=== design 1 ===
File: src/rtl/result_uart_formatter_pkg.sv
// Shared definitions for the result-to-UART formatter: FSM states, ASCII
// byte constants and the power-of-ten table used by the digit converter.
package result_uart_formatter_pkg;

  typedef enum logic [2:0] {
    ST_IDLE,
    ST_CONV,
    ST_SIGN,
    ST_DIGIT,
    ST_SUFFIX,
    ST_CR,
    ST_LF
  } state_t;

  localparam logic [7:0] ASCII_MINUS = 8'h2D;
  localparam logic [7:0] ASCII_ZERO  = 8'h30;
  localparam logic [7:0] ASCII_CR    = 8'h0D;
  localparam logic [7:0] ASCII_LF    = 8'h0A;
  localparam logic [7:0] ASCII_SPACE = 8'h20;
  localparam logic [7:0] ASCII_R     = 8'h52;

  // 10^k for k in 0..9; the fixed loop bound keeps this a plain mux tree.
  function automatic logic [31:0] pow10(input int k);
    logic [31:0] p;
    p = 32'd1;
    for (int i = 0; i < 9; i++) begin
      if (i < k) p = p * 32'd10;
    end
    return p;
  endfunction

endpackage

File: src/rtl/result_uart_formatter_dec_digit_serial.sv
// dec_digit_serial: binary-to-BCD conversion by repeated subtraction of
// powers of ten, most significant power first. One subtraction or one
// power step per cycle; done is raised combinationally in the last cycle.
module dec_digit_serial #(
  parameter int W      = 12,
  parameter int DIGITS = 4
) (
  input  logic                    clk,
  input  logic                    reset,
  input  logic                    start,
  input  logic [W-1:0]            mag,
  output logic [DIGITS-1:0][3:0]  digits,
  output logic                    done
);
  import result_uart_formatter_pkg::*;

  localparam int KW = (DIGITS > 1) ? $clog2(DIGITS) : 1;

  logic          running;
  logic [W-1:0]  rem;
  logic [KW-1:0] k;
  logic [31:0]   rem_ext;
  logic [31:0]   step;
  logic          ge;

  assign rem_ext = 32'(rem);
  assign step    = pow10(int'(k));
  assign ge      = (rem_ext >= step);
  assign done    = running && !ge && (k == '0);

  // Subtract the current power while it fits, otherwise move to the next lower power.
  always_ff @(posedge clk or posedge reset) begin
    if (reset) begin
      running <= 1'b0;
      rem     <= '0;
      k       <= '0;
      digits  <= '0;
    end else if (start) begin
      running <= 1'b1;
      rem     <= mag;
      k       <= KW'(DIGITS - 1);
      digits  <= '0;
    end else if (running) begin
      if (ge) begin
        rem       <= rem - step[W-1:0];
        digits[k] <= digits[k] + 4'd1;
      end else if (k == '0) begin
        running <= 1'b0;
      end else begin
        k <= k - 1'b1;
      end
    end
  end

endmodule

File: src/rtl/result_uart_formatter.sv
// result_uart_formatter: captures a signed result and writes it to the UART
// TX FIFO as decimal ASCII ('-', digits without leading zeros, CR LF).
// Optional build macro RMD_SUFFIX_EN appends " R" when the remainder flag
// was set. DIGITS must satisfy 10^DIGITS > 2^(W-1).
module result_uart_formatter #(
  parameter int W      = 12,
  parameter int DIGITS = 4
) (
  input  logic         clk,
  input  logic         reset,
  input  logic         valid,
  input  logic [W-1:0] q,
  input  logic         rmd,
  input  logic         tx_full,
  output logic         wr_en,
  output logic [7:0]   wr_data,
  output logic         busy,
  output logic         done_tick,
  output logic         overrun_tick
);
  import result_uart_formatter_pkg::*;

  localparam int KW = (DIGITS > 1) ? $clog2(DIGITS) : 1;

  state_t                 state;
  state_t                 state_next;
  logic                   sign_r;
  logic [KW-1:0]          ptr;
  logic [KW-1:0]          ptr_next;
  logic [KW-1:0]          first_nz;
  logic [W-1:0]           abs_q;
  logic                   conv_start;
  logic                   conv_done;
  logic [DIGITS-1:0][3:0] digits;
  state_t                 after_digits;

`ifdef RMD_SUFFIX_EN
  logic rmd_r;
  logic suf_idx;
  logic suf_idx_next;
  assign after_digits = rmd_r ? ST_SUFFIX : ST_CR;
`else
  logic unused_rmd;
  assign unused_rmd   = rmd;
  assign after_digits = ST_CR;
`endif

  // Two's-complement magnitude; the most negative value maps to 2^(W-1) unsigned.
  assign abs_q = q[W-1] ? (~q + W'(1)) : q;

  assign busy         = (state != ST_IDLE);
  assign overrun_tick = valid && (state != ST_IDLE);

  dec_digit_serial #(
    .W      (W),
    .DIGITS (DIGITS)
  ) u_conv (
    .clk    (clk),
    .reset  (reset),
    .start  (conv_start),
    .mag    (abs_q),
    .digits (digits),
    .done   (conv_done)
  );

  // Locate the most significant nonzero digit; all-zero results point at digit 0.
  always_comb begin
    first_nz = '0;
    for (int i = 0; i < DIGITS; i++) begin
      if (digits[i] != 4'd0) first_nz = KW'(i);
    end
  end

  // State, digit pointer and captured sign/remainder registers.
  always_ff @(posedge clk or posedge reset) begin
    if (reset) begin
      state  <= ST_IDLE;
      ptr    <= '0;
      sign_r <= 1'b0;
`ifdef RMD_SUFFIX_EN
      rmd_r   <= 1'b0;
      suf_idx <= 1'b0;
`endif
    end else begin
      state <= state_next;
      ptr   <= ptr_next;
      if (conv_start) begin
        sign_r <= q[W-1];
`ifdef RMD_SUFFIX_EN
        rmd_r <= rmd;
`endif
      end
`ifdef RMD_SUFFIX_EN
      suf_idx <= suf_idx_next;
`endif
    end
  end

  // Byte sequencing: each emitting state writes only when the FIFO has room.
  always_comb begin
    state_next = state;
    ptr_next   = ptr;
    wr_en      = 1'b0;
    wr_data    = 8'h00;
    done_tick  = 1'b0;
    conv_start = 1'b0;
`ifdef RMD_SUFFIX_EN
    suf_idx_next = suf_idx;
`endif
    case (state)
      ST_IDLE: begin
        if (valid) begin
          conv_start = 1'b1;
          state_next = ST_CONV;
        end
      end
      ST_CONV: begin
        if (conv_done) begin
          ptr_next   = first_nz;
          state_next = sign_r ? ST_SIGN : ST_DIGIT;
        end
      end
      ST_SIGN: begin
        if (!tx_full) begin
          wr_en      = 1'b1;
          wr_data    = ASCII_MINUS;
          state_next = ST_DIGIT;
        end
      end
      ST_DIGIT: begin
        if (!tx_full) begin
          wr_en   = 1'b1;
          wr_data = ASCII_ZERO + {4'd0, digits[ptr]};
          if (ptr == '0) begin
            state_next = after_digits;
`ifdef RMD_SUFFIX_EN
            suf_idx_next = 1'b0;
`endif
          end else begin
            ptr_next = ptr - 1'b1;
          end
        end
      end
      ST_SUFFIX: begin
`ifdef RMD_SUFFIX_EN
        if (!tx_full) begin
          wr_en = 1'b1;
          if (suf_idx) begin
            wr_data      = ASCII_R;
            suf_idx_next = 1'b0;
            state_next   = ST_CR;
          end else begin
            wr_data      = ASCII_SPACE;
            suf_idx_next = 1'b1;
          end
        end
`else
        state_next = ST_CR;
`endif
      end
      ST_CR: begin
        if (!tx_full) begin
          wr_en      = 1'b1;
          wr_data    = ASCII_CR;
          state_next = ST_LF;
        end
      end
      ST_LF: begin
        if (!tx_full) begin
          wr_en      = 1'b1;
          wr_data    = ASCII_LF;
          done_tick  = 1'b1;
          state_next = ST_IDLE;
        end
      end
      default: state_next = ST_IDLE;
    endcase
  end

endmodule

File: config.mk
export PLATFORM = sky130hd
export DESIGN_NAME = result_uart_formatter
export DESIGN_NICKNAME = d
export VERILOG_FILES = /design/src/rtl/result_uart_formatter_pkg.sv /design/src/rtl/result_uart_formatter_dec_digit_serial.sv /design/src/rtl/result_uart_formatter.sv
export SDC_FILE = /design/constraint.sdc
export NUM_CORES = 1
export LEC_CHECK = 0
export CAP_MARGIN = 25
export CELL_PAD_IN_SITES_DETAIL_PLACEMENT = 1
export CELL_PAD_IN_SITES_GLOBAL_PLACEMENT = 1
export CORE_MARGIN = 3
export CORE_UTILIZATION = 40
export DETAILED_ROUTE_END_ITERATION = 12
export PLACE_DENSITY_LB_ADDON = 0.08
export SYNTH_ARGS = -nofsm -noshare
export SYNTH_HDL_FRONTEND = slang
export SYNTH_SLANG_ARGS = --single-unit
File: constraint.sdc
create_clock -name clk -period 7.4 [get_ports clk]
set_input_delay 0.74 -clock clk [delete_from_list [all_inputs] [get_ports clk]]
set_output_delay 0.74 -clock clk [all_outputs]
set_load 0.01 [all_outputs]
Fig. 1: design 1, metal 1
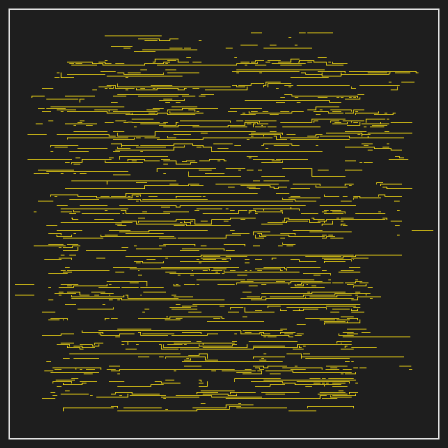
longest straight run: 36.8 um
main direction: horizontal
total routed wirelength: 8130 um
number of vias in the routed layout: 2,637
met1 layer usage reported by global route: 0.291

Fig. 2: design 1, wires at chosen ports, followed through buffers
Scale bar: 20 um.
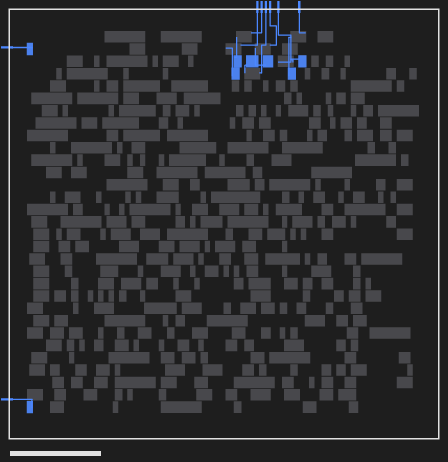
legend:
  wr_data:
    color: blue
    bits: 8
    direction: output
    end_cells: 8
    buffers: 6
    wire: 110 um
number of top-level pins: 29
PortBufs: 25

==> worst register-to-register path, stage by stage (launching register included) <==
cell	delay [ns]
dfrtp_1	0.61
inv_1	0.22
ha_1	0.32
o21bai_1	0.21
ha_1	0.39
a211oi_1	0.29
nor2_1	0.15
o311ai_2	0.37
nand2_2	0.38
nand2_1	0.36
mux2i_1	0.27
==> metrics by stage <==
step / util / instances
after global routing: 0.478 / 464
after floorplan: - / 347
after detailed placement: 0.463 / 456
final: 0.478 / 464
after CTS: 0.478 / 464
after global placement: 0.463 / 456
==> cell families (layout without fill, tap and decap cells) <==
kind of cell             count (synthesis)  after routing  synth area share
AND-OR/OR-AND                           81             81             0.187
multiplexers                            34             34             0.142
other                                    2              3           0.00241
flip-flops                              37             37             0.297
AND/OR/NAND/NOR                        119            119             0.185
XOR/XNOR                                16             16            0.0450
buffers and inverters                   34             52            0.0470
adder cells (fa/ha/maj)                 23             23            0.0947
==> routing by layer <==
metal  vias to the layer above  wire, um
met3                         2       281
li1                       1293         -
met2                        45      3690
met5                         -         0
met1                      1297      4130
met4                         0        39
==> flow_summary.json <==
{
  "clock_tree_from_tritoncts": "done",
  "post-route-period-util": 0.493,
  "ys_top_cells_by_area": "dfrtp_1 30%, ha_1 8.8%, mux2i_1 7.7%",
  "post_layout_instance_area_um2": 3540,
  "final-max-slew-violation-count": 0,
  "met3_usage": 0.0264,
  "largest_register_ffs": 16,
  "die_area_um2": 8890,
  "ctsHoldBuffers": 0,
  "final-nonclk-buf-share": 0.0749,
  "top_area_cell_class": "combinational gates",
  "cells_along_the_critical_path": "inv_1 > ha_1 > o21bai_1 > ha_1 > a211oi_1 > nor2_1 > o311ai_2 > nand2_2 > nand2_1 > mux2i_1",
  "initial_utilization": 0.421,
  "flop_cell": "dfrtp_1",
  "outcome": "completed",
  "timing.critical_path.to": "u_conv.digits[2]",
  "cts.htree.levels": 2,
  "tool_warnings": 34,
  "min-delay-start": "sign_r",
  "drt.antenna.violating_nets": 0,
  "finalClockSkew_ns": 0.00676,
  "synth_chip_area_um2": 3120,
  "yosys-top-cells-count": "48 x nand2_1, 37 x dfrtp_1, 24 x mux2i_1, 22 x ha_1, 18 x nor2_1"
}

=== design 2 ===
Fig. 3: design 2, clock distribution
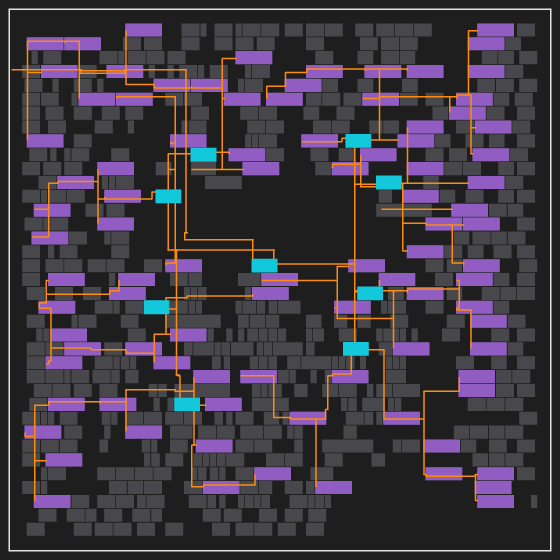
Fig. 4: design 2, metal 1
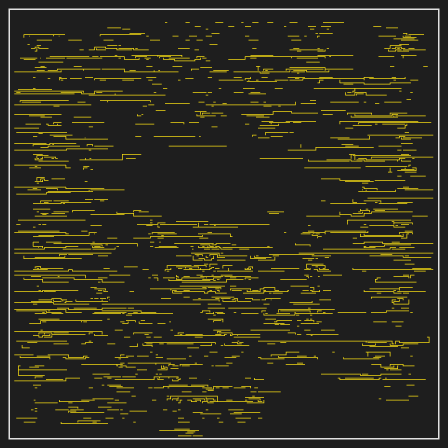
Fig. 5: design 2, wires at chosen ports, followed through buffers
Scale bar: 20 um.
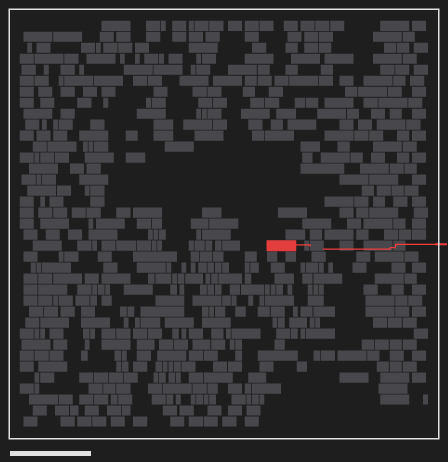
### src/rtl/c7b_exc_pkg.sv
// Shared types and constants for the c7b exception entry controller.
// C7B_SWI_EN makes LIE[1:0] writable and lets ESTAT.SIS raise interrupts.
package c7b_exc_pkg;

    localparam int LIE_W = 13;
    localparam logic [5:0] ECODE_INT = 6'd0;
    localparam logic [13:0] LCSR_ECFG = 14'h4;

    typedef enum logic [1:0] {
        ST_IDLE,
        ST_COMMIT,
        ST_FLUSH,
        ST_HOLD
    } exc_state_t;

    typedef enum logic [1:0] {
        EV_EXC,
        EV_INT,
        EV_ERTN
    } exc_kind_t;

    // LIE[12] is reserved in every build.
`ifdef C7B_SWI_EN
    localparam logic [LIE_W-1:0] LIE_WR_MASK = 13'h0FFF;
`else
    localparam logic [LIE_W-1:0] LIE_WR_MASK = 13'h0FFC;
`endif

    function automatic logic [LIE_W-1:0] lie_update(input logic [LIE_W-1:0] old,
                                                    input logic [LIE_W-1:0] wdata,
                                                    input logic [LIE_W-1:0] mask);
        logic [LIE_W-1:0] m;
        m = mask & LIE_WR_MASK;
        return (old & ~m) | (wdata & m);
    endfunction

endpackage

### src/rtl/c7bexc_holdoff.sv
// Loadable down-counter with a zero flag, used to keep interrupts
// suppressed for a few retired instructions after an ERTN.
module c7bexc_holdoff #(
    parameter int W = 4
) (
    input  logic         clk,
    input  logic         rst,
    input  logic         load,
    input  logic [W-1:0] load_val,
    input  logic         dec,
    output logic         zero
);

    logic [W-1:0] cnt;

    always_ff @(posedge clk) begin
        if (rst) begin
            cnt <= '0;
        end else if (load) begin
            cnt <= load_val;
        end else if (dec && cnt != '0) begin
            cnt <= cnt - 1'b1;
        end
    end

    assign zero = (cnt == '0);

endmodule

### src/rtl/c7bexc_ctl.sv
// Exception/interrupt entry controller: picks one event at _w, pulses the CSR
// commit, then holds the front end in a flush handshake. Optional: C7B_SWI_EN.
module c7bexc_ctl
    import c7b_exc_pkg::*;
#(
    parameter int HOLDOFF_CYC = 4
) (
    input  logic        clk,
    input  logic        rst,
    input  logic        ecl_inst_valid_w,
    input  logic        ecl_exc_valid_w,
    input  logic [5:0]  ecl_exc_code_w,
    input  logic [31:0] ecl_exc_badv_w,
    input  logic [31:0] ecl_pc_w,
    input  logic        ecl_ertn_w,
    input  logic        csr_crmd_ie,
    input  logic [12:0] csr_estat_is,
    input  logic [1:0]  csr_estat_sis,
    input  logic        csr_wen,
    input  logic [13:0] csr_waddr,
    input  logic [31:0] csr_wdata,
    input  logic [31:0] csr_mask,
    output logic [12:0] ecfg_lie,
    output logic        exu_ifu_except,
    output logic [5:0]  ecl_csr_exccode_w,
    output logic [31:0] ecl_csr_badv_w,
    output logic [31:0] ifu_exu_pc_w,
    output logic        ecl_csr_ertn_w,
    output logic        exc_stall,
    output logic        ifu_flush_req,
    input  logic        ifu_flush_ack
);

    exc_state_t state;
    exc_kind_t  kind;
    logic [LIE_W-1:0] is_eff;
    logic hold_zero;
    logic int_pend;
    logic accept;
    logic take_int;
    logic take_exc;
    logic take_ertn;
    logic hold_load;
    logic unused_bits;

`ifdef C7B_SWI_EN
    assign is_eff = {csr_estat_is[12:2], csr_estat_sis};
`else
    assign is_eff = {csr_estat_is[12:2], 2'b00};
`endif

    assign unused_bits = ^{csr_wdata[31:13], csr_mask[31:13], csr_estat_is[1:0], csr_estat_sis};

    always_ff @(posedge clk) begin
        if (rst) begin
            ecfg_lie <= '0;
        end else if (csr_wen && csr_waddr == LCSR_ECFG) begin
            ecfg_lie <= lie_update(ecfg_lie, csr_wdata[LIE_W-1:0], csr_mask[LIE_W-1:0]);
        end
    end

    // The holdoff counter is only nonzero after an ERTN, so it masks interrupts in HOLD.
    assign int_pend  = csr_crmd_ie & (|(is_eff & ecfg_lie)) & hold_zero;
    assign accept    = (state == ST_IDLE) || (state == ST_HOLD);
    assign take_int  = accept & ecl_inst_valid_w & int_pend & ~ecl_ertn_w;
    assign take_exc  = accept & ~take_int & ecl_exc_valid_w;
    assign take_ertn = accept & ~take_int & ~ecl_exc_valid_w & ecl_ertn_w;
    assign hold_load = (state == ST_FLUSH) & ifu_flush_ack & (kind == EV_ERTN);

    c7bexc_holdoff #(.W(4)) u_holdoff (
        .clk      (clk),
        .rst      (rst),
        .load     (hold_load),
        .load_val (4'(HOLDOFF_CYC)),
        .dec      (ecl_inst_valid_w),
        .zero     (hold_zero)
    );

    always_ff @(posedge clk) begin
        if (rst) begin
            state             <= ST_IDLE;
            kind              <= EV_EXC;
            exu_ifu_except    <= 1'b0;
            ecl_csr_ertn_w    <= 1'b0;
            ecl_csr_exccode_w <= '0;
            ecl_csr_badv_w    <= '0;
            ifu_exu_pc_w      <= '0;
            exc_stall         <= 1'b0;
            ifu_flush_req     <= 1'b0;
        end else begin
            exu_ifu_except <= take_int | take_exc;
            ecl_csr_ertn_w <= take_ertn;
            unique case (state)
                ST_IDLE, ST_HOLD: begin
                    if (take_int) begin
                        kind              <= EV_INT;
                        ecl_csr_exccode_w <= ECODE_INT;
                        ecl_csr_badv_w    <= '0;
                        ifu_exu_pc_w      <= ecl_pc_w;
                    end else if (take_exc) begin
                        kind              <= EV_EXC;
                        ecl_csr_exccode_w <= ecl_exc_code_w;
                        ecl_csr_badv_w    <= ecl_exc_badv_w;
                        ifu_exu_pc_w      <= ecl_pc_w;
                    end else if (take_ertn) begin
                        kind              <= EV_ERTN;
                        ecl_csr_exccode_w <= '0;
                        ecl_csr_badv_w    <= '0;
                        ifu_exu_pc_w      <= ecl_pc_w;
                    end
                    if (take_int || take_exc || take_ertn) begin
                        state     <= ST_COMMIT;
                        exc_stall <= 1'b1;
                    end else if (state == ST_HOLD && hold_zero) begin
                        state <= ST_IDLE;
                    end
                end
                ST_COMMIT: begin
                    state         <= ST_FLUSH;
                    ifu_flush_req <= 1'b1;
                end
                ST_FLUSH: begin
                    if (ifu_flush_ack) begin
                        ifu_flush_req <= 1'b0;
                        exc_stall     <= 1'b0;
                        state <= (kind == EV_ERTN && HOLDOFF_CYC != 0) ? ST_HOLD : ST_IDLE;
                    end
                end
                default: state <= ST_IDLE;
            endcase
        end
    end

endmodule

### config.mk
export PLATFORM = sky130hd
export DESIGN_NAME = c7bexc_ctl
export DESIGN_NICKNAME = d
export VERILOG_FILES = /design/src/rtl/c7b_exc_pkg.sv /design/src/rtl/c7bexc_holdoff.sv /design/src/rtl/c7bexc_ctl.sv
export SDC_FILE = /design/constraint.sdc
export NUM_CORES = 1
export LEC_CHECK = 0
export CORE_MARGIN = 2
export CORE_UTILIZATION = 34
export CTS_CLUSTER_SIZE = 40
export DETAILED_ROUTE_END_ITERATION = 10
export MAX_ROUTING_LAYER = met4
export PLACE_DENSITY_LB_ADDON = 0.3
export SYNTH_ARGS = -nofsm -noshare
export SYNTH_HDL_FRONTEND = slang
export SYNTH_HIERARCHICAL = 1
export SYNTH_SLANG_ARGS = --single-unit
### constraint.sdc
create_clock -name clk -period 3.2 [get_ports clk]
set_clock_uncertainty 0.1 [all_clocks]
set_input_delay 0.64 -clock clk [delete_from_list [all_inputs] [get_ports clk]]
set_output_delay 0.64 -clock clk [all_outputs]
set_load 0.005 [all_outputs]
==> flow_summary.json <==
{
  "outcome": "completed",
  "antenna_cells_inserted": 0,
  "placed_cells": 675,
  "adder_share": 0.0142,
  "net_switching_component_of_the_power_uw": 817,
  "worstHoldPathCells": 2,
  "layout_setup_ws_ns": 0.412,
  "avgViaCountPerCell": 4.83,
  "synthDistinctLibCells": 42,
  "setup.worst_path.end_class": "flop",
  "clock_sinks": 92,
  "core_area_um2": 10200,
  "cells_along_the_critical_path": "clkdlybuf4s50_1 > a22oi_1 > nand2_1 > o21a_2 > nor3_4 > buf_4 > a22o_1",
  "worst-endpoint-required_ns": 3.38,
  "simple_gate_area_frac": 0.140,
  "report.final.hold_viol_count": 0,
  "ctsHoldBuffers": 0,
  "logic_area_um2": 1550,
  "netlist.area_leader.share": 0.522,
  "setup_repair_after_global_routing_missed_its_margin": "no",
  "seq_power_mw": 1.34,
  "weighted_congestion_reported_at_the_end_of_routability_driven_placement": 0.817,
  "die_area_um2": 11200,
  "cts-resized-gates": 0,
  "dr.max_layer_used": "met4",
  "critical_path.slowest_cell": "nor3_4",
  "num_rows": 37,
  "post_layout_instance_area_um2": 5960,
  "drt-met1-wl_um": 4270,
  "peakVddDrop_mv": 0.241,
  "critPathKind": "in -> reg",
  "tool_warnings": 77,
  "rr_startpoint": "u_holdoff/cnt[1]",
  "met3_usage": 0.0454,
  "timing.critical_path.depth": 7,
  "layout.area.seq_um2": 1840,
  "length_of_the_first_detailed_routing_pass_in_iterations": 4,
  "cts-buffers-inserted": 9,
  "number_of_max_capacitance_violations_reported": 0,
  "ys_sh_xor": 0,
  "power_mw": 3.16,
  "leakagePower_nw": 2.34,
  "die_x_um": 106,
  "path_buffers": 2,
  "ys.warnings.count": 6,
  "critical_path.max_stage_delay_ns": 0.68,
  "worstPathArrival_ns": 2.97,
  "report.final.setup_viol": 0,
  "clk_path_buf_depth": 2,
  "grt_max_degree": 40,
  "num-fill-cells": 849,
  "globalRoute.busiestLayer": "met2",
  "worst_setup_path_start_kind": "primary input",
  "path_max_fanout": 21,
  "place.detailed.hpwl_um": 7420,
  "final_nets": 725,
  "hold_ws_ns": 0.378,
  "mostFrequentLayoutCells": "204 x clkdlybuf4s50_1, 92 x dfxtp_1, 40 x nor2_1",
  "cts.htree.levels": 3
}
Notes on Fig. 3 above:
legend:
  clock wires:
    color: orange
    length: 1,090 um
  clock-net drivers:
    color: cyan
    count: 9
  flip-flops:
    color: purple
    count: 92
routed clock nets: 10
flops lie: widely spread
clk latency of the worst-skew pair: 0.34 ns
Clk pwr share: 0.297

Notes on Fig. 4 above:
share of all routed wire: 43%
main direction: horizontal
wire length on this layer: 4,270 um
number of vias in the routed layout: 3,337
met1 layer usage reported by global route: 0.223
total routed wirelength: 9930 um

Notes on Fig. 5 above:
legend:
  exu_ifu_except:
    color: red
    bits: 1
    direction: output
    end_cells: 1
    buffers: 1
    wire: 33.4 um
number of top-level pins: 258
PortBufs: 205

final cells by class:
cell class | count | area share
inverters | 10 | 0.00630
clock inverters | 6 | 0.0187
multi-input cells | 225 | 0.259
clock buffers | 10 | 0.0231
repair buffers | 212 | 0.355
well taps | 136 | 0.0286
flip-flops and latches | 92 | 0.309
Yosys cell counts (all sizes together):
master / count
buf: 13
and4: 1
inv: 10
mux2: 1
a311oi: 2
a211o: 1
nor3: 7
nor4: 2
ha: 4
a211oi: 1
a21o: 1
nand2: 30
nor2: 41
clkbuf: 9
a311o: 1
a22oi: 6
a31oi: 1
o22ai: 1
nand4b: 2
or3b: 1
nand4: 1
nor4b: 1
conb: 2
nor3b: 2
nor4bb: 1
a21oi: 14
a2111oi: 1
dfxtp: 92
mux2i: 33
nand2b: 1
a221oi: 1
a22o: 38
nand3: 13
or4: 1
o21a: 1
o21ai: 7
worst reg2reg max path, stage by stage (launching register included):
cell and delay [ns]:
dfxtp_1 0.36, inv_1 0.09, ha_1 0.23, or3b_4 0.28, inv_1 0.07, nand4b_1 0.12, nor2_2 0.08, o21a_2 0.15
nor3_4 0.68, buf_4 0.37, a22o_1 0.19

=== design 3 ===
**config.mk**
```make
export PLATFORM = sky130hd
export DESIGN_NAME = fccc_lock_clken_gen
export DESIGN_NICKNAME = d
export VERILOG_FILES = /design/src/rtl/fccc_pkg.sv /design/src/rtl/fccc_lock_clken_gen_div.sv /design/src/rtl/fccc_lock_clken_gen.sv
export SDC_FILE = /design/constraint.sdc
export NUM_CORES = 1
export LEC_CHECK = 0
export CAP_MARGIN = 20
export CELL_PAD_IN_SITES_DETAIL_PLACEMENT = 2
export CELL_PAD_IN_SITES_GLOBAL_PLACEMENT = 2
export CORE_AREA = 8 8 107 109
export DETAILED_ROUTE_END_ITERATION = 10
export DIE_AREA = 0 0 115 117
export MAX_ROUTING_LAYER = met4
export PLACE_DENSITY_LB_ADDON = 0.25
export SYNTH_ARGS = -nofsm -noshare
export SYNTH_HDL_FRONTEND = slang
export SYNTH_SLANG_ARGS = --single-unit
```
**constraint.sdc**
```tcl
create_clock -name CLK -period 2.24 [get_ports CLK]
set_clock_uncertainty 0.15 [all_clocks]
set_input_delay 0.336 -clock CLK [delete_from_list [all_inputs] [get_ports CLK]]
set_output_delay 0.336 -clock CLK [all_outputs]
set_load 0.05 [all_outputs]
```
**src/rtl/fccc_pkg.sv**
```systemverilog
// Shared definitions for the fabric CCC lock qualifier and clock-enable generator.
// FSM state codes, default divide vector and the synchroniser depth.
package fccc_pkg;

  typedef logic [1:0] fccc_state_t;

  localparam fccc_state_t ST_WAIT_LOCK = 2'd0;
  localparam fccc_state_t ST_STABILISE = 2'd1;
  localparam fccc_state_t ST_RUN       = 2'd2;
  localparam fccc_state_t ST_LOST      = 2'd3;

  // Two flops are enough to bring the asynchronous PLL LOCK into the GL0 domain.
  localparam int FCCC_SYNC_STAGES = 2;

  // Channel 0 runs at full rate, then /2, /4, /8.
  localparam logic [63:0] FCCC_DIV_VEC_DEF = {16'd8, 16'd4, 16'd2, 16'd1};

endpackage

```
**src/rtl/fccc_lock_clken_gen_div.sv**
```systemverilog
// Single-channel clock-enable divider. Counts 0..div-1 while running and emits
// a registered one-cycle strobe on every wrap. A divide value of 0 acts as 1.
module fccc_clken_div #(
  parameter int CNT_W = 16
) (
  input  logic             i_clk,
  input  logic             i_rst,
  input  logic             i_clear,
  input  logic             i_run,
  input  logic [CNT_W-1:0] i_div,
  output logic             o_stb
);

  logic [CNT_W-1:0] r_cnt;
  logic             r_stb;
  logic [CNT_W-1:0] w_last;
  logic             w_wrap;

  assign w_last = (i_div == '0) ? '0 : (i_div - CNT_W'(1));
  assign w_wrap = (r_cnt == w_last);
  assign o_stb  = r_stb;

  // Counter and strobe; held at zero whenever the channel is not running so no partial strobe escapes.
  always_ff @(posedge i_clk) begin
    if (i_rst) begin
      r_cnt <= '0;
      r_stb <= 1'b0;
    end else if (i_clear || !i_run) begin
      r_cnt <= '0;
      r_stb <= 1'b0;
    end else if (w_wrap) begin
      r_cnt <= '0;
      r_stb <= 1'b1;
    end else begin
      r_cnt <= r_cnt + CNT_W'(1);
      r_stb <= 1'b0;
    end
  end

endmodule

```
**src/rtl/fccc_lock_clken_gen.sv**
```systemverilog
// Fabric CCC lock qualifier: synchronises PLL LOCK, waits for a stable lock,
// then releases the fabric reset and runs NUM_CH phase-aligned clock-enable strobes.
// Optional lock-loss counter enabled by defining FCCC_LOSS_COUNTER_EN.
module fccc_lock_clken_gen
  import fccc_pkg::*;
#(
  parameter int                       NUM_CH          = 4,
  parameter int                       CNT_W           = 16,
  parameter logic [NUM_CH*CNT_W-1:0]  DIV_VEC         = FCCC_DIV_VEC_DEF,
  parameter int                       LOCK_STABLE_CYC = 1024,
  parameter int                       LOSS_CNT_W      = 8
) (
  input  logic              CLK,
  input  logic              RESET,
  input  logic              LOCK,
  output logic              LOCK_OK,
  output logic              FABRIC_RESET,
  output logic [NUM_CH-1:0] CLKEN
`ifdef FCCC_LOSS_COUNTER_EN
  ,
  output logic [LOSS_CNT_W-1:0] LOSS_CNT
`endif
);

  localparam int STB_W = (LOCK_STABLE_CYC > 1) ? $clog2(LOCK_STABLE_CYC) : 1;

  logic [FCCC_SYNC_STAGES-1:0] r_sync;
  logic                        w_lock_s;
  fccc_state_t                 r_state;
  fccc_state_t                 w_next;
  logic [STB_W-1:0]            r_stb_cnt;
  logic                        r_lock_ok;
  logic                        r_fabric_reset;
  logic                        w_div_run;
  logic                        w_div_clear;

  assign w_lock_s = r_sync[FCCC_SYNC_STAGES-1];

  // LOCK synchroniser.
  always_ff @(posedge CLK) begin
    if (RESET) r_sync <= '0;
    else       r_sync <= {r_sync[FCCC_SYNC_STAGES-2:0], LOCK};
  end

  // Next-state decode; a lock drop on the final stabilise cycle wins over entering RUN.
  always_comb begin
    w_next = r_state;
    case (r_state)
      ST_WAIT_LOCK: if (w_lock_s) w_next = ST_STABILISE;
      ST_STABILISE: begin
        if (!w_lock_s)                                         w_next = ST_WAIT_LOCK;
        else if (r_stb_cnt == STB_W'(LOCK_STABLE_CYC - 1))     w_next = ST_RUN;
      end
      ST_RUN:       if (!w_lock_s) w_next = ST_LOST;
      default:      w_next = ST_WAIT_LOCK;
    endcase
  end

  // State, stable counter and outputs registered from the next state so they move on the same edge.
  always_ff @(posedge CLK) begin
    if (RESET) begin
      r_state        <= ST_WAIT_LOCK;
      r_stb_cnt      <= '0;
      r_lock_ok      <= 1'b0;
      r_fabric_reset <= 1'b1;
    end else begin
      r_state        <= w_next;
      r_stb_cnt      <= (r_state == ST_STABILISE && w_next == ST_STABILISE) ? r_stb_cnt + STB_W'(1) : '0;
      r_lock_ok      <= (w_next == ST_RUN);
      r_fabric_reset <= (w_next != ST_RUN);
    end
  end

  assign LOCK_OK      = r_lock_ok;
  assign FABRIC_RESET = r_fabric_reset;

  // Dividers run only while staying in RUN, and restart together on RUN entry.
  assign w_div_run   = (r_state == ST_RUN) && (w_next == ST_RUN);
  assign w_div_clear = (r_state != ST_RUN) && (w_next == ST_RUN);

  for (genvar g = 0; g < NUM_CH; g++) begin : g_ch
    fccc_clken_div #(
      .CNT_W (CNT_W)
    ) u_div (
      .i_clk   (CLK),
      .i_rst   (RESET),
      .i_clear (w_div_clear),
      .i_run   (w_div_run),
      .i_div   (DIV_VEC[g*CNT_W +: CNT_W]),
      .o_stb   (CLKEN[g])
    );
  end

`ifdef FCCC_LOSS_COUNTER_EN
  logic [LOSS_CNT_W-1:0] r_loss_cnt;

  // Saturating count of RUN->LOST transitions; only RESET clears it.
  always_ff @(posedge CLK) begin
    if (RESET)
      r_loss_cnt <= '0;
    else if (r_state == ST_RUN && w_next == ST_LOST && r_loss_cnt != '1)
      r_loss_cnt <= r_loss_cnt + LOSS_CNT_W'(1);
  end

  assign LOSS_CNT = r_loss_cnt;
`endif

endmodule
```
==> flow_summary.json <==
{
  "worst_setup_path_start_kind": "flop",
  "ys_top_cells_by_area": "dfxtp_1 46%, xnor2_1 12%, nor2_1 8.6%",
  "remaining_drc_errors": 0,
  "weighted_congestion_reported_at_the_end_of_routability_driven_placement": 0.741,
  "netlist.area_leader.share": 0.463,
  "n_sequential_cell": 84,
  "synth.most_common_cell": "dfxtp_1",
  "worst-endpoint-required_ns": 1.75,
  "maxSlewHeadroom": 0.658,
  "yosys-top-cells-count": "84 x dfxtp_1, 83 x nor2_1, 49 x xnor2_1, 25 x nand2_1, 25 x nor4_1",
  "post-route-period-util": 0.907,
  "top_area_cell_class": "combinational gates",
  "outcome": "completed",
  "clockNetworkAreaShare": 0.0475,
  "floorplan.die.height_um": 117,
  "die_area_um2": 13500,
  "clkLatencyLatePin_ns": 0.36,
  "layout.area.seq_um2": 1680,
  "report.final.setup_viol": 0,
  "leakagePower_nw": 1.16,
  "synth_area_leader_cell": "dfxtp_1",
  "synth_chip_area_um2": 3630,
  "setup_repair_after_global_routing_missed_its_margin": "no",
  "setup.worst_path.end_class": "primary output",
  "avgViaCountPerCell": 5.03,
  "final-max-slew-violation-count": 0,
  "antenna_cells_inserted": 0
}
flip-flops by register name, summed over array words and instances (netlist names):
register and count:
LOCK_OK 1, r_stb_cnt 10, g_ch.u_div.r_cnt 64, r_sync 2, FABRIC_RESET 1, r_state 2, g_ch.u_div.o_stb 4
worst paths after layout:
kind                              startpoint            to  slack [ns]  depth (start not counted)
worst max-delay path            FABRIC_RESET  FABRIC_RESET        0.21                          1
worst min-delay path               r_sync[0]     r_sync[1]        0.30                          1
worst max register to register  r_stb_cnt[0]  FABRIC_RESET        0.42                          5
worst min register to register     r_sync[0]     r_sync[1]        0.30                          1
metrics by stage:
step / setup slack [ns] / cell area, um^2
2_1_floorplan: 0.656 / 3630
3_3_place_gp: 0.215 / 3840
3_5_place_dp: 0.132 / 3840
4_1_cts: 0.173 / 4030
5_1_grt: 0.139 / 4030
6_report: 0.209 / 4030
power by group:
group | switching, mW | internal [mW]
logic | 0.00374 | 0.00632
clock network | 0.563 | 0.511
registers | 0.00103 | 1.49
routing by layer:
metal | up-vias | track usage | wire length, um
li1 | 1407 | - | -
met1 | 1376 | 0.158 | 4020
met2 | 21 | 0.226 | 3830
met3 | 14 | 0.0292 | 194
met4 | 0 | 0.0630 | 165
met5 | - | - | 0
Fig. 6: design 3, sequential cells colored by netlist name
Other sequential cells in the stronger gray, the rest of the logic in the fainter gray.
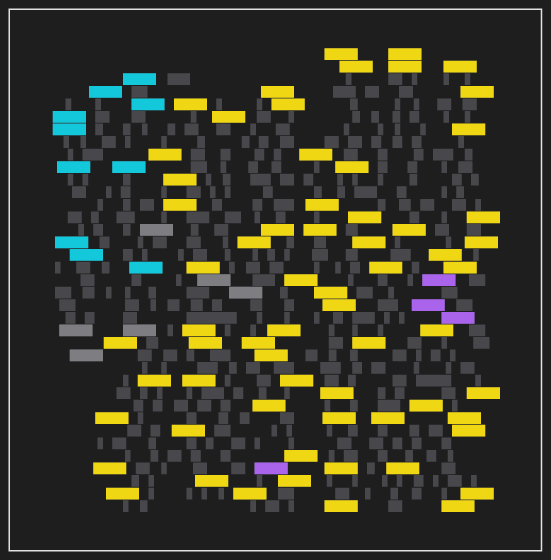
legend:
  r_stb_cnt:
    color: cyan
    sequential_cells: 10
  g_ch.u_div.r_cnt:
    color: yellow
    sequential_cells: 64
  g_ch.u_div.o_stb:
    color: purple
    sequential_cells: 4
    where: east
not colored: 6
fraction of area in registers: 0.418
share of the core filled with cells: 0.407


=== design 4 ===
===== src/rtl/arb_pkg.sv =====
// Shared types and sizes for the eight-way round-robin arbiter.
package arb_pkg;
  localparam int unsigned ARB_N    = 8;
  localparam int unsigned ARB_IDXW = 3;

  typedef enum logic {
    ST_IDLE  = 1'b0,
    ST_OWNED = 1'b1
  } arb_state_t;
endpackage


===== src/rtl/rr_pick8.sv =====
// Combinational masked priority picker: first set request at or above ptr, wrapping 7->0.
module rr_pick8
  import arb_pkg::*;
(
  input  logic [ARB_N-1:0]    req,
  input  logic [ARB_IDXW-1:0] ptr,
  output logic                valid,
  output logic [ARB_IDXW-1:0] idx,
  output logic [ARB_N-1:0]    onehot
);
  logic [2*ARB_N-1:0]  w_dbl;
  logic [ARB_N-1:0]    w_rot;
  logic [ARB_IDXW-1:0] w_off;
  logic                w_found;

  // Bit k of w_rot is req[(ptr+k) mod 8], so the lowest set bit is the winner.
  assign w_dbl = {req, req} >> ptr;
  assign w_rot = w_dbl[ARB_N-1:0];

  always_comb begin
    w_off   = '0;
    w_found = 1'b0;
    for (int unsigned k = 0; k < ARB_N; k++) begin
      if (!w_found && w_rot[k]) begin
        w_off   = ARB_IDXW'(k);
        w_found = 1'b1;
      end
    end
  end

  assign valid  = |req;
  assign idx    = ptr + w_off;
  assign onehot = valid ? (ARB_N'(1) << idx) : '0;
endmodule


===== src/rtl/arbiter_rr8.sv =====
// Eight-requester round-robin arbiter with hold-until-release grants.
// Optional forced revocation after MAX_HOLD cycles when ARB_RR8_TIMEOUT_EN is defined.
module arbiter_rr8
  import arb_pkg::*;
#(
  parameter int unsigned MAX_HOLD = 16
) (
  input  logic                clk,
  input  logic                rst_n,
  input  logic [ARB_N-1:0]    req,
  input  logic [ARB_N-1:0]    done,
  output logic [ARB_N-1:0]    grant,
  output logic [ARB_IDXW-1:0] grant_idx,
  output logic                busy,
  output logic                any_req,
  output logic                timeout
);
  arb_state_t          r_state;
  logic [ARB_N-1:0]    r_grant;
  logic [ARB_IDXW-1:0] r_idx;
  logic [ARB_IDXW-1:0] r_ptr;
  logic                r_busy;

  logic                w_valid;
  logic [ARB_IDXW-1:0] w_pidx;
  logic [ARB_N-1:0]    w_onehot;
  logic                w_vol_rel;
  logic                w_force;
  logic                w_release;

  if (MAX_HOLD < 2 || MAX_HOLD > 255) begin : g_bad_max_hold
    $error("arbiter_rr8: MAX_HOLD out of range 2..255");
  end

  // In OWNED, r_ptr already points past the owner, so the owner is picked last.
  rr_pick8 u_pick (
    .req    (req),
    .ptr    (r_ptr),
    .valid  (w_valid),
    .idx    (w_pidx),
    .onehot (w_onehot)
  );

  assign w_vol_rel = done[r_idx] || !req[r_idx];
  assign w_release = w_vol_rel || w_force;

`ifdef ARB_RR8_TIMEOUT_EN
  localparam logic [7:0] HOLD_LAST = 8'(MAX_HOLD - 1);
  logic [7:0] r_hold;
  logic       r_timeout;

  assign w_force = (r_state == ST_OWNED) && (r_hold == HOLD_LAST) && !w_vol_rel;

  always_ff @(posedge clk) begin
    if (!rst_n) begin
      r_hold    <= '0;
      r_timeout <= 1'b0;
    end else begin
      r_timeout <= w_force;
      if (r_state == ST_OWNED && !w_release) r_hold <= r_hold + 8'd1;
      else                                   r_hold <= '0;
    end
  end

  assign timeout = r_timeout;
`else
  assign w_force = 1'b0;
  assign timeout = 1'b0;
`endif

  always_ff @(posedge clk) begin
    if (!rst_n) begin
      r_state <= ST_IDLE;
      r_grant <= '0;
      r_idx   <= '0;
      r_ptr   <= '0;
      r_busy  <= 1'b0;
    end else begin
      case (r_state)
        ST_IDLE: begin
          if (w_valid) begin
            r_grant <= w_onehot;
            r_idx   <= w_pidx;
            r_ptr   <= w_pidx + 3'd1;
            r_busy  <= 1'b1;
            r_state <= ST_OWNED;
          end
        end
        ST_OWNED: begin
          if (w_release) begin
            if (w_valid) begin
              r_grant <= w_onehot;
              r_idx   <= w_pidx;
              r_ptr   <= w_pidx + 3'd1;
            end else begin
              r_grant <= '0;
              r_busy  <= 1'b0;
              r_state <= ST_IDLE;
            end
          end
        end
        default: r_state <= ST_IDLE;
      endcase
    end
  end

  assign grant     = r_grant;
  assign grant_idx = r_idx;
  assign busy      = r_busy;
  assign any_req   = w_valid;
endmodule


===== config.mk =====
export PLATFORM = sky130hd
export DESIGN_NAME = arbiter_rr8
export DESIGN_NICKNAME = d
export VERILOG_FILES = /design/src/rtl/arb_pkg.sv /design/src/rtl/rr_pick8.sv /design/src/rtl/arbiter_rr8.sv
export SDC_FILE = /design/constraint.sdc
export NUM_CORES = 1
export LEC_CHECK = 0
export CORE_ASPECT_RATIO = 1.25
export CORE_MARGIN = 2
export CORE_UTILIZATION = 40
export CTS_CLUSTER_DIAMETER = 200
export DETAILED_ROUTE_END_ITERATION = 7
export PLACE_DENSITY_LB_ADDON = 0.1
export SLEW_MARGIN = 20
export SYNTH_ARGS = -nofsm -noshare
export SYNTH_HDL_FRONTEND = slang
export SYNTH_SLANG_ARGS = --single-unit

===== constraint.sdc =====
create_clock -name clk -period 3.7 [get_ports clk]
set_input_delay 0.74 -clock clk [delete_from_list [all_inputs] [get_ports clk]]
set_output_delay 0.74 -clock clk [all_outputs]
set_load 0.02 [all_outputs]

==> flow_summary.json <==
{
  "rr_startpoint": "r_ptr[1]",
  "place.detailed.hpwl_um": 3130,
  "drt-total-wl_um": 3910,
  "ys_top_cells_by_area": "dfxtp_1 21%, mux4_1 8.5%, ha_1 5.7%",
  "setup.worst_path.end_class": "flop",
  "flop_cell": "dfxtp_1",
  "use_met1": 0.206,
  "length_of_the_first_detailed_routing_pass_in_iterations": 4,
  "totalNegativeSetupSlack_ns": 0,
  "critical_path.slowest_cell": "fa_2",
  "cells_along_the_critical_path": "dlygate4sd2_1 > mux2_4 > mux2_2 > o22a_4 > nor3_2 > a22o_1 > ha_1 > inv_1 > fa_2 > inv_1 > ha_1 > ha_1 > nand2_1 > o211a_1",
  "max_freq_mhz": 285,
  "ctsHoldBuffers": 0,
  "remaining_drc_errors": 0,
  "hold_ws_ns": 0.483,
  "final_util": 0.562,
  "power_mw": 1.60,
  "postCtsSetupRepairBufs": 0,
  "ys.warnings.count": 0,
  "worst_setup_path_start_kind": "primary input",
  "dr.max_layer_used": "met4",
  "floorplan.die.height_um": 73.4,
  "dr.first_iter.drc_count": 27,
  "avgRoutedWirePerCell_um": 15.6,
  "tightest_slew_ns": 0.725,
  "clock_tree_from_tritoncts": "done",
  "maxSlewHeadroom": 0.517,
  "postSynthSeqShare": 0.208,
  "syn-instance-count": 160,
  "worst-r2r-setup-slack_ns": 0.38,
  "synth.avg_cell_area_um2": 9.63,
  "ys_seq_elements": 16,
  "synth.most_common_cell": "nand2_1",
  "die_x_um": 59.5,
  "min_to": "grant[0]",
  "outcome": "completed",
  "number_of_max_capacitance_violations_reported": 0,
  "clock_sinks": 16,
  "post_placement_setup_slack_ns": -0.321,
  "synth_chip_area_um2": 1540,
  "simple_gate_area_frac": 0.183,
  "synthToLayoutAreaGrowth_pct": 36.9,
  "placed_cells": 246,
  "yosys-top-cells-count": "17 x nand2_1, 16 x dfxtp_1, 9 x nand2b_1, 8 x mux2i_1",
  "min-delay-start": "grant[0]",
  "worstPathArrival_ns": 3.65,
  "tool_warnings": 30,
  "cts.htree.levels": 1,
  "global_route.overflow_total": 0,
  "netlist.area_leader.share": 0.208,
  "asyncSetResetFlopFracSynth": 0,
  "weighted_congestion_reported_at_the_end_of_routability_driven_placement": 0.985,
  "yosysCellCount": 160,
  "mostFrequentLayoutCells": "26 x buf_4, 22 x clkdlybuf4s50_1, 17 x nand2_1"
}
## critical path: cells and delay by family
family / cells / cell delay [ns]
compound gates: 3 / 0.57
fa+ha+maj: 4 / 1.15
buf+inv: 3 / 0.40
mux: 2 / 0.59
simple gates: 2 / 0.20
## registers in the layout, summed over array words and instances (netlist names)
register and cells:
r_ptr 3, busy 1, grant 8, grant_idx 3
r_state 1
## report_power, final
group	switching [mW]	leakage (nW)	internal, mW
Sequential	0.0658	0.132	0.232
Clock	0.0669	0.0288	0.0946
Combinational	0.545	0.713	0.597
## area by class of cell
class | count | area [um^2]
Multi-Input combinational cell | 126 | 1140
Clock buffer | 4 | 55.1
Timing Repair Buffer | 57 | 512
Fill cell | 345 | 1650
Inverter | 7 | 26.3
Tap cell | 40 | 50.0
Sequential cell | 16 | 322
## worst max path at each step
| stage | slack [ns] | cells past startpoint | endpoint |
|---|---|---|---|
| global placement | -0.25 | 14 | r_ptr[2] |
| global route | 0.06 | 14 | r_ptr[2] |
| floorplan | 0.31 | 13 | r_ptr[2] |
| finish | 0.20 | 14 | r_ptr[2] |
| detailed placement | -0.32 | 14 | grant[6] |
| CTS | 0.007 | 14 | grant[6] |
Fig. 7: design 4, routing congestion map
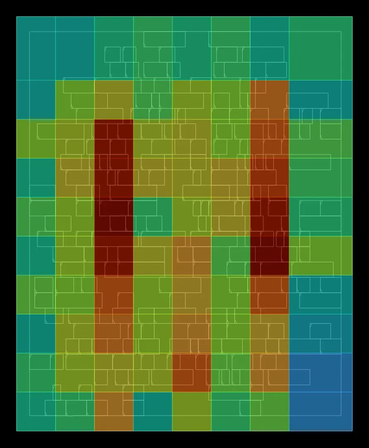
met2 usage in global routing: 0.365
GR peak layer: met2
total routing resource utilization after global routing: 0.192

Fig. 8: design 4, wires at chosen ports, followed through buffers
Scale bar: 20 um.
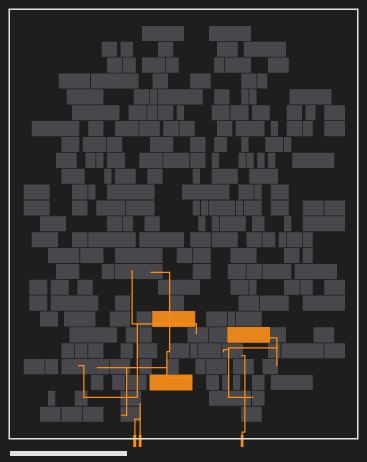
legend:
  grant_idx:
    color: orange
    bits: 3
    direction: output
    end_cells: 3
    buffers: 3
    wire: 150 um
number of top-level pins: 32
PortBufs: 30


=== design 5 ===
$ cat src/rtl/pipe_ctrl_pkg.sv
// rtl/pipe_ctrl_pkg.sv - shared types and constants for the pipeline hazard controller
package pipe_ctrl_pkg;

    typedef enum logic [1:0] {
        RUN   = 2'd0,
        STALL = 2'd1,
        FLUSH = 2'd2
    } ctrl_state_t;

    typedef logic [3:0] cnt_t;

    localparam logic [4:0] REG_X0 = 5'd0;

endpackage

$ cat src/rtl/pipe_hazard_cmp.sv
// rtl/pipe_hazard_cmp.sv - combinational load-use hazard comparator
module pipe_hazard_cmp
    import pipe_ctrl_pkg::*;
(
    input  logic [4:0] rs1,
    input  logic [4:0] rs2,
    input  logic       uses_rs2,
    input  logic [4:0] rd,
    input  logic       memread,
    output logic       lu
);

    // A load into x0 never produces a value, so it can never cause a hazard.
    assign lu = memread && (rd != REG_X0) &&
                ((rd == rs1) || (uses_rs2 && (rd == rs2)));

endmodule

$ cat src/rtl/pipe_hazard_ctrl.sv
// rtl/pipe_hazard_ctrl.sv - IF/ID and ID/EX sequencing: load-use stall, branch flush, mem-busy freeze
// Optional perf counters enabled by PIPE_HAZARD_CTRL_PERF_EN.
module pipe_hazard_ctrl
    import pipe_ctrl_pkg::*;
#(
    parameter int unsigned LU_STALL     = 1,
    parameter int unsigned FLUSH_CYCLES = 1,
    parameter int unsigned CNT_W        = 32
) (
    input  logic             clk,
    input  logic             reset,
    input  logic [4:0]       if_id_rs1,
    input  logic [4:0]       if_id_rs2,
    input  logic             if_id_uses_rs2,
    input  logic [4:0]       id_ex_rd,
    input  logic             id_ex_memread,
    input  logic             branch_taken,
    input  logic             mem_busy,
    output logic             pc_write,
    output logic             if_id_write,
    output logic             if_id_flush,
    output logic             id_ex_bubble,
    output logic             ex_mem_hold,
    output logic [1:0]       ctrl_state,
    output logic [CNT_W-1:0] stall_cnt,
    output logic [CNT_W-1:0] flush_cnt,
    output logic [CNT_W-1:0] busy_cnt
);

    localparam int   LU_INIT_I = (LU_STALL > 1) ? int'(LU_STALL) - 2 : 0;
    localparam int   FL_INIT_I = (FLUSH_CYCLES > 1) ? int'(FLUSH_CYCLES) - 2 : 0;
    localparam cnt_t LU_INIT   = cnt_t'(LU_INIT_I);
    localparam cnt_t FL_INIT   = cnt_t'(FL_INIT_I);

    ctrl_state_t state, state_nxt;
    cnt_t        cnt, cnt_nxt;
    logic        lu;

    pipe_hazard_cmp u_cmp (
        .rs1      (if_id_rs1),
        .rs2      (if_id_rs2),
        .uses_rs2 (if_id_uses_rs2),
        .rd       (id_ex_rd),
        .memread  (id_ex_memread),
        .lu       (lu)
    );

    always_ff @(posedge clk) begin
        if (!reset) begin
            state <= RUN;
            cnt   <= '0;
        end else begin
            state <= state_nxt;
            cnt   <= cnt_nxt;
        end
    end

    always_comb begin
        state_nxt    = state;
        cnt_nxt      = cnt;
        pc_write     = 1'b1;
        if_id_write  = 1'b1;
        if_id_flush  = 1'b0;
        id_ex_bubble = 1'b0;
        ex_mem_hold  = 1'b0;
        if (mem_busy) begin
            pc_write    = 1'b0;
            if_id_write = 1'b0;
            ex_mem_hold = 1'b1;
        end else if (branch_taken) begin
            if_id_write  = 1'b0;
            if_id_flush  = 1'b1;
            id_ex_bubble = 1'b1;
            if (FLUSH_CYCLES > 1) begin
                state_nxt = FLUSH;
                cnt_nxt   = FL_INIT;
            end else begin
                state_nxt = RUN;
            end
        end else if ((state == RUN && lu) || state == STALL) begin
            pc_write     = 1'b0;
            if_id_write  = 1'b0;
            id_ex_bubble = 1'b1;
            if (state == STALL) begin
                if (cnt == '0) state_nxt = RUN;
                else           cnt_nxt   = cnt - 4'd1;
            end else if (LU_STALL > 1) begin
                state_nxt = STALL;
                cnt_nxt   = LU_INIT;
            end
        end else if (state == FLUSH) begin
            if_id_write  = 1'b0;
            if_id_flush  = 1'b1;
            id_ex_bubble = 1'b1;
            if (cnt == '0) state_nxt = RUN;
            else           cnt_nxt   = cnt - 4'd1;
        end else if (state != RUN) begin
            state_nxt = RUN;
        end
        // Reset overrides everything so IF/ID and ID/EX fill with NOPs.
        if (!reset) begin
            pc_write     = 1'b0;
            if_id_write  = 1'b0;
            if_id_flush  = 1'b1;
            id_ex_bubble = 1'b1;
            ex_mem_hold  = 1'b0;
        end
    end

    assign ctrl_state = state;

`ifdef PIPE_HAZARD_CTRL_PERF_EN
    logic             stall_evt, flush_evt, busy_evt;
    logic [CNT_W-1:0] stall_q, flush_q, busy_q;
    localparam logic [CNT_W-1:0] ONE = {{(CNT_W-1){1'b0}}, 1'b1};

    // Each cycle class has a unique output signature; reset cycles match none.
    assign stall_evt = !pc_write && id_ex_bubble && !if_id_flush;
    assign flush_evt = pc_write && if_id_flush;
    assign busy_evt  = ex_mem_hold;

    always_ff @(posedge clk) begin
        if (!reset) begin
            stall_q <= '0;
            flush_q <= '0;
            busy_q  <= '0;
        end else begin
            if (stall_evt && stall_q != '1) stall_q <= stall_q + ONE;
            if (flush_evt && flush_q != '1) flush_q <= flush_q + ONE;
            if (busy_evt  && busy_q  != '1) busy_q  <= busy_q + ONE;
        end
    end

    assign stall_cnt = stall_q;
    assign flush_cnt = flush_q;
    assign busy_cnt  = busy_q;
`else
    assign stall_cnt = '0;
    assign flush_cnt = '0;
    assign busy_cnt  = '0;
`endif

endmodule
$ cat config.mk
export PLATFORM = sky130hd
export DESIGN_NAME = pipe_hazard_ctrl
export DESIGN_NICKNAME = d
export VERILOG_FILES = /design/src/rtl/pipe_ctrl_pkg.sv /design/src/rtl/pipe_hazard_cmp.sv /design/src/rtl/pipe_hazard_ctrl.sv
export SDC_FILE = /design/constraint.sdc
export NUM_CORES = 1
export LEC_CHECK = 0
export ABC_AREA = 1
export CELL_PAD_IN_SITES_DETAIL_PLACEMENT = 1
export CELL_PAD_IN_SITES_GLOBAL_PLACEMENT = 1
export CORE_MARGIN = 3
export CORE_UTILIZATION = 21
export CTS_BUF_LIST = sky130_fd_sc_hd__clkbuf_4
export CTS_CLUSTER_DIAMETER = 120
export DETAILED_ROUTE_END_ITERATION = 8
export HOLD_SLACK_MARGIN = 0.1
export MAX_ROUTING_LAYER = met4
export PLACE_DENSITY = 0.86
export SLEW_MARGIN = 20
export SYNTH_ARGS = -nofsm -noshare
export SYNTH_HDL_FRONTEND = slang
export SYNTH_SLANG_ARGS = --single-unit
$ cat constraint.sdc
create_clock -name clk -period 3.1 [get_ports clk]
set_input_delay 0.465 -clock clk [delete_from_list [all_inputs] [get_ports clk]]
set_output_delay 0.465 -clock clk [all_outputs]
set_load 0.02 [all_outputs]
Fig. 9: design 5, clock distribution
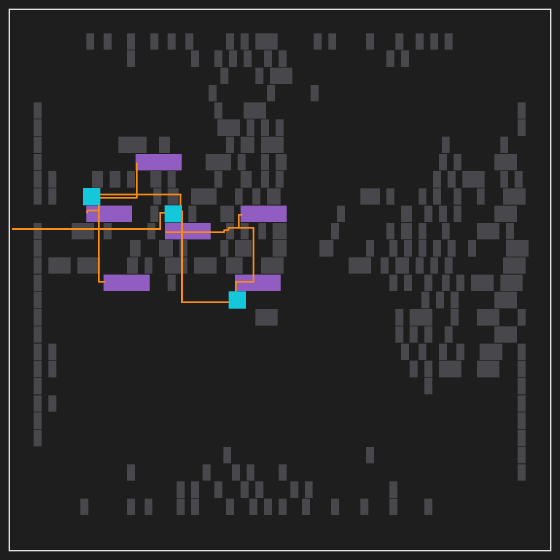
legend:
  clock wires:
    color: orange
    length: 126 um
  flip-flops:
    color: purple
    count: 6
  clock-net drivers:
    color: cyan
    count: 3
routed clock nets: 4
total clock network power: 73.6 uW
final worst clock skew: 0.00269 ns
Clk pwr share: 0.222

Fig. 10: design 5, sequential cells colored by netlist name
Other cells in gray.
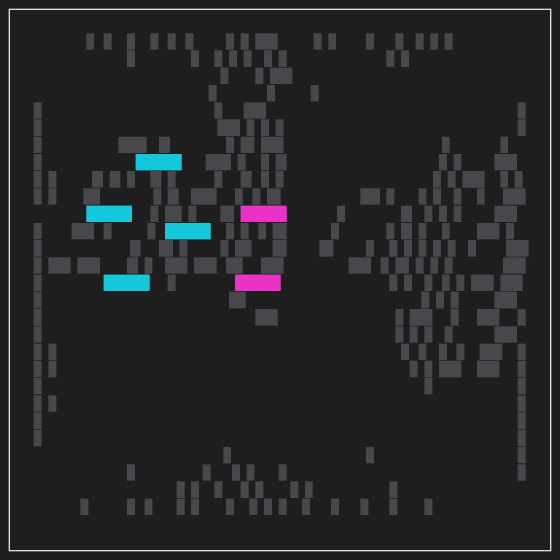
legend:
  cnt:
    color: cyan
    sequential_cells: 4
    where: west
  ctrl_state:
    color: magenta
    sequential_cells: 2
Flop area: 120 um^2
share of the core filled with cells: 0.224

Fig. 11: design 5, wires at chosen ports, followed through buffers
Scale bar: 20 um.
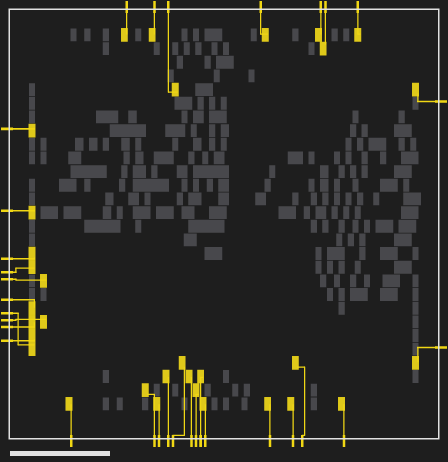
legend:
  flush_cnt:
    color: yellow
    bits: 32
    direction: output
    end_cells: 32
    buffers: 0
    wire: 243 um
number of top-level pins: 124
PortBufs: 27

==> flow_summary.json <==
{
  "hold_ws_ns": 0.479,
  "max_freq_mhz": 360,
  "worst-endpoint-required_ns": 2.63,
  "post_placement_setup_slack_ns": 0.295,
  "seq-cell-share": 0.0896,
  "dr.max_layer_used": "met4",
  "synth_area_leader_cell": "buf_4",
  "syn-instance-count": 207,
  "nonClockInverterCount": 28,
  "postSynthSeqShare": 0.0912,
  "ys.warnings.count": 0,
  "synth_chip_area_um2": 1320,
  "num-fill-cells": 785,
  "switching_share": 0.513,
  "floorplan.die.height_um": 85.2,
  "final-max-slew-violation-count": 0,
  "final_nets": 260,
  "netlist.area_leader.share": 0.547,
  "cts-buffers-inserted": 3,
  "path_max_fanout": 4,
  "route.met2.wl_um": 1420,
  "grt_first_pass_wirelength_um": 4010,
  "met3_wirelength_um": 327,
  "weighted_congestion_reported_at_the_end_of_routability_driven_placement": 0.800,
  "logic_gates": 172,
  "clockNetworkAreaShare": 0.0168,
  "clockRootBuffer": "clkbuf_4",
  "clock_buffer_count_in_the_final_layout": 3,
  "timing.critical_path.depth": 12,
  "tool_warnings": 26,
  "num_rows": 28,
  "rr_worst_depth": 8,
  "seq_power_uw": 77.4,
  "final-nonclk-buf-share": 0.202,
  "internal_power_uw": 161,
  "outcome": "completed",
  "post_route_cells_drive_above_1_share": 0.0890,
  "ys_seq_elements": 6,
  "min_to": "cnt[2]",
  "critPathKind": "in -> out",
  "grtUsageTotal": 0.0702,
  "setup_repair_after_global_routing_missed_its_margin": "no",
  "antenna_cells_inserted": 0,
  "worstHoldPathCells": 2,
  "path_buffers": 4,
  "worstPathArrival_ns": 2.32,
  "maxPowerGroup": "combinational cells",
  "report.final.setup_viol": 0,
  "avgViaCountPerCell": 3.21,
  "post-route-period-util": 0.897,
  "setup.worst_path.end_class": "primary output",
  "grt_max_degree": 7,
  "clkLatencyLatePin_ns": 0.25,
  "global_route.overflow_total": 0,
  "sh_comb_area": 0.543,
  "worst_setup_path_start_kind": "primary input",
  "setup.worst_path.start": "id_ex_rd[1]",
  "drt-met1-wl_um": 947,
  "logic_area_um2": 728,
  "timing.critical_path.to": "id_ex_bubble",
  "synth.avg_cell_area_um2": 6.36,
  "peakVddDrop_mv": 0.118,
  "mostFrequentLayoutCells": "96 x conb_1, 37 x nand2_1, 27 x clkdlybuf4s50_1"
}
-- cell families after synthesis --
family	synth area share
buffers and inverters	0.627
other	0.00285
AND-OR/OR-AND	0.0427
XOR/XNOR	0.00665
AND/OR/NAND/NOR	0.220
flip-flops	0.0912
adder cells (fa/ha/maj)	0.00950
-- metrics by stage --
step | power, mW | util | cell area [um^2]
floorplan | 0.304 | - | 1670
global placement | 0.254 | 0.220 | 1320
detailed placement | 0.256 | 0.220 | 1320
CTS | 0.334 | 0.224 | 1340
global route | 0.359 | 0.224 | 1340
finish | 0.332 | 0.224 | 1340
-- synth_stat cells, drive strengths merged --
cell     n
nand3    4
dfxtp    6
a21oi    4
ha       1
a211oi   2
nor3     2
o21ai    3
buf     96
a31oi    1
conb     1
inv     28
nor2    14
xnor2    1
nand4    2
nand2   42
-- tightest hold or removal path, cell delays in order (launching register included) --
cell and delay (ns):
dfxtp_1 0.31, inv_2 0.06, a21oi_1 0.05
-- registers in the layout (all words and copies together) (netlist names) --
register / count
cnt: 4
ctrl_state: 2
-- metal layers --
layer	vias up	global-route usage
met4	0	0.0129
met5	-	-
met1	447	0.0773
met3	2	0.0252
li1	484	-
met2	64	0.122

=== design 6 ===
[config.mk]
export PLATFORM = sky130hd
export DESIGN_NAME = bus_response_collector
export DESIGN_NICKNAME = d
export VERILOG_FILES = /design/src/rtl/bus_response_collector_pkg.sv /design/src/rtl/bus_timeout_counter.sv /design/src/rtl/bus_response_collector.sv
export SDC_FILE = /design/constraint.sdc
export NUM_CORES = 1
export LEC_CHECK = 0
export CAP_MARGIN = 20
export CORE_MARGIN = 1.5
export CORE_UTILIZATION = 37
export CTS_CLUSTER_SIZE = 25
export DETAILED_ROUTE_END_ITERATION = 10
export GPL_TIMING_DRIVEN = 1
export HOLD_SLACK_MARGIN = 0.06
export PLACE_DENSITY = 0.91
export SYNTH_ARGS = -nofsm -noshare
export SYNTH_HDL_FRONTEND = slang
export SYNTH_HIERARCHICAL = 1
export SYNTH_SLANG_ARGS = --single-unit
[constraint.sdc]
create_clock -name clock -period 2.3 [get_ports clock]
set_input_delay 0.46 -clock clock [delete_from_list [all_inputs] [get_ports clock]]
set_output_delay 0.46 -clock clock [all_outputs]
set_load 0.005 [all_outputs]
[src/rtl/bus_response_collector_pkg.sv]
`default_nettype none
// +------------------------------------------------------------------+
// | Module   : bus_response_collector_pkg                            |
// | Purpose  : Shared encodings for the data-bus response collector: |
// |            target one-hot codes, FSM states, default error data. |
// | Revision : 1.0  initial release                                  |
// +------------------------------------------------------------------+
package bus_response_collector_pkg;

  // One-hot target codes, bit order {dma, pctrl, mem}
  localparam logic [2:0] TGT_NONE  = 3'b000;
  localparam logic [2:0] TGT_MEM   = 3'b001;
  localparam logic [2:0] TGT_PCTRL = 3'b010;
  localparam logic [2:0] TGT_DMA   = 3'b100;

  // Read data returned when an access ends in a bus error
  localparam logic [31:0] DEFAULT_ERROR_DATA = 32'hDEADBEEF;

  typedef enum logic [0:0] {
    ST_IDLE = 1'b0,
    ST_WAIT = 1'b1
  } state_t;

  // True when exactly one decoder select is asserted
  function automatic logic is_onehot3(input logic [2:0] v);
    return (v == TGT_MEM) || (v == TGT_PCTRL) || (v == TGT_DMA);
  endfunction

  // Saturating 8-bit increment for the error counter
  function automatic logic [7:0] sat_inc8(input logic [7:0] v);
    return (v == 8'hFF) ? v : v + 8'd1;
  endfunction

endpackage
`default_nettype wire

[src/rtl/bus_timeout_counter.sv]
`default_nettype none
// +------------------------------------------------------------------+
// | Module   : bus_timeout_counter                                   |
// | Purpose  : Counts WAIT cycles of an outstanding bus access and   |
// |            flags the last permitted cycle (TIMEOUT_CYCLES-1).    |
// | Revision : 1.0  initial release                                  |
// +------------------------------------------------------------------+
module bus_timeout_counter #(
  parameter int unsigned TIMEOUT_CYCLES = 16
) (
  input  logic clock,
  input  logic reset,
  input  logic clear,
  input  logic enable,
  output logic expired
);

  // Width holds values 0..TIMEOUT_CYCLES-1; one bit minimum for TIMEOUT_CYCLES=2
  localparam int unsigned CNT_W = (TIMEOUT_CYCLES > 2) ? $clog2(TIMEOUT_CYCLES) : 1;
  localparam logic [CNT_W-1:0] LAST_COUNT = CNT_W'(TIMEOUT_CYCLES - 1);

  logic [CNT_W-1:0] count;

  // Clear on a new acceptance, otherwise advance on every unacknowledged WAIT cycle
  always_ff @(posedge clock) begin
    if (!reset) begin
      count <= '0;
    end else if (clear) begin
      count <= '0;
    end else if (enable) begin
      count <= count + CNT_W'(1);
    end
  end

  assign expired = (count == LAST_COUNT);

endmodule
`default_nettype wire

[src/rtl/bus_response_collector.sv]
`default_nettype none
// +------------------------------------------------------------------+
// | Module   : bus_response_collector                                |
// | Purpose  : Data-bus return path. Latches the decoder-selected    |
// |            target at acceptance, waits for its acknowledge and   |
// |            returns a one-cycle response; times out or rejects    |
// |            bad selects with a bus-error response.                |
// | Revision : 1.0  initial release                                  |
// +------------------------------------------------------------------+
module bus_response_collector
  import bus_response_collector_pkg::*;
#(
  parameter int unsigned           DATA_WIDTH     = 32,
  parameter int unsigned           TIMEOUT_CYCLES = 16,
  parameter logic [DATA_WIDTH-1:0] ERROR_DATA     = DATA_WIDTH'(DEFAULT_ERROR_DATA)
) (
  input  logic                  clock,
  input  logic                  reset,
  input  logic                  req_valid,
  input  logic                  req_write,
  input  logic                  sel_peripheral_mem,
  input  logic                  sel_peripheral_pctrl,
  input  logic                  sel_peripheral_dma,
  input  logic                  mem_ack,
  input  logic                  pctrl_ack,
  input  logic                  dma_ack,
  input  logic [DATA_WIDTH-1:0] mem_rdata,
  input  logic [DATA_WIDTH-1:0] pctrl_rdata,
  input  logic [DATA_WIDTH-1:0] dma_rdata,
  output logic                  busy,
  output logic                  resp_valid,
  output logic                  resp_error,
  output logic [DATA_WIDTH-1:0] resp_rdata,
  output logic [7:0]            err_count
);

  state_t                state;
  logic [2:0]            target;
  logic                  is_write;

  logic [2:0]            sel_vec;
  logic [2:0]            ack_vec;
  logic                  ack_hit;
  logic [DATA_WIDTH-1:0] ack_rdata;
  logic                  accept;
  logic                  tmo_enable;
  logic                  tmo_expired;

  assign sel_vec = {sel_peripheral_dma, sel_peripheral_pctrl, sel_peripheral_mem};
  assign ack_vec = {dma_ack, pctrl_ack, mem_ack};

  // Only the captured target's strobe counts; others are masked off
  assign ack_hit    = |(target & ack_vec);
  assign accept     = (state == ST_IDLE) && req_valid;
  assign tmo_enable = (state == ST_WAIT) && !ack_hit;

  // Read data of the captured target
  always_comb begin
    ack_rdata = '0;
    case (target)
      TGT_MEM:   ack_rdata = mem_rdata;
      TGT_PCTRL: ack_rdata = pctrl_rdata;
      TGT_DMA:   ack_rdata = dma_rdata;
      default:   ack_rdata = '0;
    endcase
  end

  bus_timeout_counter #(
    .TIMEOUT_CYCLES (TIMEOUT_CYCLES)
  ) u_timeout (
    .clock   (clock),
    .reset   (reset),
    .clear   (accept),
    .enable  (tmo_enable),
    .expired (tmo_expired)
  );

  // Transaction FSM with registered response outputs; responses default to a zero pulse
  always_ff @(posedge clock) begin
    if (!reset) begin
      state      <= ST_IDLE;
      busy       <= 1'b0;
      target     <= TGT_NONE;
      is_write   <= 1'b0;
      resp_valid <= 1'b0;
      resp_error <= 1'b0;
      resp_rdata <= '0;
      err_count  <= 8'd0;
    end else begin
      resp_valid <= 1'b0;
      resp_error <= 1'b0;
      resp_rdata <= '0;
      case (state)
        ST_IDLE: begin
          if (req_valid) begin
            target   <= sel_vec;
            is_write <= req_write;
            if (is_onehot3(sel_vec)) begin
              state <= ST_WAIT;
              busy  <= 1'b1;
            end else begin
              // No or ambiguous target: reject without ever stalling the core
              resp_valid <= 1'b1;
              resp_error <= 1'b1;
              resp_rdata <= req_write ? '0 : ERROR_DATA;
              err_count  <= sat_inc8(err_count);
            end
          end
        end
        ST_WAIT: begin
          // An ack on the final permitted cycle takes priority over the timeout
          if (ack_hit) begin
            state      <= ST_IDLE;
            busy       <= 1'b0;
            target     <= TGT_NONE;
            resp_valid <= 1'b1;
            resp_rdata <= is_write ? '0 : ack_rdata;
          end else if (tmo_expired) begin
            state      <= ST_IDLE;
            busy       <= 1'b0;
            target     <= TGT_NONE;
            resp_valid <= 1'b1;
            resp_error <= 1'b1;
            resp_rdata <= is_write ? '0 : ERROR_DATA;
            err_count  <= sat_inc8(err_count);
          end
        end
        default: begin
          state <= ST_IDLE;
          busy  <= 1'b0;
        end
      endcase
    end
  end

endmodule
`default_nettype wire
Fig. 12: design 6, routing congestion map
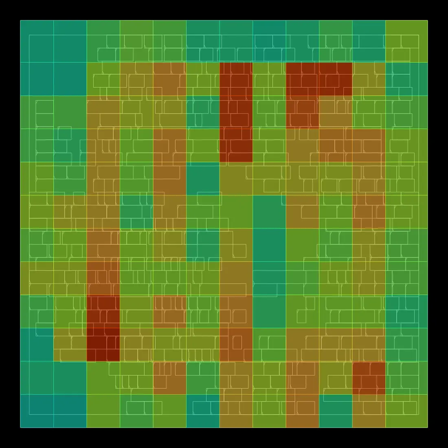
share of the core filled with cells: 0.654
total routing resource utilization after global routing: 0.205

Fig. 13: design 6, sequential cells colored by netlist name
Other sequential cells in the stronger gray, the rest of the logic in the fainter gray.
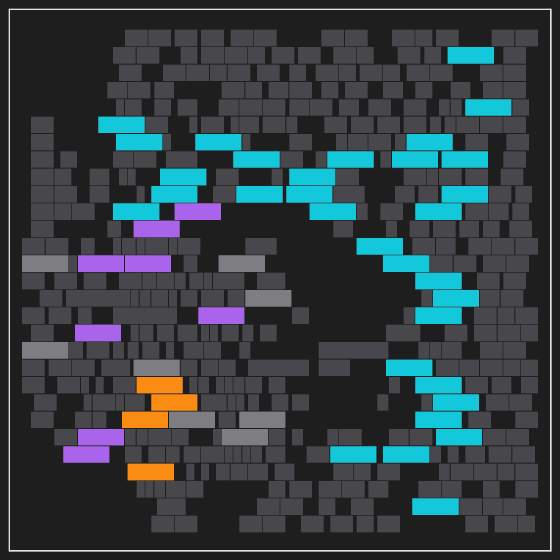
legend:
  u_timeout/count:
    color: orange
    sequential_cells: 4
    where: south-west
  err_count:
    color: purple
    sequential_cells: 8
    where: west
  resp_rdata:
    color: cyan
    sequential_cells: 32
not colored: 8
fraction of area in registers: 0.249
Power Sequential: 950 uW
Flop area: 1040 um^2

==> flow_summary.json <==
{
  "length_of_the_first_detailed_routing_pass_in_iterations": 4,
  "first_global_vias": 2594,
  "ys_sh_aoi": 0.351,
  "clk_pin_slew_worst_paths_ns": 0.09,
  "min-delay-start": "is_write",
  "leakagePower_nw": 1.50,
  "worst-endpoint-required_ns": 2.53,
  "ctsHoldBuffers": 0,
  "edf_count": 0,
  "remaining_drc_errors": 0,
  "use_met1": 0.226,
  "die_area_um2": 7160,
  "report.final.hold_viol_count": 0,
  "floorplan.die.height_um": 84.6,
  "met3_usage": 0.0580,
  "final-max-slew-violation-count": 0,
  "tightest_slew_ns": 0.522,
  "yosysCellCount": 267,
  "post_route_cells_drive_above_1_share": 0.0657,
  "core_area_um2": 6390,
  "route.vias.total": 2641,
  "post-route-period-util": 0.865,
  "outcome": "completed",
  "synth_area_um2": 2470,
  "tool_warnings": 26,
  "ys_seq_elements": 52,
  "gr-usage-met2": 0.390,
  "grt_antenna_before_repair": 0,
  "synth_area_leader_cell": "dfxtp_1",
  "met3_wirelength_um": 552,
  "simple_gate_area_frac": 0.126
}
[cell type report]
class,instances,area [um^2],share of cell area
repair buffers,160,1580,0.378
multi-input cells,189,1350,0.323
flip-flops and latches,52,1040,0.249
well taps,77,96.3,0.0231
clock buffers,5,68.8,0.0165
clock inverters,1,30.0,0.00719
inverters,4,15.0,0.00359
[cell usage in the layout, fill, tap and decap left out, drive strengths merged, types with 4 or more instances in the layout]
cell           synthesis  final
clkdlybuf4s50          0    148
buf                    1     12
nand2b                 8      8
a22oi                 32     32
a21boi                 8      8
a21oi                  4      4
nand3                  6      6
nand2                 21     21
nor2                  11     11
dfxtp                 52     52
a2bb2oi               32     32
clkbuf                21      5
o21ai                 28     28
mux2i                 10     10
[per-stage QoR]
| stage | area (um^2) | hold WS, ns |
|---|---|---|
| 6_report | 4180 | 0.491 |
| 2_1_floorplan | 2470 | 0.458 |
| 4_1_cts | 4160 | 0.495 |
| 5_1_grt | 4180 | 0.509 |
| 3_3_place_gp | 4060 | 0.470 |
| 3_5_place_dp | 4060 | 0.479 |
[power by group]
part	total, mW	internal (mW)	switching, mW
Sequential	0.950	0.931	0.0191
Combinational	0.468	0.303	0.165
Clock	0.581	0.312	0.269

=== design 7 ===
### src/rtl/ram_arbiter_if.sv
// One requester port of the RAM arbiter.
// Carries the request/grant handshake, the write data and the read return.
interface ram_arbiter_if #(
  parameter int AW = 16,
  parameter int DW = 16
);
  logic          req;
  logic          we;
  logic [AW-1:0] addr;
  logic [DW-1:0] wdata;
  logic          gnt;
  logic          rvalid;
  logic [DW-1:0] rdata;

  modport master (
    output req, we, addr, wdata,
    input  gnt, rvalid, rdata
  );

  modport slave (
    input  req, we, addr, wdata,
    output gnt, rvalid, rdata
  );
endinterface

### src/rtl/ram_arbiter.sv
// Two-port arbiter in front of a single-port synchronous RAM.
// Round-robin grant, port-1 bus lock, in-order pipelined read return.
module ram_arbiter #(
  parameter int RD_LAT = 2,
  parameter int AW     = 16,
  parameter int DW     = 16
) (
  input  logic          clock,
  input  logic          reset_n,
  ram_arbiter_if.slave  p0,
  ram_arbiter_if.slave  p1,
  input  logic          lock1,
  output logic [AW-1:0] address_ram,
  output logic [DW-1:0] data_ram,
  output logic          wren_ram,
  input  logic [DW-1:0] q_ram,
  output logic          busy
);

  typedef enum logic {
    IDLE_RR,
    LOCKED
  } state_t;

  state_t state;
  logic   ptr;

  logic          lock_act;
  logic          prio1;
  logic          g0;
  logic          g1;
  logic          issue;
  logic          sel_we;
  logic [AW-1:0] sel_addr;
  logic [DW-1:0] sel_wdata;

  logic [RD_LAT-1:0] vld;
  logic [RD_LAT-1:0] own;
  logic              rv0;
  logic              rv1;
  logic [DW-1:0]     rdata_q0;
  logic [DW-1:0]     rdata_q1;

  // The lock-release cycle arbitrates as if port 0 held the pointer.
  always_comb begin
    lock_act  = (state == LOCKED) && lock1;
    prio1     = ptr && (state == IDLE_RR);
    g1        = reset_n && p1.req
              && (lock_act || !p0.req || prio1);
    g0        = reset_n && p0.req && !lock_act
              && (!p1.req || !prio1);
    issue     = g0 || g1;
    sel_we    = g1 ? p1.we    : p0.we;
    sel_addr  = g1 ? p1.addr  : p0.addr;
    sel_wdata = g1 ? p1.wdata : p0.wdata;
  end

  assign p0.gnt = g0;
  assign p1.gnt = g1;

  always_ff @(posedge clock or negedge reset_n) begin
    if (!reset_n) begin
      state <= IDLE_RR;
      ptr   <= 1'b0;
    end else begin
      if (g0)
        ptr <= 1'b1;
      else if (g1)
        ptr <= 1'b0;
      unique case (state)
        IDLE_RR:
          if (g1 && lock1)
            state <= LOCKED;
        LOCKED:
          if (!lock1)
            state <= IDLE_RR;
      endcase
    end
  end

  always_ff @(posedge clock or negedge reset_n) begin
    if (!reset_n) begin
      address_ram <= '0;
      data_ram    <= '0;
      wren_ram    <= 1'b0;
    end else begin
      wren_ram <= issue && sel_we;
      if (issue) begin
        address_ram <= sel_addr;
        data_ram    <= sel_wdata;
      end
    end
  end

  // own marks port 1 as the owner of each in-flight read.
  always_ff @(posedge clock or negedge reset_n) begin
    if (!reset_n) begin
      vld <= '0;
      own <= '0;
    end else begin
      vld[0] <= issue && !sel_we;
      own[0] <= g1;
      for (int i = 1; i < RD_LAT; i++) begin
        vld[i] <= vld[i-1];
        own[i] <= own[i-1];
      end
    end
  end

  assign rv0  = vld[RD_LAT-1] && !own[RD_LAT-1];
  assign rv1  = vld[RD_LAT-1] &&  own[RD_LAT-1];
  assign busy = |vld;

  always_ff @(posedge clock or negedge reset_n) begin
    if (!reset_n) begin
      rdata_q0 <= '0;
      rdata_q1 <= '0;
    end else begin
      if (rv0)
        rdata_q0 <= q_ram;
      if (rv1)
        rdata_q1 <= q_ram;
    end
  end

  assign p0.rvalid = rv0;
  assign p1.rvalid = rv1;
  assign p0.rdata  = rv0 ? q_ram : rdata_q0;
  assign p1.rdata  = rv1 ? q_ram : rdata_q1;

endmodule

### src/flat_wrapper.sv
// flat-port wrapper written by rule: the top's interface ports become plain ports
module ram_arbiter_flat 
#(
  parameter int RD_LAT = 2,
  parameter int AW     = 16,
  parameter int DW     = 16
)
  (clock, reset_n, lock1, address_ram, data_ram, wren_ram, q_ram, busy, p0_req, p0_we, p0_addr, p0_wdata, p0_gnt, p0_rvalid, p0_rdata, p1_req, p1_we, p1_addr, p1_wdata, p1_gnt, p1_rvalid, p1_rdata);
  ram_arbiter_if #(.AW(AW), .DW(DW)) p0_i ();
  ram_arbiter_if #(.AW(AW), .DW(DW)) p1_i ();
  input  logic clock;
  input  logic reset_n;
  input  logic lock1;
  output logic [AW-1:0] address_ram;
  output logic [DW-1:0] data_ram;
  output logic wren_ram;
  input  logic [DW-1:0] q_ram;
  output logic busy;
  input wire logic [$bits(p0_i.req)-1:0] p0_req;
  input wire logic [$bits(p0_i.we)-1:0] p0_we;
  input wire logic [$bits(p0_i.addr)-1:0] p0_addr;
  input wire logic [$bits(p0_i.wdata)-1:0] p0_wdata;
  output wire logic [$bits(p0_i.gnt)-1:0] p0_gnt;
  output wire logic [$bits(p0_i.rvalid)-1:0] p0_rvalid;
  output wire logic [$bits(p0_i.rdata)-1:0] p0_rdata;
  input wire logic [$bits(p1_i.req)-1:0] p1_req;
  input wire logic [$bits(p1_i.we)-1:0] p1_we;
  input wire logic [$bits(p1_i.addr)-1:0] p1_addr;
  input wire logic [$bits(p1_i.wdata)-1:0] p1_wdata;
  output wire logic [$bits(p1_i.gnt)-1:0] p1_gnt;
  output wire logic [$bits(p1_i.rvalid)-1:0] p1_rvalid;
  output wire logic [$bits(p1_i.rdata)-1:0] p1_rdata;
  assign p0_i.req = p0_req;
  assign p0_i.we = p0_we;
  assign p0_i.addr = p0_addr;
  assign p0_i.wdata = p0_wdata;
  assign p0_gnt = p0_i.gnt;
  assign p0_rvalid = p0_i.rvalid;
  assign p0_rdata = p0_i.rdata;
  assign p1_i.req = p1_req;
  assign p1_i.we = p1_we;
  assign p1_i.addr = p1_addr;
  assign p1_i.wdata = p1_wdata;
  assign p1_gnt = p1_i.gnt;
  assign p1_rvalid = p1_i.rvalid;
  assign p1_rdata = p1_i.rdata;
  ram_arbiter #(.RD_LAT(RD_LAT), .AW(AW), .DW(DW)) u_core (.clock(clock), .reset_n(reset_n), .p0(p0_i), .p1(p1_i), .lock1(lock1), .address_ram(address_ram), .data_ram(data_ram), .wren_ram(wren_ram), .q_ram(q_ram), .busy(busy));
endmodule
### config.mk
export PLATFORM = sky130hd
export DESIGN_NAME = ram_arbiter_flat
export DESIGN_NICKNAME = d
export VERILOG_FILES = /design/src/rtl/ram_arbiter_if.sv /design/src/rtl/ram_arbiter.sv /design/src/flat_wrapper.sv
export SDC_FILE = /design/constraint.sdc
export NUM_CORES = 1
export LEC_CHECK = 0
export CAP_MARGIN = 20
export CELL_PAD_IN_SITES_DETAIL_PLACEMENT = 1
export CELL_PAD_IN_SITES_GLOBAL_PLACEMENT = 1
export CORE_MARGIN = 5
export CORE_UTILIZATION = 30
export CTS_BUF_LIST = sky130_fd_sc_hd__clkbuf_2 sky130_fd_sc_hd__clkbuf_4 sky130_fd_sc_hd__clkbuf_8
export DETAILED_ROUTE_END_ITERATION = 16
export GPL_TIMING_DRIVEN = 0
export PLACE_DENSITY = 0.91
export SLEW_MARGIN = 20
export SYNTH_ARGS = -nofsm -noshare
export SYNTH_HDL_FRONTEND = slang
export SYNTH_SLANG_ARGS = --single-unit
### constraint.sdc
create_clock -name clock -period 2 [get_ports clock]
set_input_delay 0.6 -clock clock [delete_from_list [all_inputs] [get_ports clock]]
set_output_delay 0.6 -clock clock [all_outputs]
set_load 0.1 [all_outputs]
Fig. 14: design 7, routing congestion map
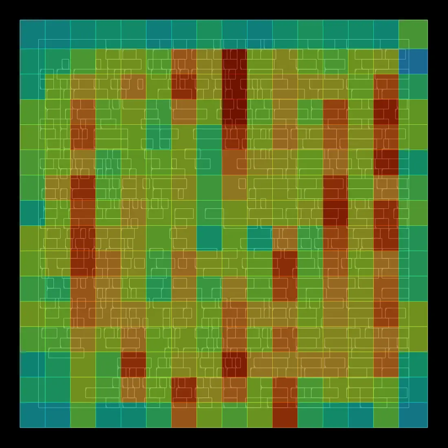
met3 GRT Util: 0.0467
mean routed wirelength per cell: 21.5 um
GR peak layer: met2
met2 usage in global routing: 0.376
share of the core filled with cells: 0.590

==> flow_summary.json <==
{
  "timing.critical_path.depth": 5,
  "num-fill-cells": 1024,
  "post_route_cells_drive_above_1_share": 0.397,
  "worst-endpoint-required_ns": 1.40,
  "n_sequential_cell": 71,
  "totalNegativeSetupSlack_ns": -8.14,
  "peakVddDrop_mv": 0.534,
  "layout.area.seq_um2": 1780,
  "ys_top_cells_by_area": "dfrtp_1 58%, mux2_2 12%, o21ai_0 8.0%",
  "synthesis.nets": 361,
  "rr_startpoint": "u_core.state",
  "portBuffers": 156,
  "remaining_drc_errors": 0,
  "floorplan.die.height_um": 111,
  "worstPathArrival_ns": 1.68,
  "buffers_excl_clock": 211,
  "cts-buffers-inserted": 9,
  "final-max-slew-violation-count": 0,
  "global_route.overflow_total": 0,
  "drt-total-wl_um": 13200,
  "post_layout_instance_area_um2": 6010,
  "asyncSetResetFlopFracSynth": 1.00,
  "worst_min_path_class": "in -> async",
  "final_nets": 561,
  "critical_path.slowest_cell": "dfrtp_2",
  "min_period_ns": 2.28,
  "syn-instance-count": 274,
  "length_of_the_first_detailed_routing_pass_in_iterations": 4,
  "path_buffers": 3,
  "synth_chip_area_um2": 3080,
  "top_area_cell_class": "non-clock buffers",
  "synth.avg_cell_area_um2": 11.3,
  "logic_area_um2": 1320,
  "die_x_um": 111,
  "sh_comb_area": 0.219,
  "path_max_fanout": 5,
  "placed_cells": 567,
  "powerDensity_nw_per_um2": 1260,
  "antenna_cells_inserted": 0,
  "avgViaCountPerCell": 4.96,
  "maxSlewHeadroom": 0.615,
  "nonClockInverterCount": 4,
  "critPathKind": "reg -> out",
  "clock_buffer_count_in_the_final_layout": 10,
  "leakagePower_nw": 2.63,
  "drt.antenna.violating_nets": 0,
  "cells_along_the_critical_path": "buf_12 > nand2_8 > buf_8 > mux2_4 > buf_12",
  "setup.worst_path.start": "u_core.vld[1]",
  "failed_checks": "negative setup slack",
  "post_layout_nonfiller_instances": 615,
  "layout_setup_ws_ns": -0.282,
  "grt_first_pass_wirelength_um": 19800,
  "critical_path.max_stage_delay_ns": 0.45,
  "synth.most_common_cell": "dfrtp_1",
  "die_area_um2": 12400,
  "grtUsageTotal": 0.203,
  "tap-cell-count": 136,
  "cts.htree.levels": 3,
  "ctsHoldBuffers": 0,
  "report.final.setup_viol": 33,
  "clockRootBuffer": "clkbuf_8",
  "ys.warnings.count": 0,
  "yosys-top-cells-count": "71 x dfrtp_1, 49 x o21ai_0, 32 x a31oi_1, 32 x mux2_2, 32 x nor2_1",
  "outcome": "finished, violations left",
  "crit_path_frequent_cell": "buf_12"
}
logic make-up (layout without fill, tap and decap cells):
family,after synthesis,in the layout,synth area share
buffers and inverters,26,231,0.0495
DFF,71,71,0.576
and+or+nand+nor,42,42,0.0633
AOI/OAI and AO/OA,102,102,0.191
muxes,33,33,0.120
layer usage:
metal | vias to the layer above | share of wire | GRT usage | wire, um
met5 | - | 0 | 0 | 0
met4 | 0 | 0.020 | 0.0600 | 268
met3 | 18 | 0.052 | 0.0467 | 682
met2 | 109 | 0.54 | 0.376 | 7160
met1 | 1544 | 0.39 | 0.233 | 5110
li1 | 1382 | - | - | -
power by group:
part           internal [mW]  switching [mW]
clock                  0.744           0.589
combinational           1.49            2.85
sequential              1.72           0.156
per-stage QoR:
stage               utilization  hold WS (ns)  setup WS [ns]
finish                    0.590        0.0910         -0.282
global route              0.590        0.0829         -0.337
CTS                       0.578         0.101         -0.284
detailed placement        0.477         0.339          -1.39
global placement          0.475         0.337          -4.35
floorplan                     -         0.304        -0.0169

=== design 8 ===
Fig. 15: design 8, sequential cells colored by netlist name
Other sequential cells in the stronger gray, the rest of the logic in the fainter gray.
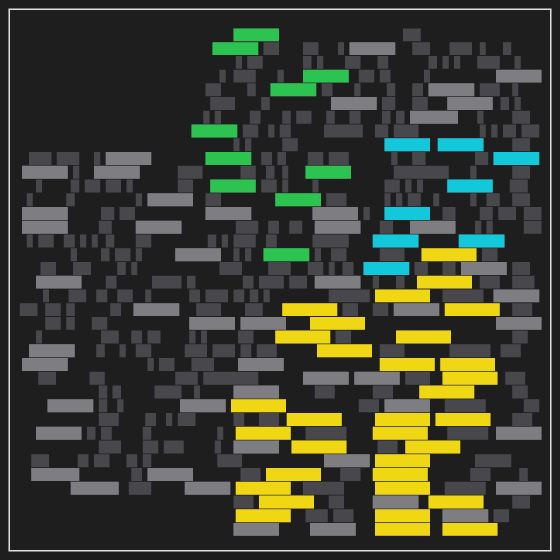
File: src/rtl/uart_pkg.sv
// Shared UART types and framing constants for the serial bridge.
package uart_pkg;

  localparam int   DATA_BITS = 8;
  localparam logic START_BIT = 1'b0;
  localparam logic STOP_BIT  = 1'b1;

  typedef enum logic [1:0] {RX_IDLE, RX_START, RX_DATA, RX_STOP} rx_state_t;
  typedef enum logic [1:0] {TX_IDLE, TX_START, TX_DATA, TX_STOP} tx_state_t;

endpackage

File: src/rtl/uart_rx_fifo.sv
// First-word-fall-through RX FIFO; head is combinational off the read pointer.
// A push into a full FIFO is accepted only when a pop frees a slot in the same cycle.
module uart_rx_fifo #(
  parameter int WIDTH = 8,
  parameter int DEPTH = 4
) (
  input  logic             clock,
  input  logic             reset,
  input  logic             push,
  input  logic [WIDTH-1:0] push_data,
  input  logic             pop,
  output logic             full,
  output logic             empty,
  output logic [WIDTH-1:0] head
);

  localparam int PTR_W = $clog2(DEPTH);
  localparam int CNT_W = $clog2(DEPTH) + 1;

  logic [WIDTH-1:0] mem_q [DEPTH];
  logic [PTR_W-1:0] wr_ptr_q, rd_ptr_q;
  logic [CNT_W-1:0] count_q, count_d;
  logic [WIDTH-1:0] last_q;
  logic             do_push, do_pop;

  assign empty   = (count_q == '0);
  assign full    = (count_q == CNT_W'(DEPTH));
  assign do_pop  = pop & ~empty;
  assign do_push = push & (~full | do_pop);
  // Once drained, keep presenting the last head rather than a stale slot.
  assign head    = empty ? last_q : mem_q[rd_ptr_q];

  always_comb begin
    count_d = count_q;
    if (do_push && !do_pop) begin
      count_d = count_q + 1'b1;
    end else if (!do_push && do_pop) begin
      count_d = count_q - 1'b1;
    end
  end

  always_ff @(posedge clock or negedge reset) begin
    if (!reset) begin
      wr_ptr_q <= '0;
      rd_ptr_q <= '0;
      count_q  <= '0;
      last_q   <= '0;
    end else begin
      count_q <= count_d;
      if (do_push) wr_ptr_q <= wr_ptr_q + 1'b1;
      if (do_pop)  rd_ptr_q <= rd_ptr_q + 1'b1;
      if (!empty)  last_q   <= mem_q[rd_ptr_q];
    end
  end

  always_ff @(posedge clock) begin
    if (do_push) mem_q[wr_ptr_q] <= push_data;
  end

endmodule

File: src/rtl/serial_uart_bridge.sv
// 8N1 UART endpoint: RX deserializer into a FWFT FIFO, TX serializer with ready/write handshake.
// RX byte visible one edge after the stop mid-sample; tx_ready drops the cycle after tx_wren.
module serial_uart_bridge
  import uart_pkg::*;
#(
  parameter int CLKS_PER_BIT  = 868,
  parameter int RX_FIFO_DEPTH = 4
) (
  input  logic       clock,
  input  logic       reset,
  input  logic       uart_rxd,
  output logic       uart_txd,
  output logic [7:0] rx_data,
  output logic       rx_valid,
  input  logic       rx_rden,
  output logic       tx_ready,
  input  logic [7:0] tx_data,
  input  logic       tx_wren,
  output logic       rx_overrun,
  output logic       rx_frame_err
);

  localparam int                CNT_W     = $clog2(CLKS_PER_BIT);
  localparam int                IDX_W     = $clog2(DATA_BITS);
  localparam logic [CNT_W-1:0]  BIT_LAST  = CNT_W'(CLKS_PER_BIT - 1);
  localparam logic [CNT_W-1:0]  HALF_LAST = CNT_W'(CLKS_PER_BIT / 2 - 1);
  localparam logic [IDX_W-1:0]  IDX_LAST  = IDX_W'(DATA_BITS - 1);

  // ---------------- RX ----------------
  logic                 rx_meta_q, rxs_q;
  rx_state_t            rx_state_q, rx_state_d;
  logic [CNT_W-1:0]     rx_cnt_q, rx_cnt_d;
  logic [IDX_W-1:0]     rx_idx_q, rx_idx_d;
  logic [DATA_BITS-1:0] rx_shift_q, rx_shift_d;
  logic                 rx_err_wait_q, rx_err_wait_d;
  logic                 rx_frame_err_q, rx_frame_err_d;
  logic                 rx_overrun_q;
  logic                 rx_push, fifo_full, fifo_empty;

  always_comb begin
    rx_state_d     = rx_state_q;
    rx_cnt_d       = rx_cnt_q + 1'b1;
    rx_idx_d       = rx_idx_q;
    rx_shift_d     = rx_shift_q;
    rx_err_wait_d  = rx_err_wait_q;
    rx_frame_err_d = 1'b0;
    rx_push        = 1'b0;
    case (rx_state_q)
      RX_IDLE: begin
        rx_cnt_d      = '0;
        rx_err_wait_d = 1'b0;
        if (rxs_q == START_BIT) begin
          rx_state_d = RX_START;
          rx_idx_d   = '0;
        end
      end
      RX_START: begin
        if (rx_cnt_q == HALF_LAST) begin
          rx_cnt_d   = '0;
          rx_state_d = (rxs_q == START_BIT) ? RX_DATA : RX_IDLE;
        end
      end
      RX_DATA: begin
        if (rx_cnt_q == BIT_LAST) begin
          rx_cnt_d   = '0;
          rx_shift_d = {rxs_q, rx_shift_q[DATA_BITS-1:1]};
          rx_idx_d   = rx_idx_q + 1'b1;
          if (rx_idx_q == IDX_LAST) rx_state_d = RX_STOP;
        end
      end
      RX_STOP: begin
        // After a bad stop bit, hold here until the line returns to idle.
        if (rx_err_wait_q) begin
          rx_cnt_d = '0;
          if (rxs_q == STOP_BIT) rx_state_d = RX_IDLE;
        end else if (rx_cnt_q == BIT_LAST) begin
          rx_cnt_d = '0;
          if (rxs_q == STOP_BIT) begin
            rx_push    = 1'b1;
            rx_state_d = RX_IDLE;
          end else begin
            rx_frame_err_d = 1'b1;
            rx_err_wait_d  = 1'b1;
          end
        end
      end
      default: rx_state_d = RX_IDLE;
    endcase
  end

  always_ff @(posedge clock or negedge reset) begin
    if (!reset) begin
      rx_meta_q      <= 1'b1;
      rxs_q          <= 1'b1;
      rx_state_q     <= RX_IDLE;
      rx_cnt_q       <= '0;
      rx_idx_q       <= '0;
      rx_shift_q     <= '0;
      rx_err_wait_q  <= 1'b0;
      rx_frame_err_q <= 1'b0;
      rx_overrun_q   <= 1'b0;
    end else begin
      rx_meta_q      <= uart_rxd;
      rxs_q          <= rx_meta_q;
      rx_state_q     <= rx_state_d;
      rx_cnt_q       <= rx_cnt_d;
      rx_idx_q       <= rx_idx_d;
      rx_shift_q     <= rx_shift_d;
      rx_err_wait_q  <= rx_err_wait_d;
      rx_frame_err_q <= rx_frame_err_d;
      if (rx_push && fifo_full && !(rx_rden && !fifo_empty)) rx_overrun_q <= 1'b1;
    end
  end

  uart_rx_fifo #(
    .WIDTH (DATA_BITS),
    .DEPTH (RX_FIFO_DEPTH)
  ) u_rx_fifo (
    .clock     (clock),
    .reset     (reset),
    .push      (rx_push),
    .push_data (rx_shift_q),
    .pop       (rx_rden),
    .full      (fifo_full),
    .empty     (fifo_empty),
    .head      (rx_data)
  );

  assign rx_valid     = ~fifo_empty;
  assign rx_overrun   = rx_overrun_q;
  assign rx_frame_err = rx_frame_err_q;

  // ---------------- TX ----------------
  tx_state_t            tx_state_q, tx_state_d;
  logic [CNT_W-1:0]     tx_cnt_q, tx_cnt_d;
  logic [IDX_W-1:0]     tx_idx_q, tx_idx_d;
  logic [DATA_BITS-1:0] tx_shift_q, tx_shift_d;
  logic                 txd_q, txd_d;

  always_comb begin
    tx_state_d = tx_state_q;
    tx_cnt_d   = tx_cnt_q + 1'b1;
    tx_idx_d   = tx_idx_q;
    tx_shift_d = tx_shift_q;
    case (tx_state_q)
      TX_IDLE: begin
        tx_cnt_d = '0;
        if (tx_wren) begin
          tx_shift_d = tx_data;
          tx_idx_d   = '0;
          tx_state_d = TX_START;
        end
      end
      TX_START: begin
        if (tx_cnt_q == BIT_LAST) begin
          tx_cnt_d   = '0;
          tx_state_d = TX_DATA;
        end
      end
      TX_DATA: begin
        if (tx_cnt_q == BIT_LAST) begin
          tx_cnt_d   = '0;
          tx_shift_d = {1'b0, tx_shift_q[DATA_BITS-1:1]};
          tx_idx_d   = tx_idx_q + 1'b1;
          if (tx_idx_q == IDX_LAST) tx_state_d = TX_STOP;
        end
      end
      TX_STOP: begin
        if (tx_cnt_q == BIT_LAST) begin
          tx_cnt_d   = '0;
          tx_state_d = TX_IDLE;
        end
      end
      default: tx_state_d = TX_IDLE;
    endcase

    // The pin is registered from next-state so it lines up with tx_state_q.
    txd_d = STOP_BIT;
    case (tx_state_d)
      TX_START: txd_d = START_BIT;
      TX_DATA:  txd_d = tx_shift_d[0];
      default:  txd_d = STOP_BIT;
    endcase
  end

  always_ff @(posedge clock or negedge reset) begin
    if (!reset) begin
      tx_state_q <= TX_IDLE;
      tx_cnt_q   <= '0;
      tx_idx_q   <= '0;
      tx_shift_q <= '0;
      txd_q      <= 1'b1;
    end else begin
      tx_state_q <= tx_state_d;
      tx_cnt_q   <= tx_cnt_d;
      tx_idx_q   <= tx_idx_d;
      tx_shift_q <= tx_shift_d;
      txd_q      <= txd_d;
    end
  end

  assign uart_txd = txd_q;
  assign tx_ready = (tx_state_q == TX_IDLE);

endmodule

File: config.mk
export PLATFORM = sky130hd
export DESIGN_NAME = serial_uart_bridge
export DESIGN_NICKNAME = d
export VERILOG_FILES = /design/src/rtl/uart_pkg.sv /design/src/rtl/uart_rx_fifo.sv /design/src/rtl/serial_uart_bridge.sv
export SDC_FILE = /design/constraint.sdc
export NUM_CORES = 1
export LEC_CHECK = 0
export CELL_PAD_IN_SITES_DETAIL_PLACEMENT = 1
export CELL_PAD_IN_SITES_GLOBAL_PLACEMENT = 2
export CORE_UTILIZATION = 40
export CTS_CLUSTER_SIZE = 24
export DETAILED_ROUTE_END_ITERATION = 8
export PLACE_DENSITY_LB_ADDON = 0.3
export SYNTH_ARGS = -nofsm -noshare
export SYNTH_HDL_FRONTEND = slang
export SYNTH_SLANG_ARGS = --single-unit
File: constraint.sdc
create_clock -name clock -period 3.2 [get_ports clock]
set_input_delay 0.64 -clock clock [delete_from_list [all_inputs] [get_ports clock]]
set_output_delay 0.64 -clock clock [all_outputs]
set_load 0.05 [all_outputs]
==> flow_summary.json <==
{
  "pwr.group.combinational_uw": 380,
  "num_rows": 37,
  "clockNetworkAreaShare": 0.0423,
  "global_route.overflow_total": 0,
  "crit-reg2reg-capture": "u_rx_fifo.count_q[2]",
  "tightest_slew_ns": 0.845,
  "power_mw": 2.75,
  "initial_utilization": 0.419,
  "outcome": "completed",
  "p_clk_frac": 0.314,
  "seq_power_mw": 1.51,
  "edf_count": 32,
  "post_placement_setup_slack_ns": 0.329,
  "first_global_vias": 2875,
  "logic_area_um2": 1670,
  "top_area_cell_class": "registers",
  "worst-endpoint-required_ns": 2.56,
  "length_of_the_first_detailed_routing_pass_in_iterations": 4,
  "post_layout_instance_area_um2": 5030,
  "internal_power_mw": 2.02,
  "final_nets": 394,
  "clock_tree_from_tritoncts": "done",
  "ys_seq_elements": 99,
  "clock_buffer_count_in_the_final_layout": 9,
  "finalClockSkew_ns": 0.0125
}
About Fig. 15:
legend:
  tx_cnt_q:
    color: green
    sequential_cells: 10
    where: north
  u_rx_fifo.mem_q:
    color: yellow
    sequential_cells: 32
  tx_shift_q:
    color: cyan
    sequential_cells: 8
not colored: 49
share of the core filled with cells: 0.478
Flop area: 2640 um^2

==> synthesized netlist by cell type (3+ instances only) <==
| library cell | number | area [um^2] |
|---|---|---|
| xnor2_1 | 12 | 105 |
| nor2b_1 | 6 | 37.5 |
| buf_2 | 4 | 20.0 |
| nor2_1 | 27 | 101 |
| mux2_2 | 15 | 169 |
| dfrtp_1 | 64 | 1600 |
| and3_1 | 6 | 37.5 |
| nor3_1 | 5 | 25.0 |
| mux2_1 | 5 | 56.3 |
| nand3_1 | 14 | 70.1 |
| a22oi_1 | 6 | 45.0 |
| ha_1 | 16 | 200 |
| a21oi_1 | 4 | 20.0 |
| nand2_1 | 27 | 101 |
| mux4_2 | 8 | 180 |
| edfxtp_1 | 32 | 961 |
| clkbuf_1 | 9 | 33.8 |
| xor2_1 | 11 | 96.3 |
| and2_1 | 6 | 37.5 |
| nand2b_1 | 3 | 18.8 |
| o21ai_1 | 7 | 35.0 |
| inv_1 | 11 | 41.3 |
| dfstp_2 | 3 | 78.8 |

=== design 9 ===
===== config.mk =====
export PLATFORM = sky130hd
export DESIGN_NAME = fetch_unit_flat
export DESIGN_NICKNAME = d
export VERILOG_FILES = /design/src/rtl/fetch_unit_if.sv /design/src/rtl/fetch_unit.sv /design/src/flat_wrapper.sv
export SDC_FILE = /design/constraint.sdc
export NUM_CORES = 1
export LEC_CHECK = 0
export ABC_AREA = 1
export CORE_ASPECT_RATIO = 0.8
export CORE_MARGIN = 5
export CORE_UTILIZATION = 52
export DETAILED_ROUTE_END_ITERATION = 6
export GPL_TIMING_DRIVEN = 0
export PLACE_DENSITY = 0.89
export SYNTH_ARGS = -nofsm -noshare
export SYNTH_HDL_FRONTEND = slang
export SYNTH_SLANG_ARGS = --single-unit

===== constraint.sdc =====
create_clock -name clk -period 4 [get_ports clk]
set_input_delay 0.8 -clock clk [delete_from_list [all_inputs] [get_ports clk]]
set_output_delay 0.8 -clock clk [all_outputs]
set_load 0.02 [all_outputs]

===== src/rtl/fetch_unit_if.sv =====
// ============================================================================
// Module      : fetch_unit_if
// Description : Instruction-memory, downstream-issue and jump-control bundle
//               around the fetch stage.
// Revision    : 1.0
// ============================================================================
`default_nettype none

interface fetch_unit_if;
    logic        imem_req;
    logic [31:0] imem_addr;
    logic        imem_ack;
    logic [31:0] imem_rdata;
    logic [31:0] instr;
    logic [5:0]  opcode;
    logic [5:0]  funct;
    logic        instr_valid;
    logic [31:0] pc;
    logic [31:0] pc_plus4;
    logic        JBEQ;
    logic        JJRJAL;
    logic        JR;
    logic [31:0] rs_data;
    logic        stall;
    logic        misalign;

    modport master (
        output imem_req, imem_addr, instr, opcode, funct, instr_valid,
               pc, pc_plus4, misalign,
        input  imem_ack, imem_rdata, JBEQ, JJRJAL, JR, rs_data, stall
    );

    modport slave (
        input  imem_req, imem_addr, instr, opcode, funct, instr_valid,
               pc, pc_plus4, misalign,
        output imem_ack, imem_rdata, JBEQ, JJRJAL, JR, rs_data, stall
    );
endinterface

`default_nettype wire


===== src/rtl/fetch_unit.sv =====
// ============================================================================
// Module      : fetch_unit
// Description : MIPS instruction-fetch stage: PC, req/ack fetch, instruction
//               register and next-PC selection.
// Revision    : 1.0
// ============================================================================
`default_nettype none

module fetch_unit #(
    parameter logic [31:0] RESET_PC = 32'h0000_0000
) (
    input  wire logic   clk,
    input  wire logic   rst_n,
    fetch_unit_if.master bus
);

    typedef enum logic [1:0] {
        S_IDLE  = 2'd0,
        S_FETCH = 2'd1,
        S_EXEC  = 2'd2
    } state_t;

    state_t      state_q;
    logic [31:0] pc_q;
    logic [31:0] instr_q;
    logic        req_q;
    logic        valid_q;
    logic        misalign_q;

    logic [31:0] pc_plus4;
    logic [31:0] br_offset;
    logic [31:0] pc_d;
    logic        jr_misalign;

    assign pc_plus4    = pc_q + 32'd4;
    assign br_offset   = {{14{instr_q[15]}}, instr_q[15:0], 2'b00};
    assign jr_misalign = bus.JR && (bus.rs_data[1:0] != 2'b00);

    // JR outranks J/JAL, which outranks a taken branch.
    always_comb begin
        pc_d = pc_plus4;
        if (bus.JR) begin
            pc_d = {bus.rs_data[31:2], 2'b00};
        end else if (bus.JJRJAL) begin
            pc_d = {pc_plus4[31:28], instr_q[25:0], 2'b00};
        end else if (bus.JBEQ) begin
            pc_d = pc_plus4 + br_offset;
        end
    end

    always_ff @(posedge clk or negedge rst_n) begin
        if (!rst_n) begin
            state_q    <= S_IDLE;
            pc_q       <= {RESET_PC[31:2], 2'b00};
            instr_q    <= 32'd0;
            req_q      <= 1'b0;
            valid_q    <= 1'b0;
            misalign_q <= 1'b0;
        end else begin
            case (state_q)
                S_IDLE: begin
                    state_q <= S_FETCH;
                    req_q   <= 1'b1;
                end
                S_FETCH: begin
                    if (bus.imem_ack) begin
                        instr_q <= bus.imem_rdata;
                        state_q <= S_EXEC;
                        req_q   <= 1'b0;
                        valid_q <= 1'b1;
                    end
                end
                S_EXEC: begin
                    if (!bus.stall) begin
                        pc_q    <= pc_d;
                        state_q <= S_FETCH;
                        req_q   <= 1'b1;
                        valid_q <= 1'b0;
                        if (jr_misalign) begin
                            misalign_q <= 1'b1;
                        end
                    end
                end
                default: begin
                    state_q <= S_IDLE;
                    req_q   <= 1'b0;
                    valid_q <= 1'b0;
                end
            endcase
        end
    end

    assign bus.imem_req    = req_q;
    assign bus.imem_addr   = pc_q;
    assign bus.instr       = instr_q;
    assign bus.opcode      = instr_q[31:26];
    assign bus.funct       = instr_q[5:0];
    assign bus.instr_valid = valid_q;
    assign bus.pc          = pc_q;
    assign bus.pc_plus4    = pc_plus4;
    assign bus.misalign    = misalign_q;

endmodule

`default_nettype wire


===== src/flat_wrapper.sv =====
// flat-port wrapper written by rule: the top's interface ports become plain ports
module fetch_unit_flat 
#(
    parameter logic [31:0] RESET_PC = 32'h0000_0000
)
  (clk, rst_n, bus_imem_req, bus_imem_addr, bus_instr, bus_opcode, bus_funct, bus_instr_valid, bus_pc, bus_pc_plus4, bus_misalign, bus_imem_ack, bus_imem_rdata, bus_JBEQ, bus_JJRJAL, bus_JR, bus_rs_data, bus_stall);
  fetch_unit_if bus_i ();
  input  wire logic clk;
  input  wire logic rst_n;
  output wire logic [$bits(bus_i.imem_req)-1:0] bus_imem_req;
  output wire logic [$bits(bus_i.imem_addr)-1:0] bus_imem_addr;
  output wire logic [$bits(bus_i.instr)-1:0] bus_instr;
  output wire logic [$bits(bus_i.opcode)-1:0] bus_opcode;
  output wire logic [$bits(bus_i.funct)-1:0] bus_funct;
  output wire logic [$bits(bus_i.instr_valid)-1:0] bus_instr_valid;
  output wire logic [$bits(bus_i.pc)-1:0] bus_pc;
  output wire logic [$bits(bus_i.pc_plus4)-1:0] bus_pc_plus4;
  output wire logic [$bits(bus_i.misalign)-1:0] bus_misalign;
  input wire logic [$bits(bus_i.imem_ack)-1:0] bus_imem_ack;
  input wire logic [$bits(bus_i.imem_rdata)-1:0] bus_imem_rdata;
  input wire logic [$bits(bus_i.JBEQ)-1:0] bus_JBEQ;
  input wire logic [$bits(bus_i.JJRJAL)-1:0] bus_JJRJAL;
  input wire logic [$bits(bus_i.JR)-1:0] bus_JR;
  input wire logic [$bits(bus_i.rs_data)-1:0] bus_rs_data;
  input wire logic [$bits(bus_i.stall)-1:0] bus_stall;
  assign bus_imem_req = bus_i.imem_req;
  assign bus_imem_addr = bus_i.imem_addr;
  assign bus_instr = bus_i.instr;
  assign bus_opcode = bus_i.opcode;
  assign bus_funct = bus_i.funct;
  assign bus_instr_valid = bus_i.instr_valid;
  assign bus_pc = bus_i.pc;
  assign bus_pc_plus4 = bus_i.pc_plus4;
  assign bus_misalign = bus_i.misalign;
  assign bus_i.imem_ack = bus_imem_ack;
  assign bus_i.imem_rdata = bus_imem_rdata;
  assign bus_i.JBEQ = bus_JBEQ;
  assign bus_i.JJRJAL = bus_JJRJAL;
  assign bus_i.JR = bus_JR;
  assign bus_i.rs_data = bus_rs_data;
  assign bus_i.stall = bus_stall;
  fetch_unit #(.RESET_PC(RESET_PC)) u_core (.clk(clk), .rst_n(rst_n), .bus(bus_i));
endmodule

==> flow_summary.json <==
{
  "drt.antenna.violating_nets": 0,
  "tap-cell-count": 171,
  "final_nets": 1376,
  "outcome": "completed",
  "powerDensity_nw_per_um2": 977,
  "cp_top_family": "simple AND/OR/NAND/NOR gates",
  "final-max-slew-violation-count": 0,
  "min-delay-start": "u_core.bus.misalign",
  "internal_power_mw": 4.30,
  "critical_path.slowest_cell": "dfrtp_1",
  "path_max_fanout": 5,
  "setup.worst_path.start": "u_core.bus.imem_addr[2]",
  "worst_setup_path_start_kind": "flop",
  "edf_count": 0,
  "synth.avg_cell_area_um2": 6.35,
  "peakVddDrop_mv": 0.649,
  "power.share.combinational": 0.728,
  "remaining_drc_errors": 0,
  "ios": 214,
  "worst_min_path_class": "reg -> reg",
  "worstHoldPathCells": 1,
  "ys_sh_aoi": 0.103,
  "post_placement_setup_slack_ns": 0.465,
  "num_rows": 36,
  "timing.critical_path.depth": 20,
  "synthToLayoutAreaGrowth_pct": 39.3,
  "synth.comb.largest_family": "simple AND/OR/NAND/NOR gates",
  "nonClockInverterCount": 132,
  "synth_area_um2": 6640,
  "antenna_cells_inserted": 0,
  "worstPathArrival_ns": 4.01,
  "postCtsSetupRepairBufs": 0,
  "crit-reg2reg-capture": "u_core.bus.imem_addr[22]",
  "worst-endpoint-required_ns": 4.23,
  "leakagePower_nw": 4.62,
  "portBuffers": 206,
  "cts-resized-gates": 0,
  "net_switching_component_of_the_power_mw": 4.73,
  "first_global_vias": 7460,
  "yosysCellCount": 1046,
  "post_synth_mux_area_share": 0.0526,
  "ys.warnings.count": 0,
  "ys_top_cells_by_area": "dfrtp_1 25%, nand2_1 19%, inv_1 7.2%",
  "layout_setup_ws_ns": 0.221,
  "clock_tree_from_tritoncts": "done"
}
flip-flops by register name, indices dropped and copies added (netlist names):
name                    flops
u_core.bus.imem_req         1
u_core.state_q              1
u_core.bus.misalign         1
u_core.bus.imem_addr       30
u_core.bus.instr_valid      1
u_core.bus.instr           32
worst register-to-register path, delay by kind of cell, from the launching register on:
kind / cells / cell delay (ns)
compound gates: 1 / 0.45
buf+inv: 4 / 0.49
flops: 1 / 0.45
simple gates: 13 / 1.63
fa+ha+maj: 2 / 0.65
cells by family (layout without fill, tap and decap cells):
kind of cell / after synthesis / in the layout
AND-OR/OR-AND: 124 / 124
XOR/XNOR: 17 / 17
adder cells (fa/ha/maj): 37 / 37
buffers and inverters: 201 / 422
flip-flops: 66 / 66
multiplexers: 31 / 31
other: 1 / 6
AND/OR/NAND/NOR: 569 / 569
power groups by stage:
stage | sequential, mW | clock, mW | combinational, mW
after global routing | 1.62 | 0.900 | 7.16
final | 1.58 | 0.879 | 6.57
after global placement | 1.54 | 0 | 6.31
after detailed placement | 1.55 | 0 | 6.43
after CTS | 1.55 | 0.871 | 6.48
after floorplan | 1.76 | 0 | 3.71
Fig. 16: design 9, sequential cells colored by netlist name
Other sequential cells in the stronger gray, the rest of the logic in the fainter gray.
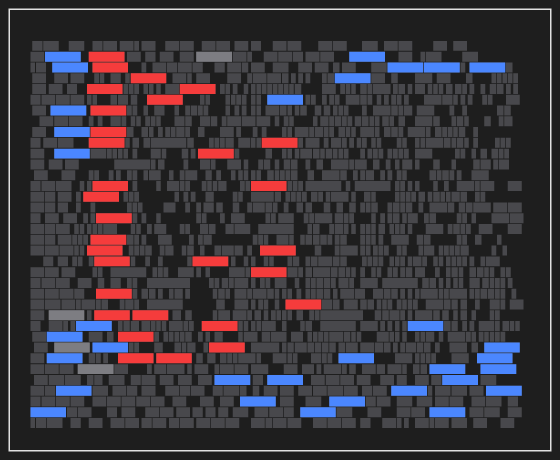
legend:
  u_core.bus.imem_addr:
    color: red
    sequential_cells: 30
  u_core.bus.instr:
    color: blue
    sequential_cells: 32
    where: widely spread
not colored: 4
Power Sequential: 1.58 mW
fraction of area in registers: 0.179
share of the core filled with cells: 0.749
Flop area: 1650 um^2

Fig. 17: design 9, routing congestion map
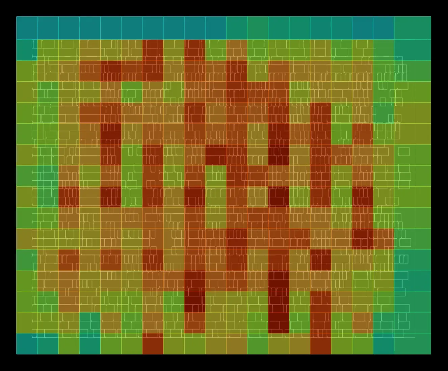
met3 GRT Util: 0.0635
GR peak layer: met2


=== design 10 ===
<file path="src/rtl/sprite_mover.sv">
// Per-frame sprite motion controller with edge bounce and tear-free buffered register writes.
// Latency: position/bounce update one clk_pix after the frame pulse; spr_start is combinational.
// Backpressure: none; writes are always accepted and held pending until the next frame pulse.
module sprite_mover #(
    parameter int CORDW  = 16,
    parameter int H_RES  = 640,
    parameter int V_RES  = 480,
    parameter int SPR_W  = 32,
    parameter int SPR_H  = 32,
    parameter int INIT_X = 16,
    parameter int INIT_Y = 16
) (
    input  logic                    clk_pix,
    input  logic                    rst_n,
    input  logic                    frame,
    input  logic                    line,
    input  logic signed [CORDW-1:0] sy,
    input  logic                    run,
    input  logic                    wr_en,
    input  logic [1:0]              wr_sel,
    input  logic [7:0]              wr_data,
    output logic signed [CORDW-1:0] sprx,
    output logic signed [CORDW-1:0] spry,
    output logic                    spr_start,
    output logic                    bounce,
    output logic [7:0]              bounce_cnt,
    output logic                    moving
);
    // Limits are held one bit wider than positions so x+spx never wraps.
    localparam logic [CORDW:0] X_MAX = (CORDW+1)'(H_RES - SPR_W);
    localparam logic [CORDW:0] Y_MAX = (CORDW+1)'(V_RES - SPR_H);

    typedef enum logic {IDLE = 1'b0, MOVE = 1'b1} state_t;
    state_t state, state_nx;

    logic [CORDW-1:0] x_q, y_q, x_p, y_p;
    logic             dx, dy;
    logic [3:0]       spx, spy, spx_p, spy_p;
    logic             spx_f, spy_f, x_f, y_f;

    logic [3:0]       spx_n, spy_n;
    logic [CORDW:0]   wr_x_ext, wr_y_ext;
    logic [CORDW-1:0] wr_x_cl, wr_y_cl;
    logic [CORDW-1:0] x_mv, y_mv;
    logic             dx_mv, dy_mv, hit_x, hit_y, hit;

    // State register.
    always_ff @(posedge clk_pix or negedge rst_n) begin
        if (!rst_n) state <= IDLE;
        else        state <= state_nx;
    end

    // Next state: transitions only happen on the frame pulse.
    always_comb begin
        state_nx = state;
        if (frame) state_nx = run ? MOVE : IDLE;
    end

    // FSM outputs.
    always_comb begin
        moving = (state == MOVE);
    end

    // Scale write data to pixel positions and clamp so the sprite stays fully on screen.
    always_comb begin
        wr_x_ext = {{(CORDW-9){1'b0}}, wr_data, 2'b00};
        wr_y_ext = {{(CORDW-8){1'b0}}, wr_data, 1'b0};
        wr_x_cl  = (wr_x_ext > X_MAX) ? X_MAX[CORDW-1:0] : wr_x_ext[CORDW-1:0];
        wr_y_cl  = (wr_y_ext > Y_MAX) ? Y_MAX[CORDW-1:0] : wr_y_ext[CORDW-1:0];
    end

    // One frame step on each axis using the speed that takes effect at this frame.
    always_comb begin
        spx_n = spx_f ? spx_p : spx;
        spy_n = spy_f ? spy_p : spy;
        x_mv  = x_q;  dx_mv = dx;  hit_x = 1'b0;
        y_mv  = y_q;  dy_mv = dy;  hit_y = 1'b0;
        if (!dx) begin
            if ({1'b0, x_q} + {{(CORDW-3){1'b0}}, spx_n} >= X_MAX) begin
                x_mv = X_MAX[CORDW-1:0]; dx_mv = 1'b1; hit_x = 1'b1;
            end else begin
                x_mv = x_q + {{(CORDW-4){1'b0}}, spx_n};
            end
        end else begin
            if (x_q <= {{(CORDW-4){1'b0}}, spx_n}) begin
                x_mv = '0; dx_mv = 1'b0; hit_x = 1'b1;
            end else begin
                x_mv = x_q - {{(CORDW-4){1'b0}}, spx_n};
            end
        end
        if (!dy) begin
            if ({1'b0, y_q} + {{(CORDW-3){1'b0}}, spy_n} >= Y_MAX) begin
                y_mv = Y_MAX[CORDW-1:0]; dy_mv = 1'b1; hit_y = 1'b1;
            end else begin
                y_mv = y_q + {{(CORDW-4){1'b0}}, spy_n};
            end
        end else begin
            if (y_q <= {{(CORDW-4){1'b0}}, spy_n}) begin
                y_mv = '0; dy_mv = 1'b0; hit_y = 1'b1;
            end else begin
                y_mv = y_q - {{(CORDW-4){1'b0}}, spy_n};
            end
        end
        // An axis overridden by a pending position write cannot bounce this frame.
        hit = (state == MOVE) && ((hit_x && !x_f) || (hit_y && !y_f));
    end

    // Pending write buffer; a write landing on the frame pulse survives the flag clear.
    always_ff @(posedge clk_pix or negedge rst_n) begin
        if (!rst_n) begin
            spx_p <= '0; spy_p <= '0; x_p <= '0; y_p <= '0;
            spx_f <= 1'b0; spy_f <= 1'b0; x_f <= 1'b0; y_f <= 1'b0;
        end else begin
            if (frame) begin
                spx_f <= 1'b0; spy_f <= 1'b0; x_f <= 1'b0; y_f <= 1'b0;
            end
            if (wr_en) begin
                case (wr_sel)
                    2'd0: begin spx_p <= wr_data[3:0]; spx_f <= 1'b1; end
                    2'd1: begin spy_p <= wr_data[3:0]; spy_f <= 1'b1; end
                    2'd2: begin x_p   <= wr_x_cl;      x_f   <= 1'b1; end
                    default: begin y_p <= wr_y_cl;     y_f   <= 1'b1; end
                endcase
            end
        end
    end

    // Frame update: speeds, positions, directions and bounce bookkeeping.
    always_ff @(posedge clk_pix or negedge rst_n) begin
        if (!rst_n) begin
            x_q <= CORDW'(INIT_X); y_q <= CORDW'(INIT_Y);
            dx <= 1'b0; dy <= 1'b0;
            spx <= 4'd1; spy <= 4'd1;
            bounce <= 1'b0; bounce_cnt <= '0;
        end else begin
            bounce <= 1'b0;
            if (frame) begin
                spx <= spx_n;
                spy <= spy_n;
                if (x_f) x_q <= x_p;
                else if (state == MOVE) begin x_q <= x_mv; dx <= dx_mv; end
                if (y_f) y_q <= y_p;
                else if (state == MOVE) begin y_q <= y_mv; dy <= dy_mv; end
                bounce <= hit;
                if (hit && bounce_cnt != 8'hFF) bounce_cnt <= bounce_cnt + 8'd1;
            end
        end
    end

    assign sprx      = x_q;
    assign spry      = y_q;
    assign spr_start = line && (sy == spry);

endmodule

</file>
<file path="config.mk">
export PLATFORM = sky130hd
export DESIGN_NAME = sprite_mover
export DESIGN_NICKNAME = d
export VERILOG_FILES = /design/src/rtl/sprite_mover.sv
export SDC_FILE = /design/constraint.sdc
export NUM_CORES = 1
export LEC_CHECK = 0
export CORE_AREA = 2 2 145 105
export DETAILED_ROUTE_END_ITERATION = 12
export DIE_AREA = 0 0 147 107
export PLACE_DENSITY_LB_ADDON = 0.2
export SYNTH_ARGS = -nofsm -noshare
export SYNTH_HDL_FRONTEND = slang
export SYNTH_SLANG_ARGS = --single-unit
</file>
<file path="constraint.sdc">
create_clock -name clk_pix -period 4.05 [get_ports clk_pix]
set_clock_uncertainty 0.2 [all_clocks]
set_input_delay 0.81 -clock clk_pix [delete_from_list [all_inputs] [get_ports clk_pix]]
set_output_delay 0.81 -clock clk_pix [all_outputs]
set_load 0.01 [all_outputs]
</file>
Fig. 18: design 10, sequential cells colored by netlist name
Other sequential cells in the stronger gray, the rest of the logic in the fainter gray.
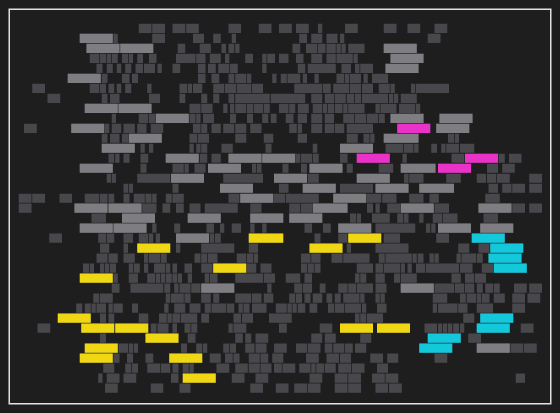
legend:
  bounce_cnt:
    color: cyan
    sequential_cells: 8
    where: south-east
  spry:
    color: yellow
    sequential_cells: 16
  spx_p:
    color: magenta
    sequential_cells: 4
share of the core filled with cells: 0.483
Flop area: 2010 um^2
Power Sequential: 1.47 mW
fraction of area in registers: 0.290

Fig. 19: design 10, wires at chosen ports, followed through buffers
Scale bar: 50 um.
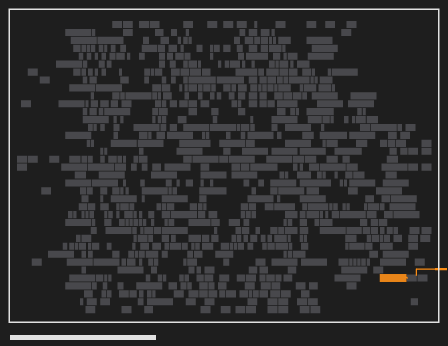
legend:
  bounce:
    color: orange
    bits: 1
    direction: output
    end_cells: 1
    buffers: 1
    wire: 10.1 um
PortBufs: 74
number of top-level pins: 75

-- power breakdown --
part           leakage (nW)  internal, mW  switching [mW]  total (mW)
Sequential            0.987          1.02           0.457        1.47
Combinational          1.68          1.30            1.43        2.73
Clock                 0.147         0.539           0.313       0.852
-- layout make-up --
class / instances / area share
multi-input cells: 478 / 0.482
well taps: 195 / 0.0352
repair buffers: 99 / 0.134
clock inverters: 4 / 0.0105
flip-flops and latches: 80 / 0.290
clock buffers: 12 / 0.0341
inverters: 27 / 0.0146
-- state kept, by name (all words and copies together) (netlist names) --
name        cells
spx             4
bounce          1
sprx           16
bounce_cnt      8
y_p             8
spx_f           1
moving          1
dx              1
spy_p           4
spx_p           4
x_f             1
spy             4
spry           16
x_p             8
y_f             1
dy              1
spy_f           1
-- cell families (layout without fill, tap and decap cells) --
logic type      after synthesis  in the layout  share of synthesized area
buf+inv                      67            142                     0.0502
flops                        80             80                      0.358
xor+xnor                     39             39                     0.0609
simple gates                203            203                      0.181
fa+ha+maj                    21             21                     0.0522
compound gates              191            191                      0.251
mux                          24             24                     0.0464
-- layer usage --
metal	vias to the layer above	routed length (um)
met2	155	6460
li1	2450	-
met3	9	907
met1	2556	8310
met5	-	0
met4	0	112
==> flow_summary.json <==
{
  "timing.critical_path.depth": 11,
  "worst-endpoint-required_ns": 4.07,
  "maxSlewHeadroom": 0.387,
  "rr_startpoint": "spy_f",
  "globalRoute.busiestLayer": "met1",
  "tool_warnings": 32,
  "outcome": "completed",
  "path_max_fanout": 8,
  "critical_path.max_stage_delay_ns": 0.41,
  "flop_cell": "dfrtp_1",
  "die_area_um2": 15700,
  "logic_area_um2": 3340,
  "cts-buffers-inserted": 9,
  "post-route-period-util": 0.949,
  "power_mw": 5.05
}


==> gallery <==
Wires at chosen ports, followed through buffers.
shot_01.png
Scale bar: 20 um.
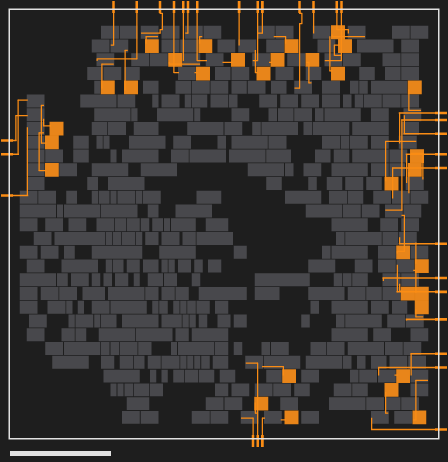
shot_02.png
Scale bar: 20 um.
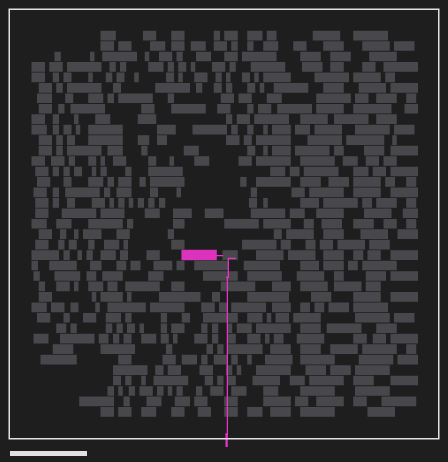
shot_03.png
Scale bar: 50 um.
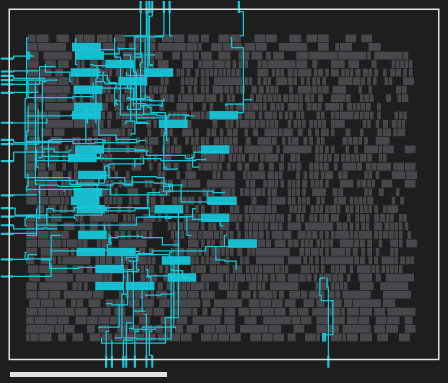
shot_04.png
Scale bar: 20 um.
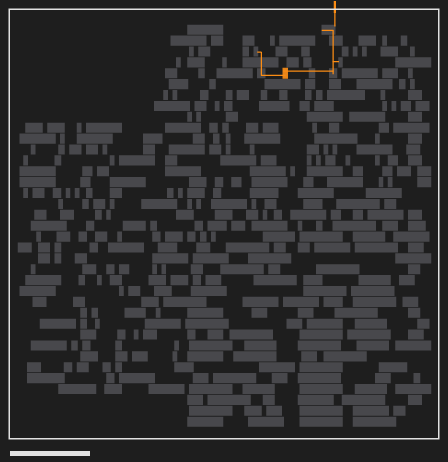
shot_05.png
Scale bar: 20 um.
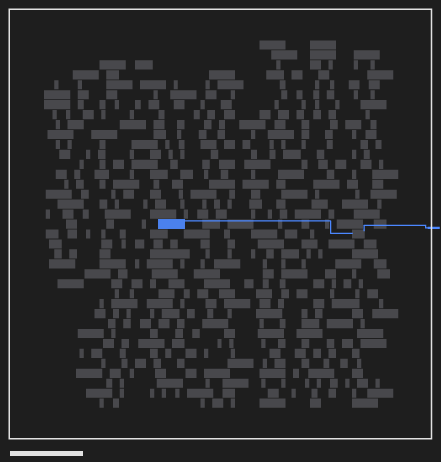
Of these, smallest die: shot_01.png
Of these, most cells: shot_03.png
| picture | from |
|---|---|
| shot_05.png | design 3 |
| shot_01.png | design 6 |
| shot_03.png | design 9 |
| shot_04.png | design 8 |
| shot_02.png | design 7 |


==> gallery <==
Routing congestion map.
image #1
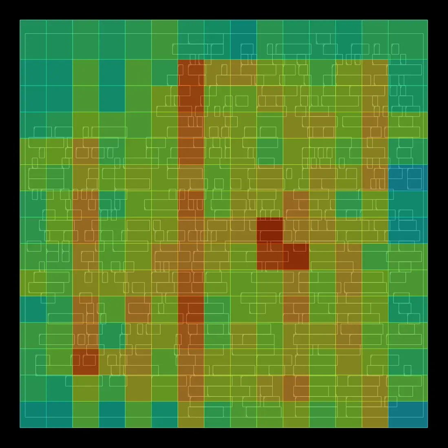
image #2
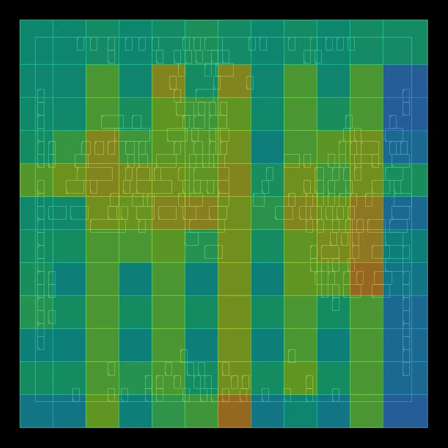
image #3
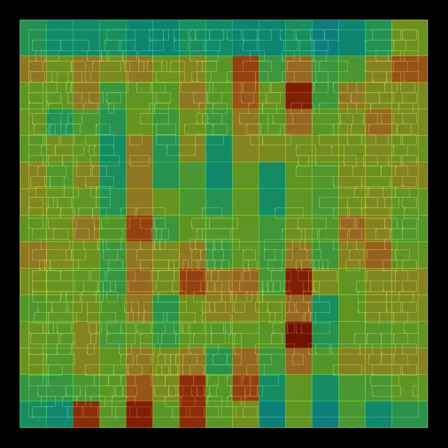
image #4
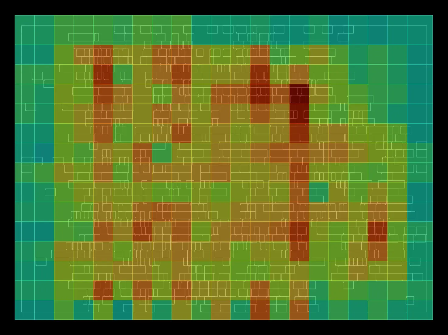
image #5
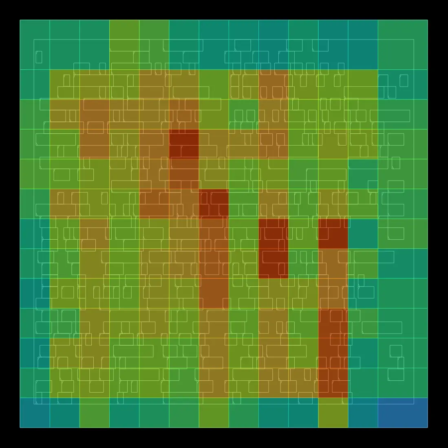
- design 1 = image #5
- design 2 = image #3
- design 5 = image #2
- design 8 = image #1
- design 10 = image #4

No activity file was given, so power comes from the tool's default toggle rates.
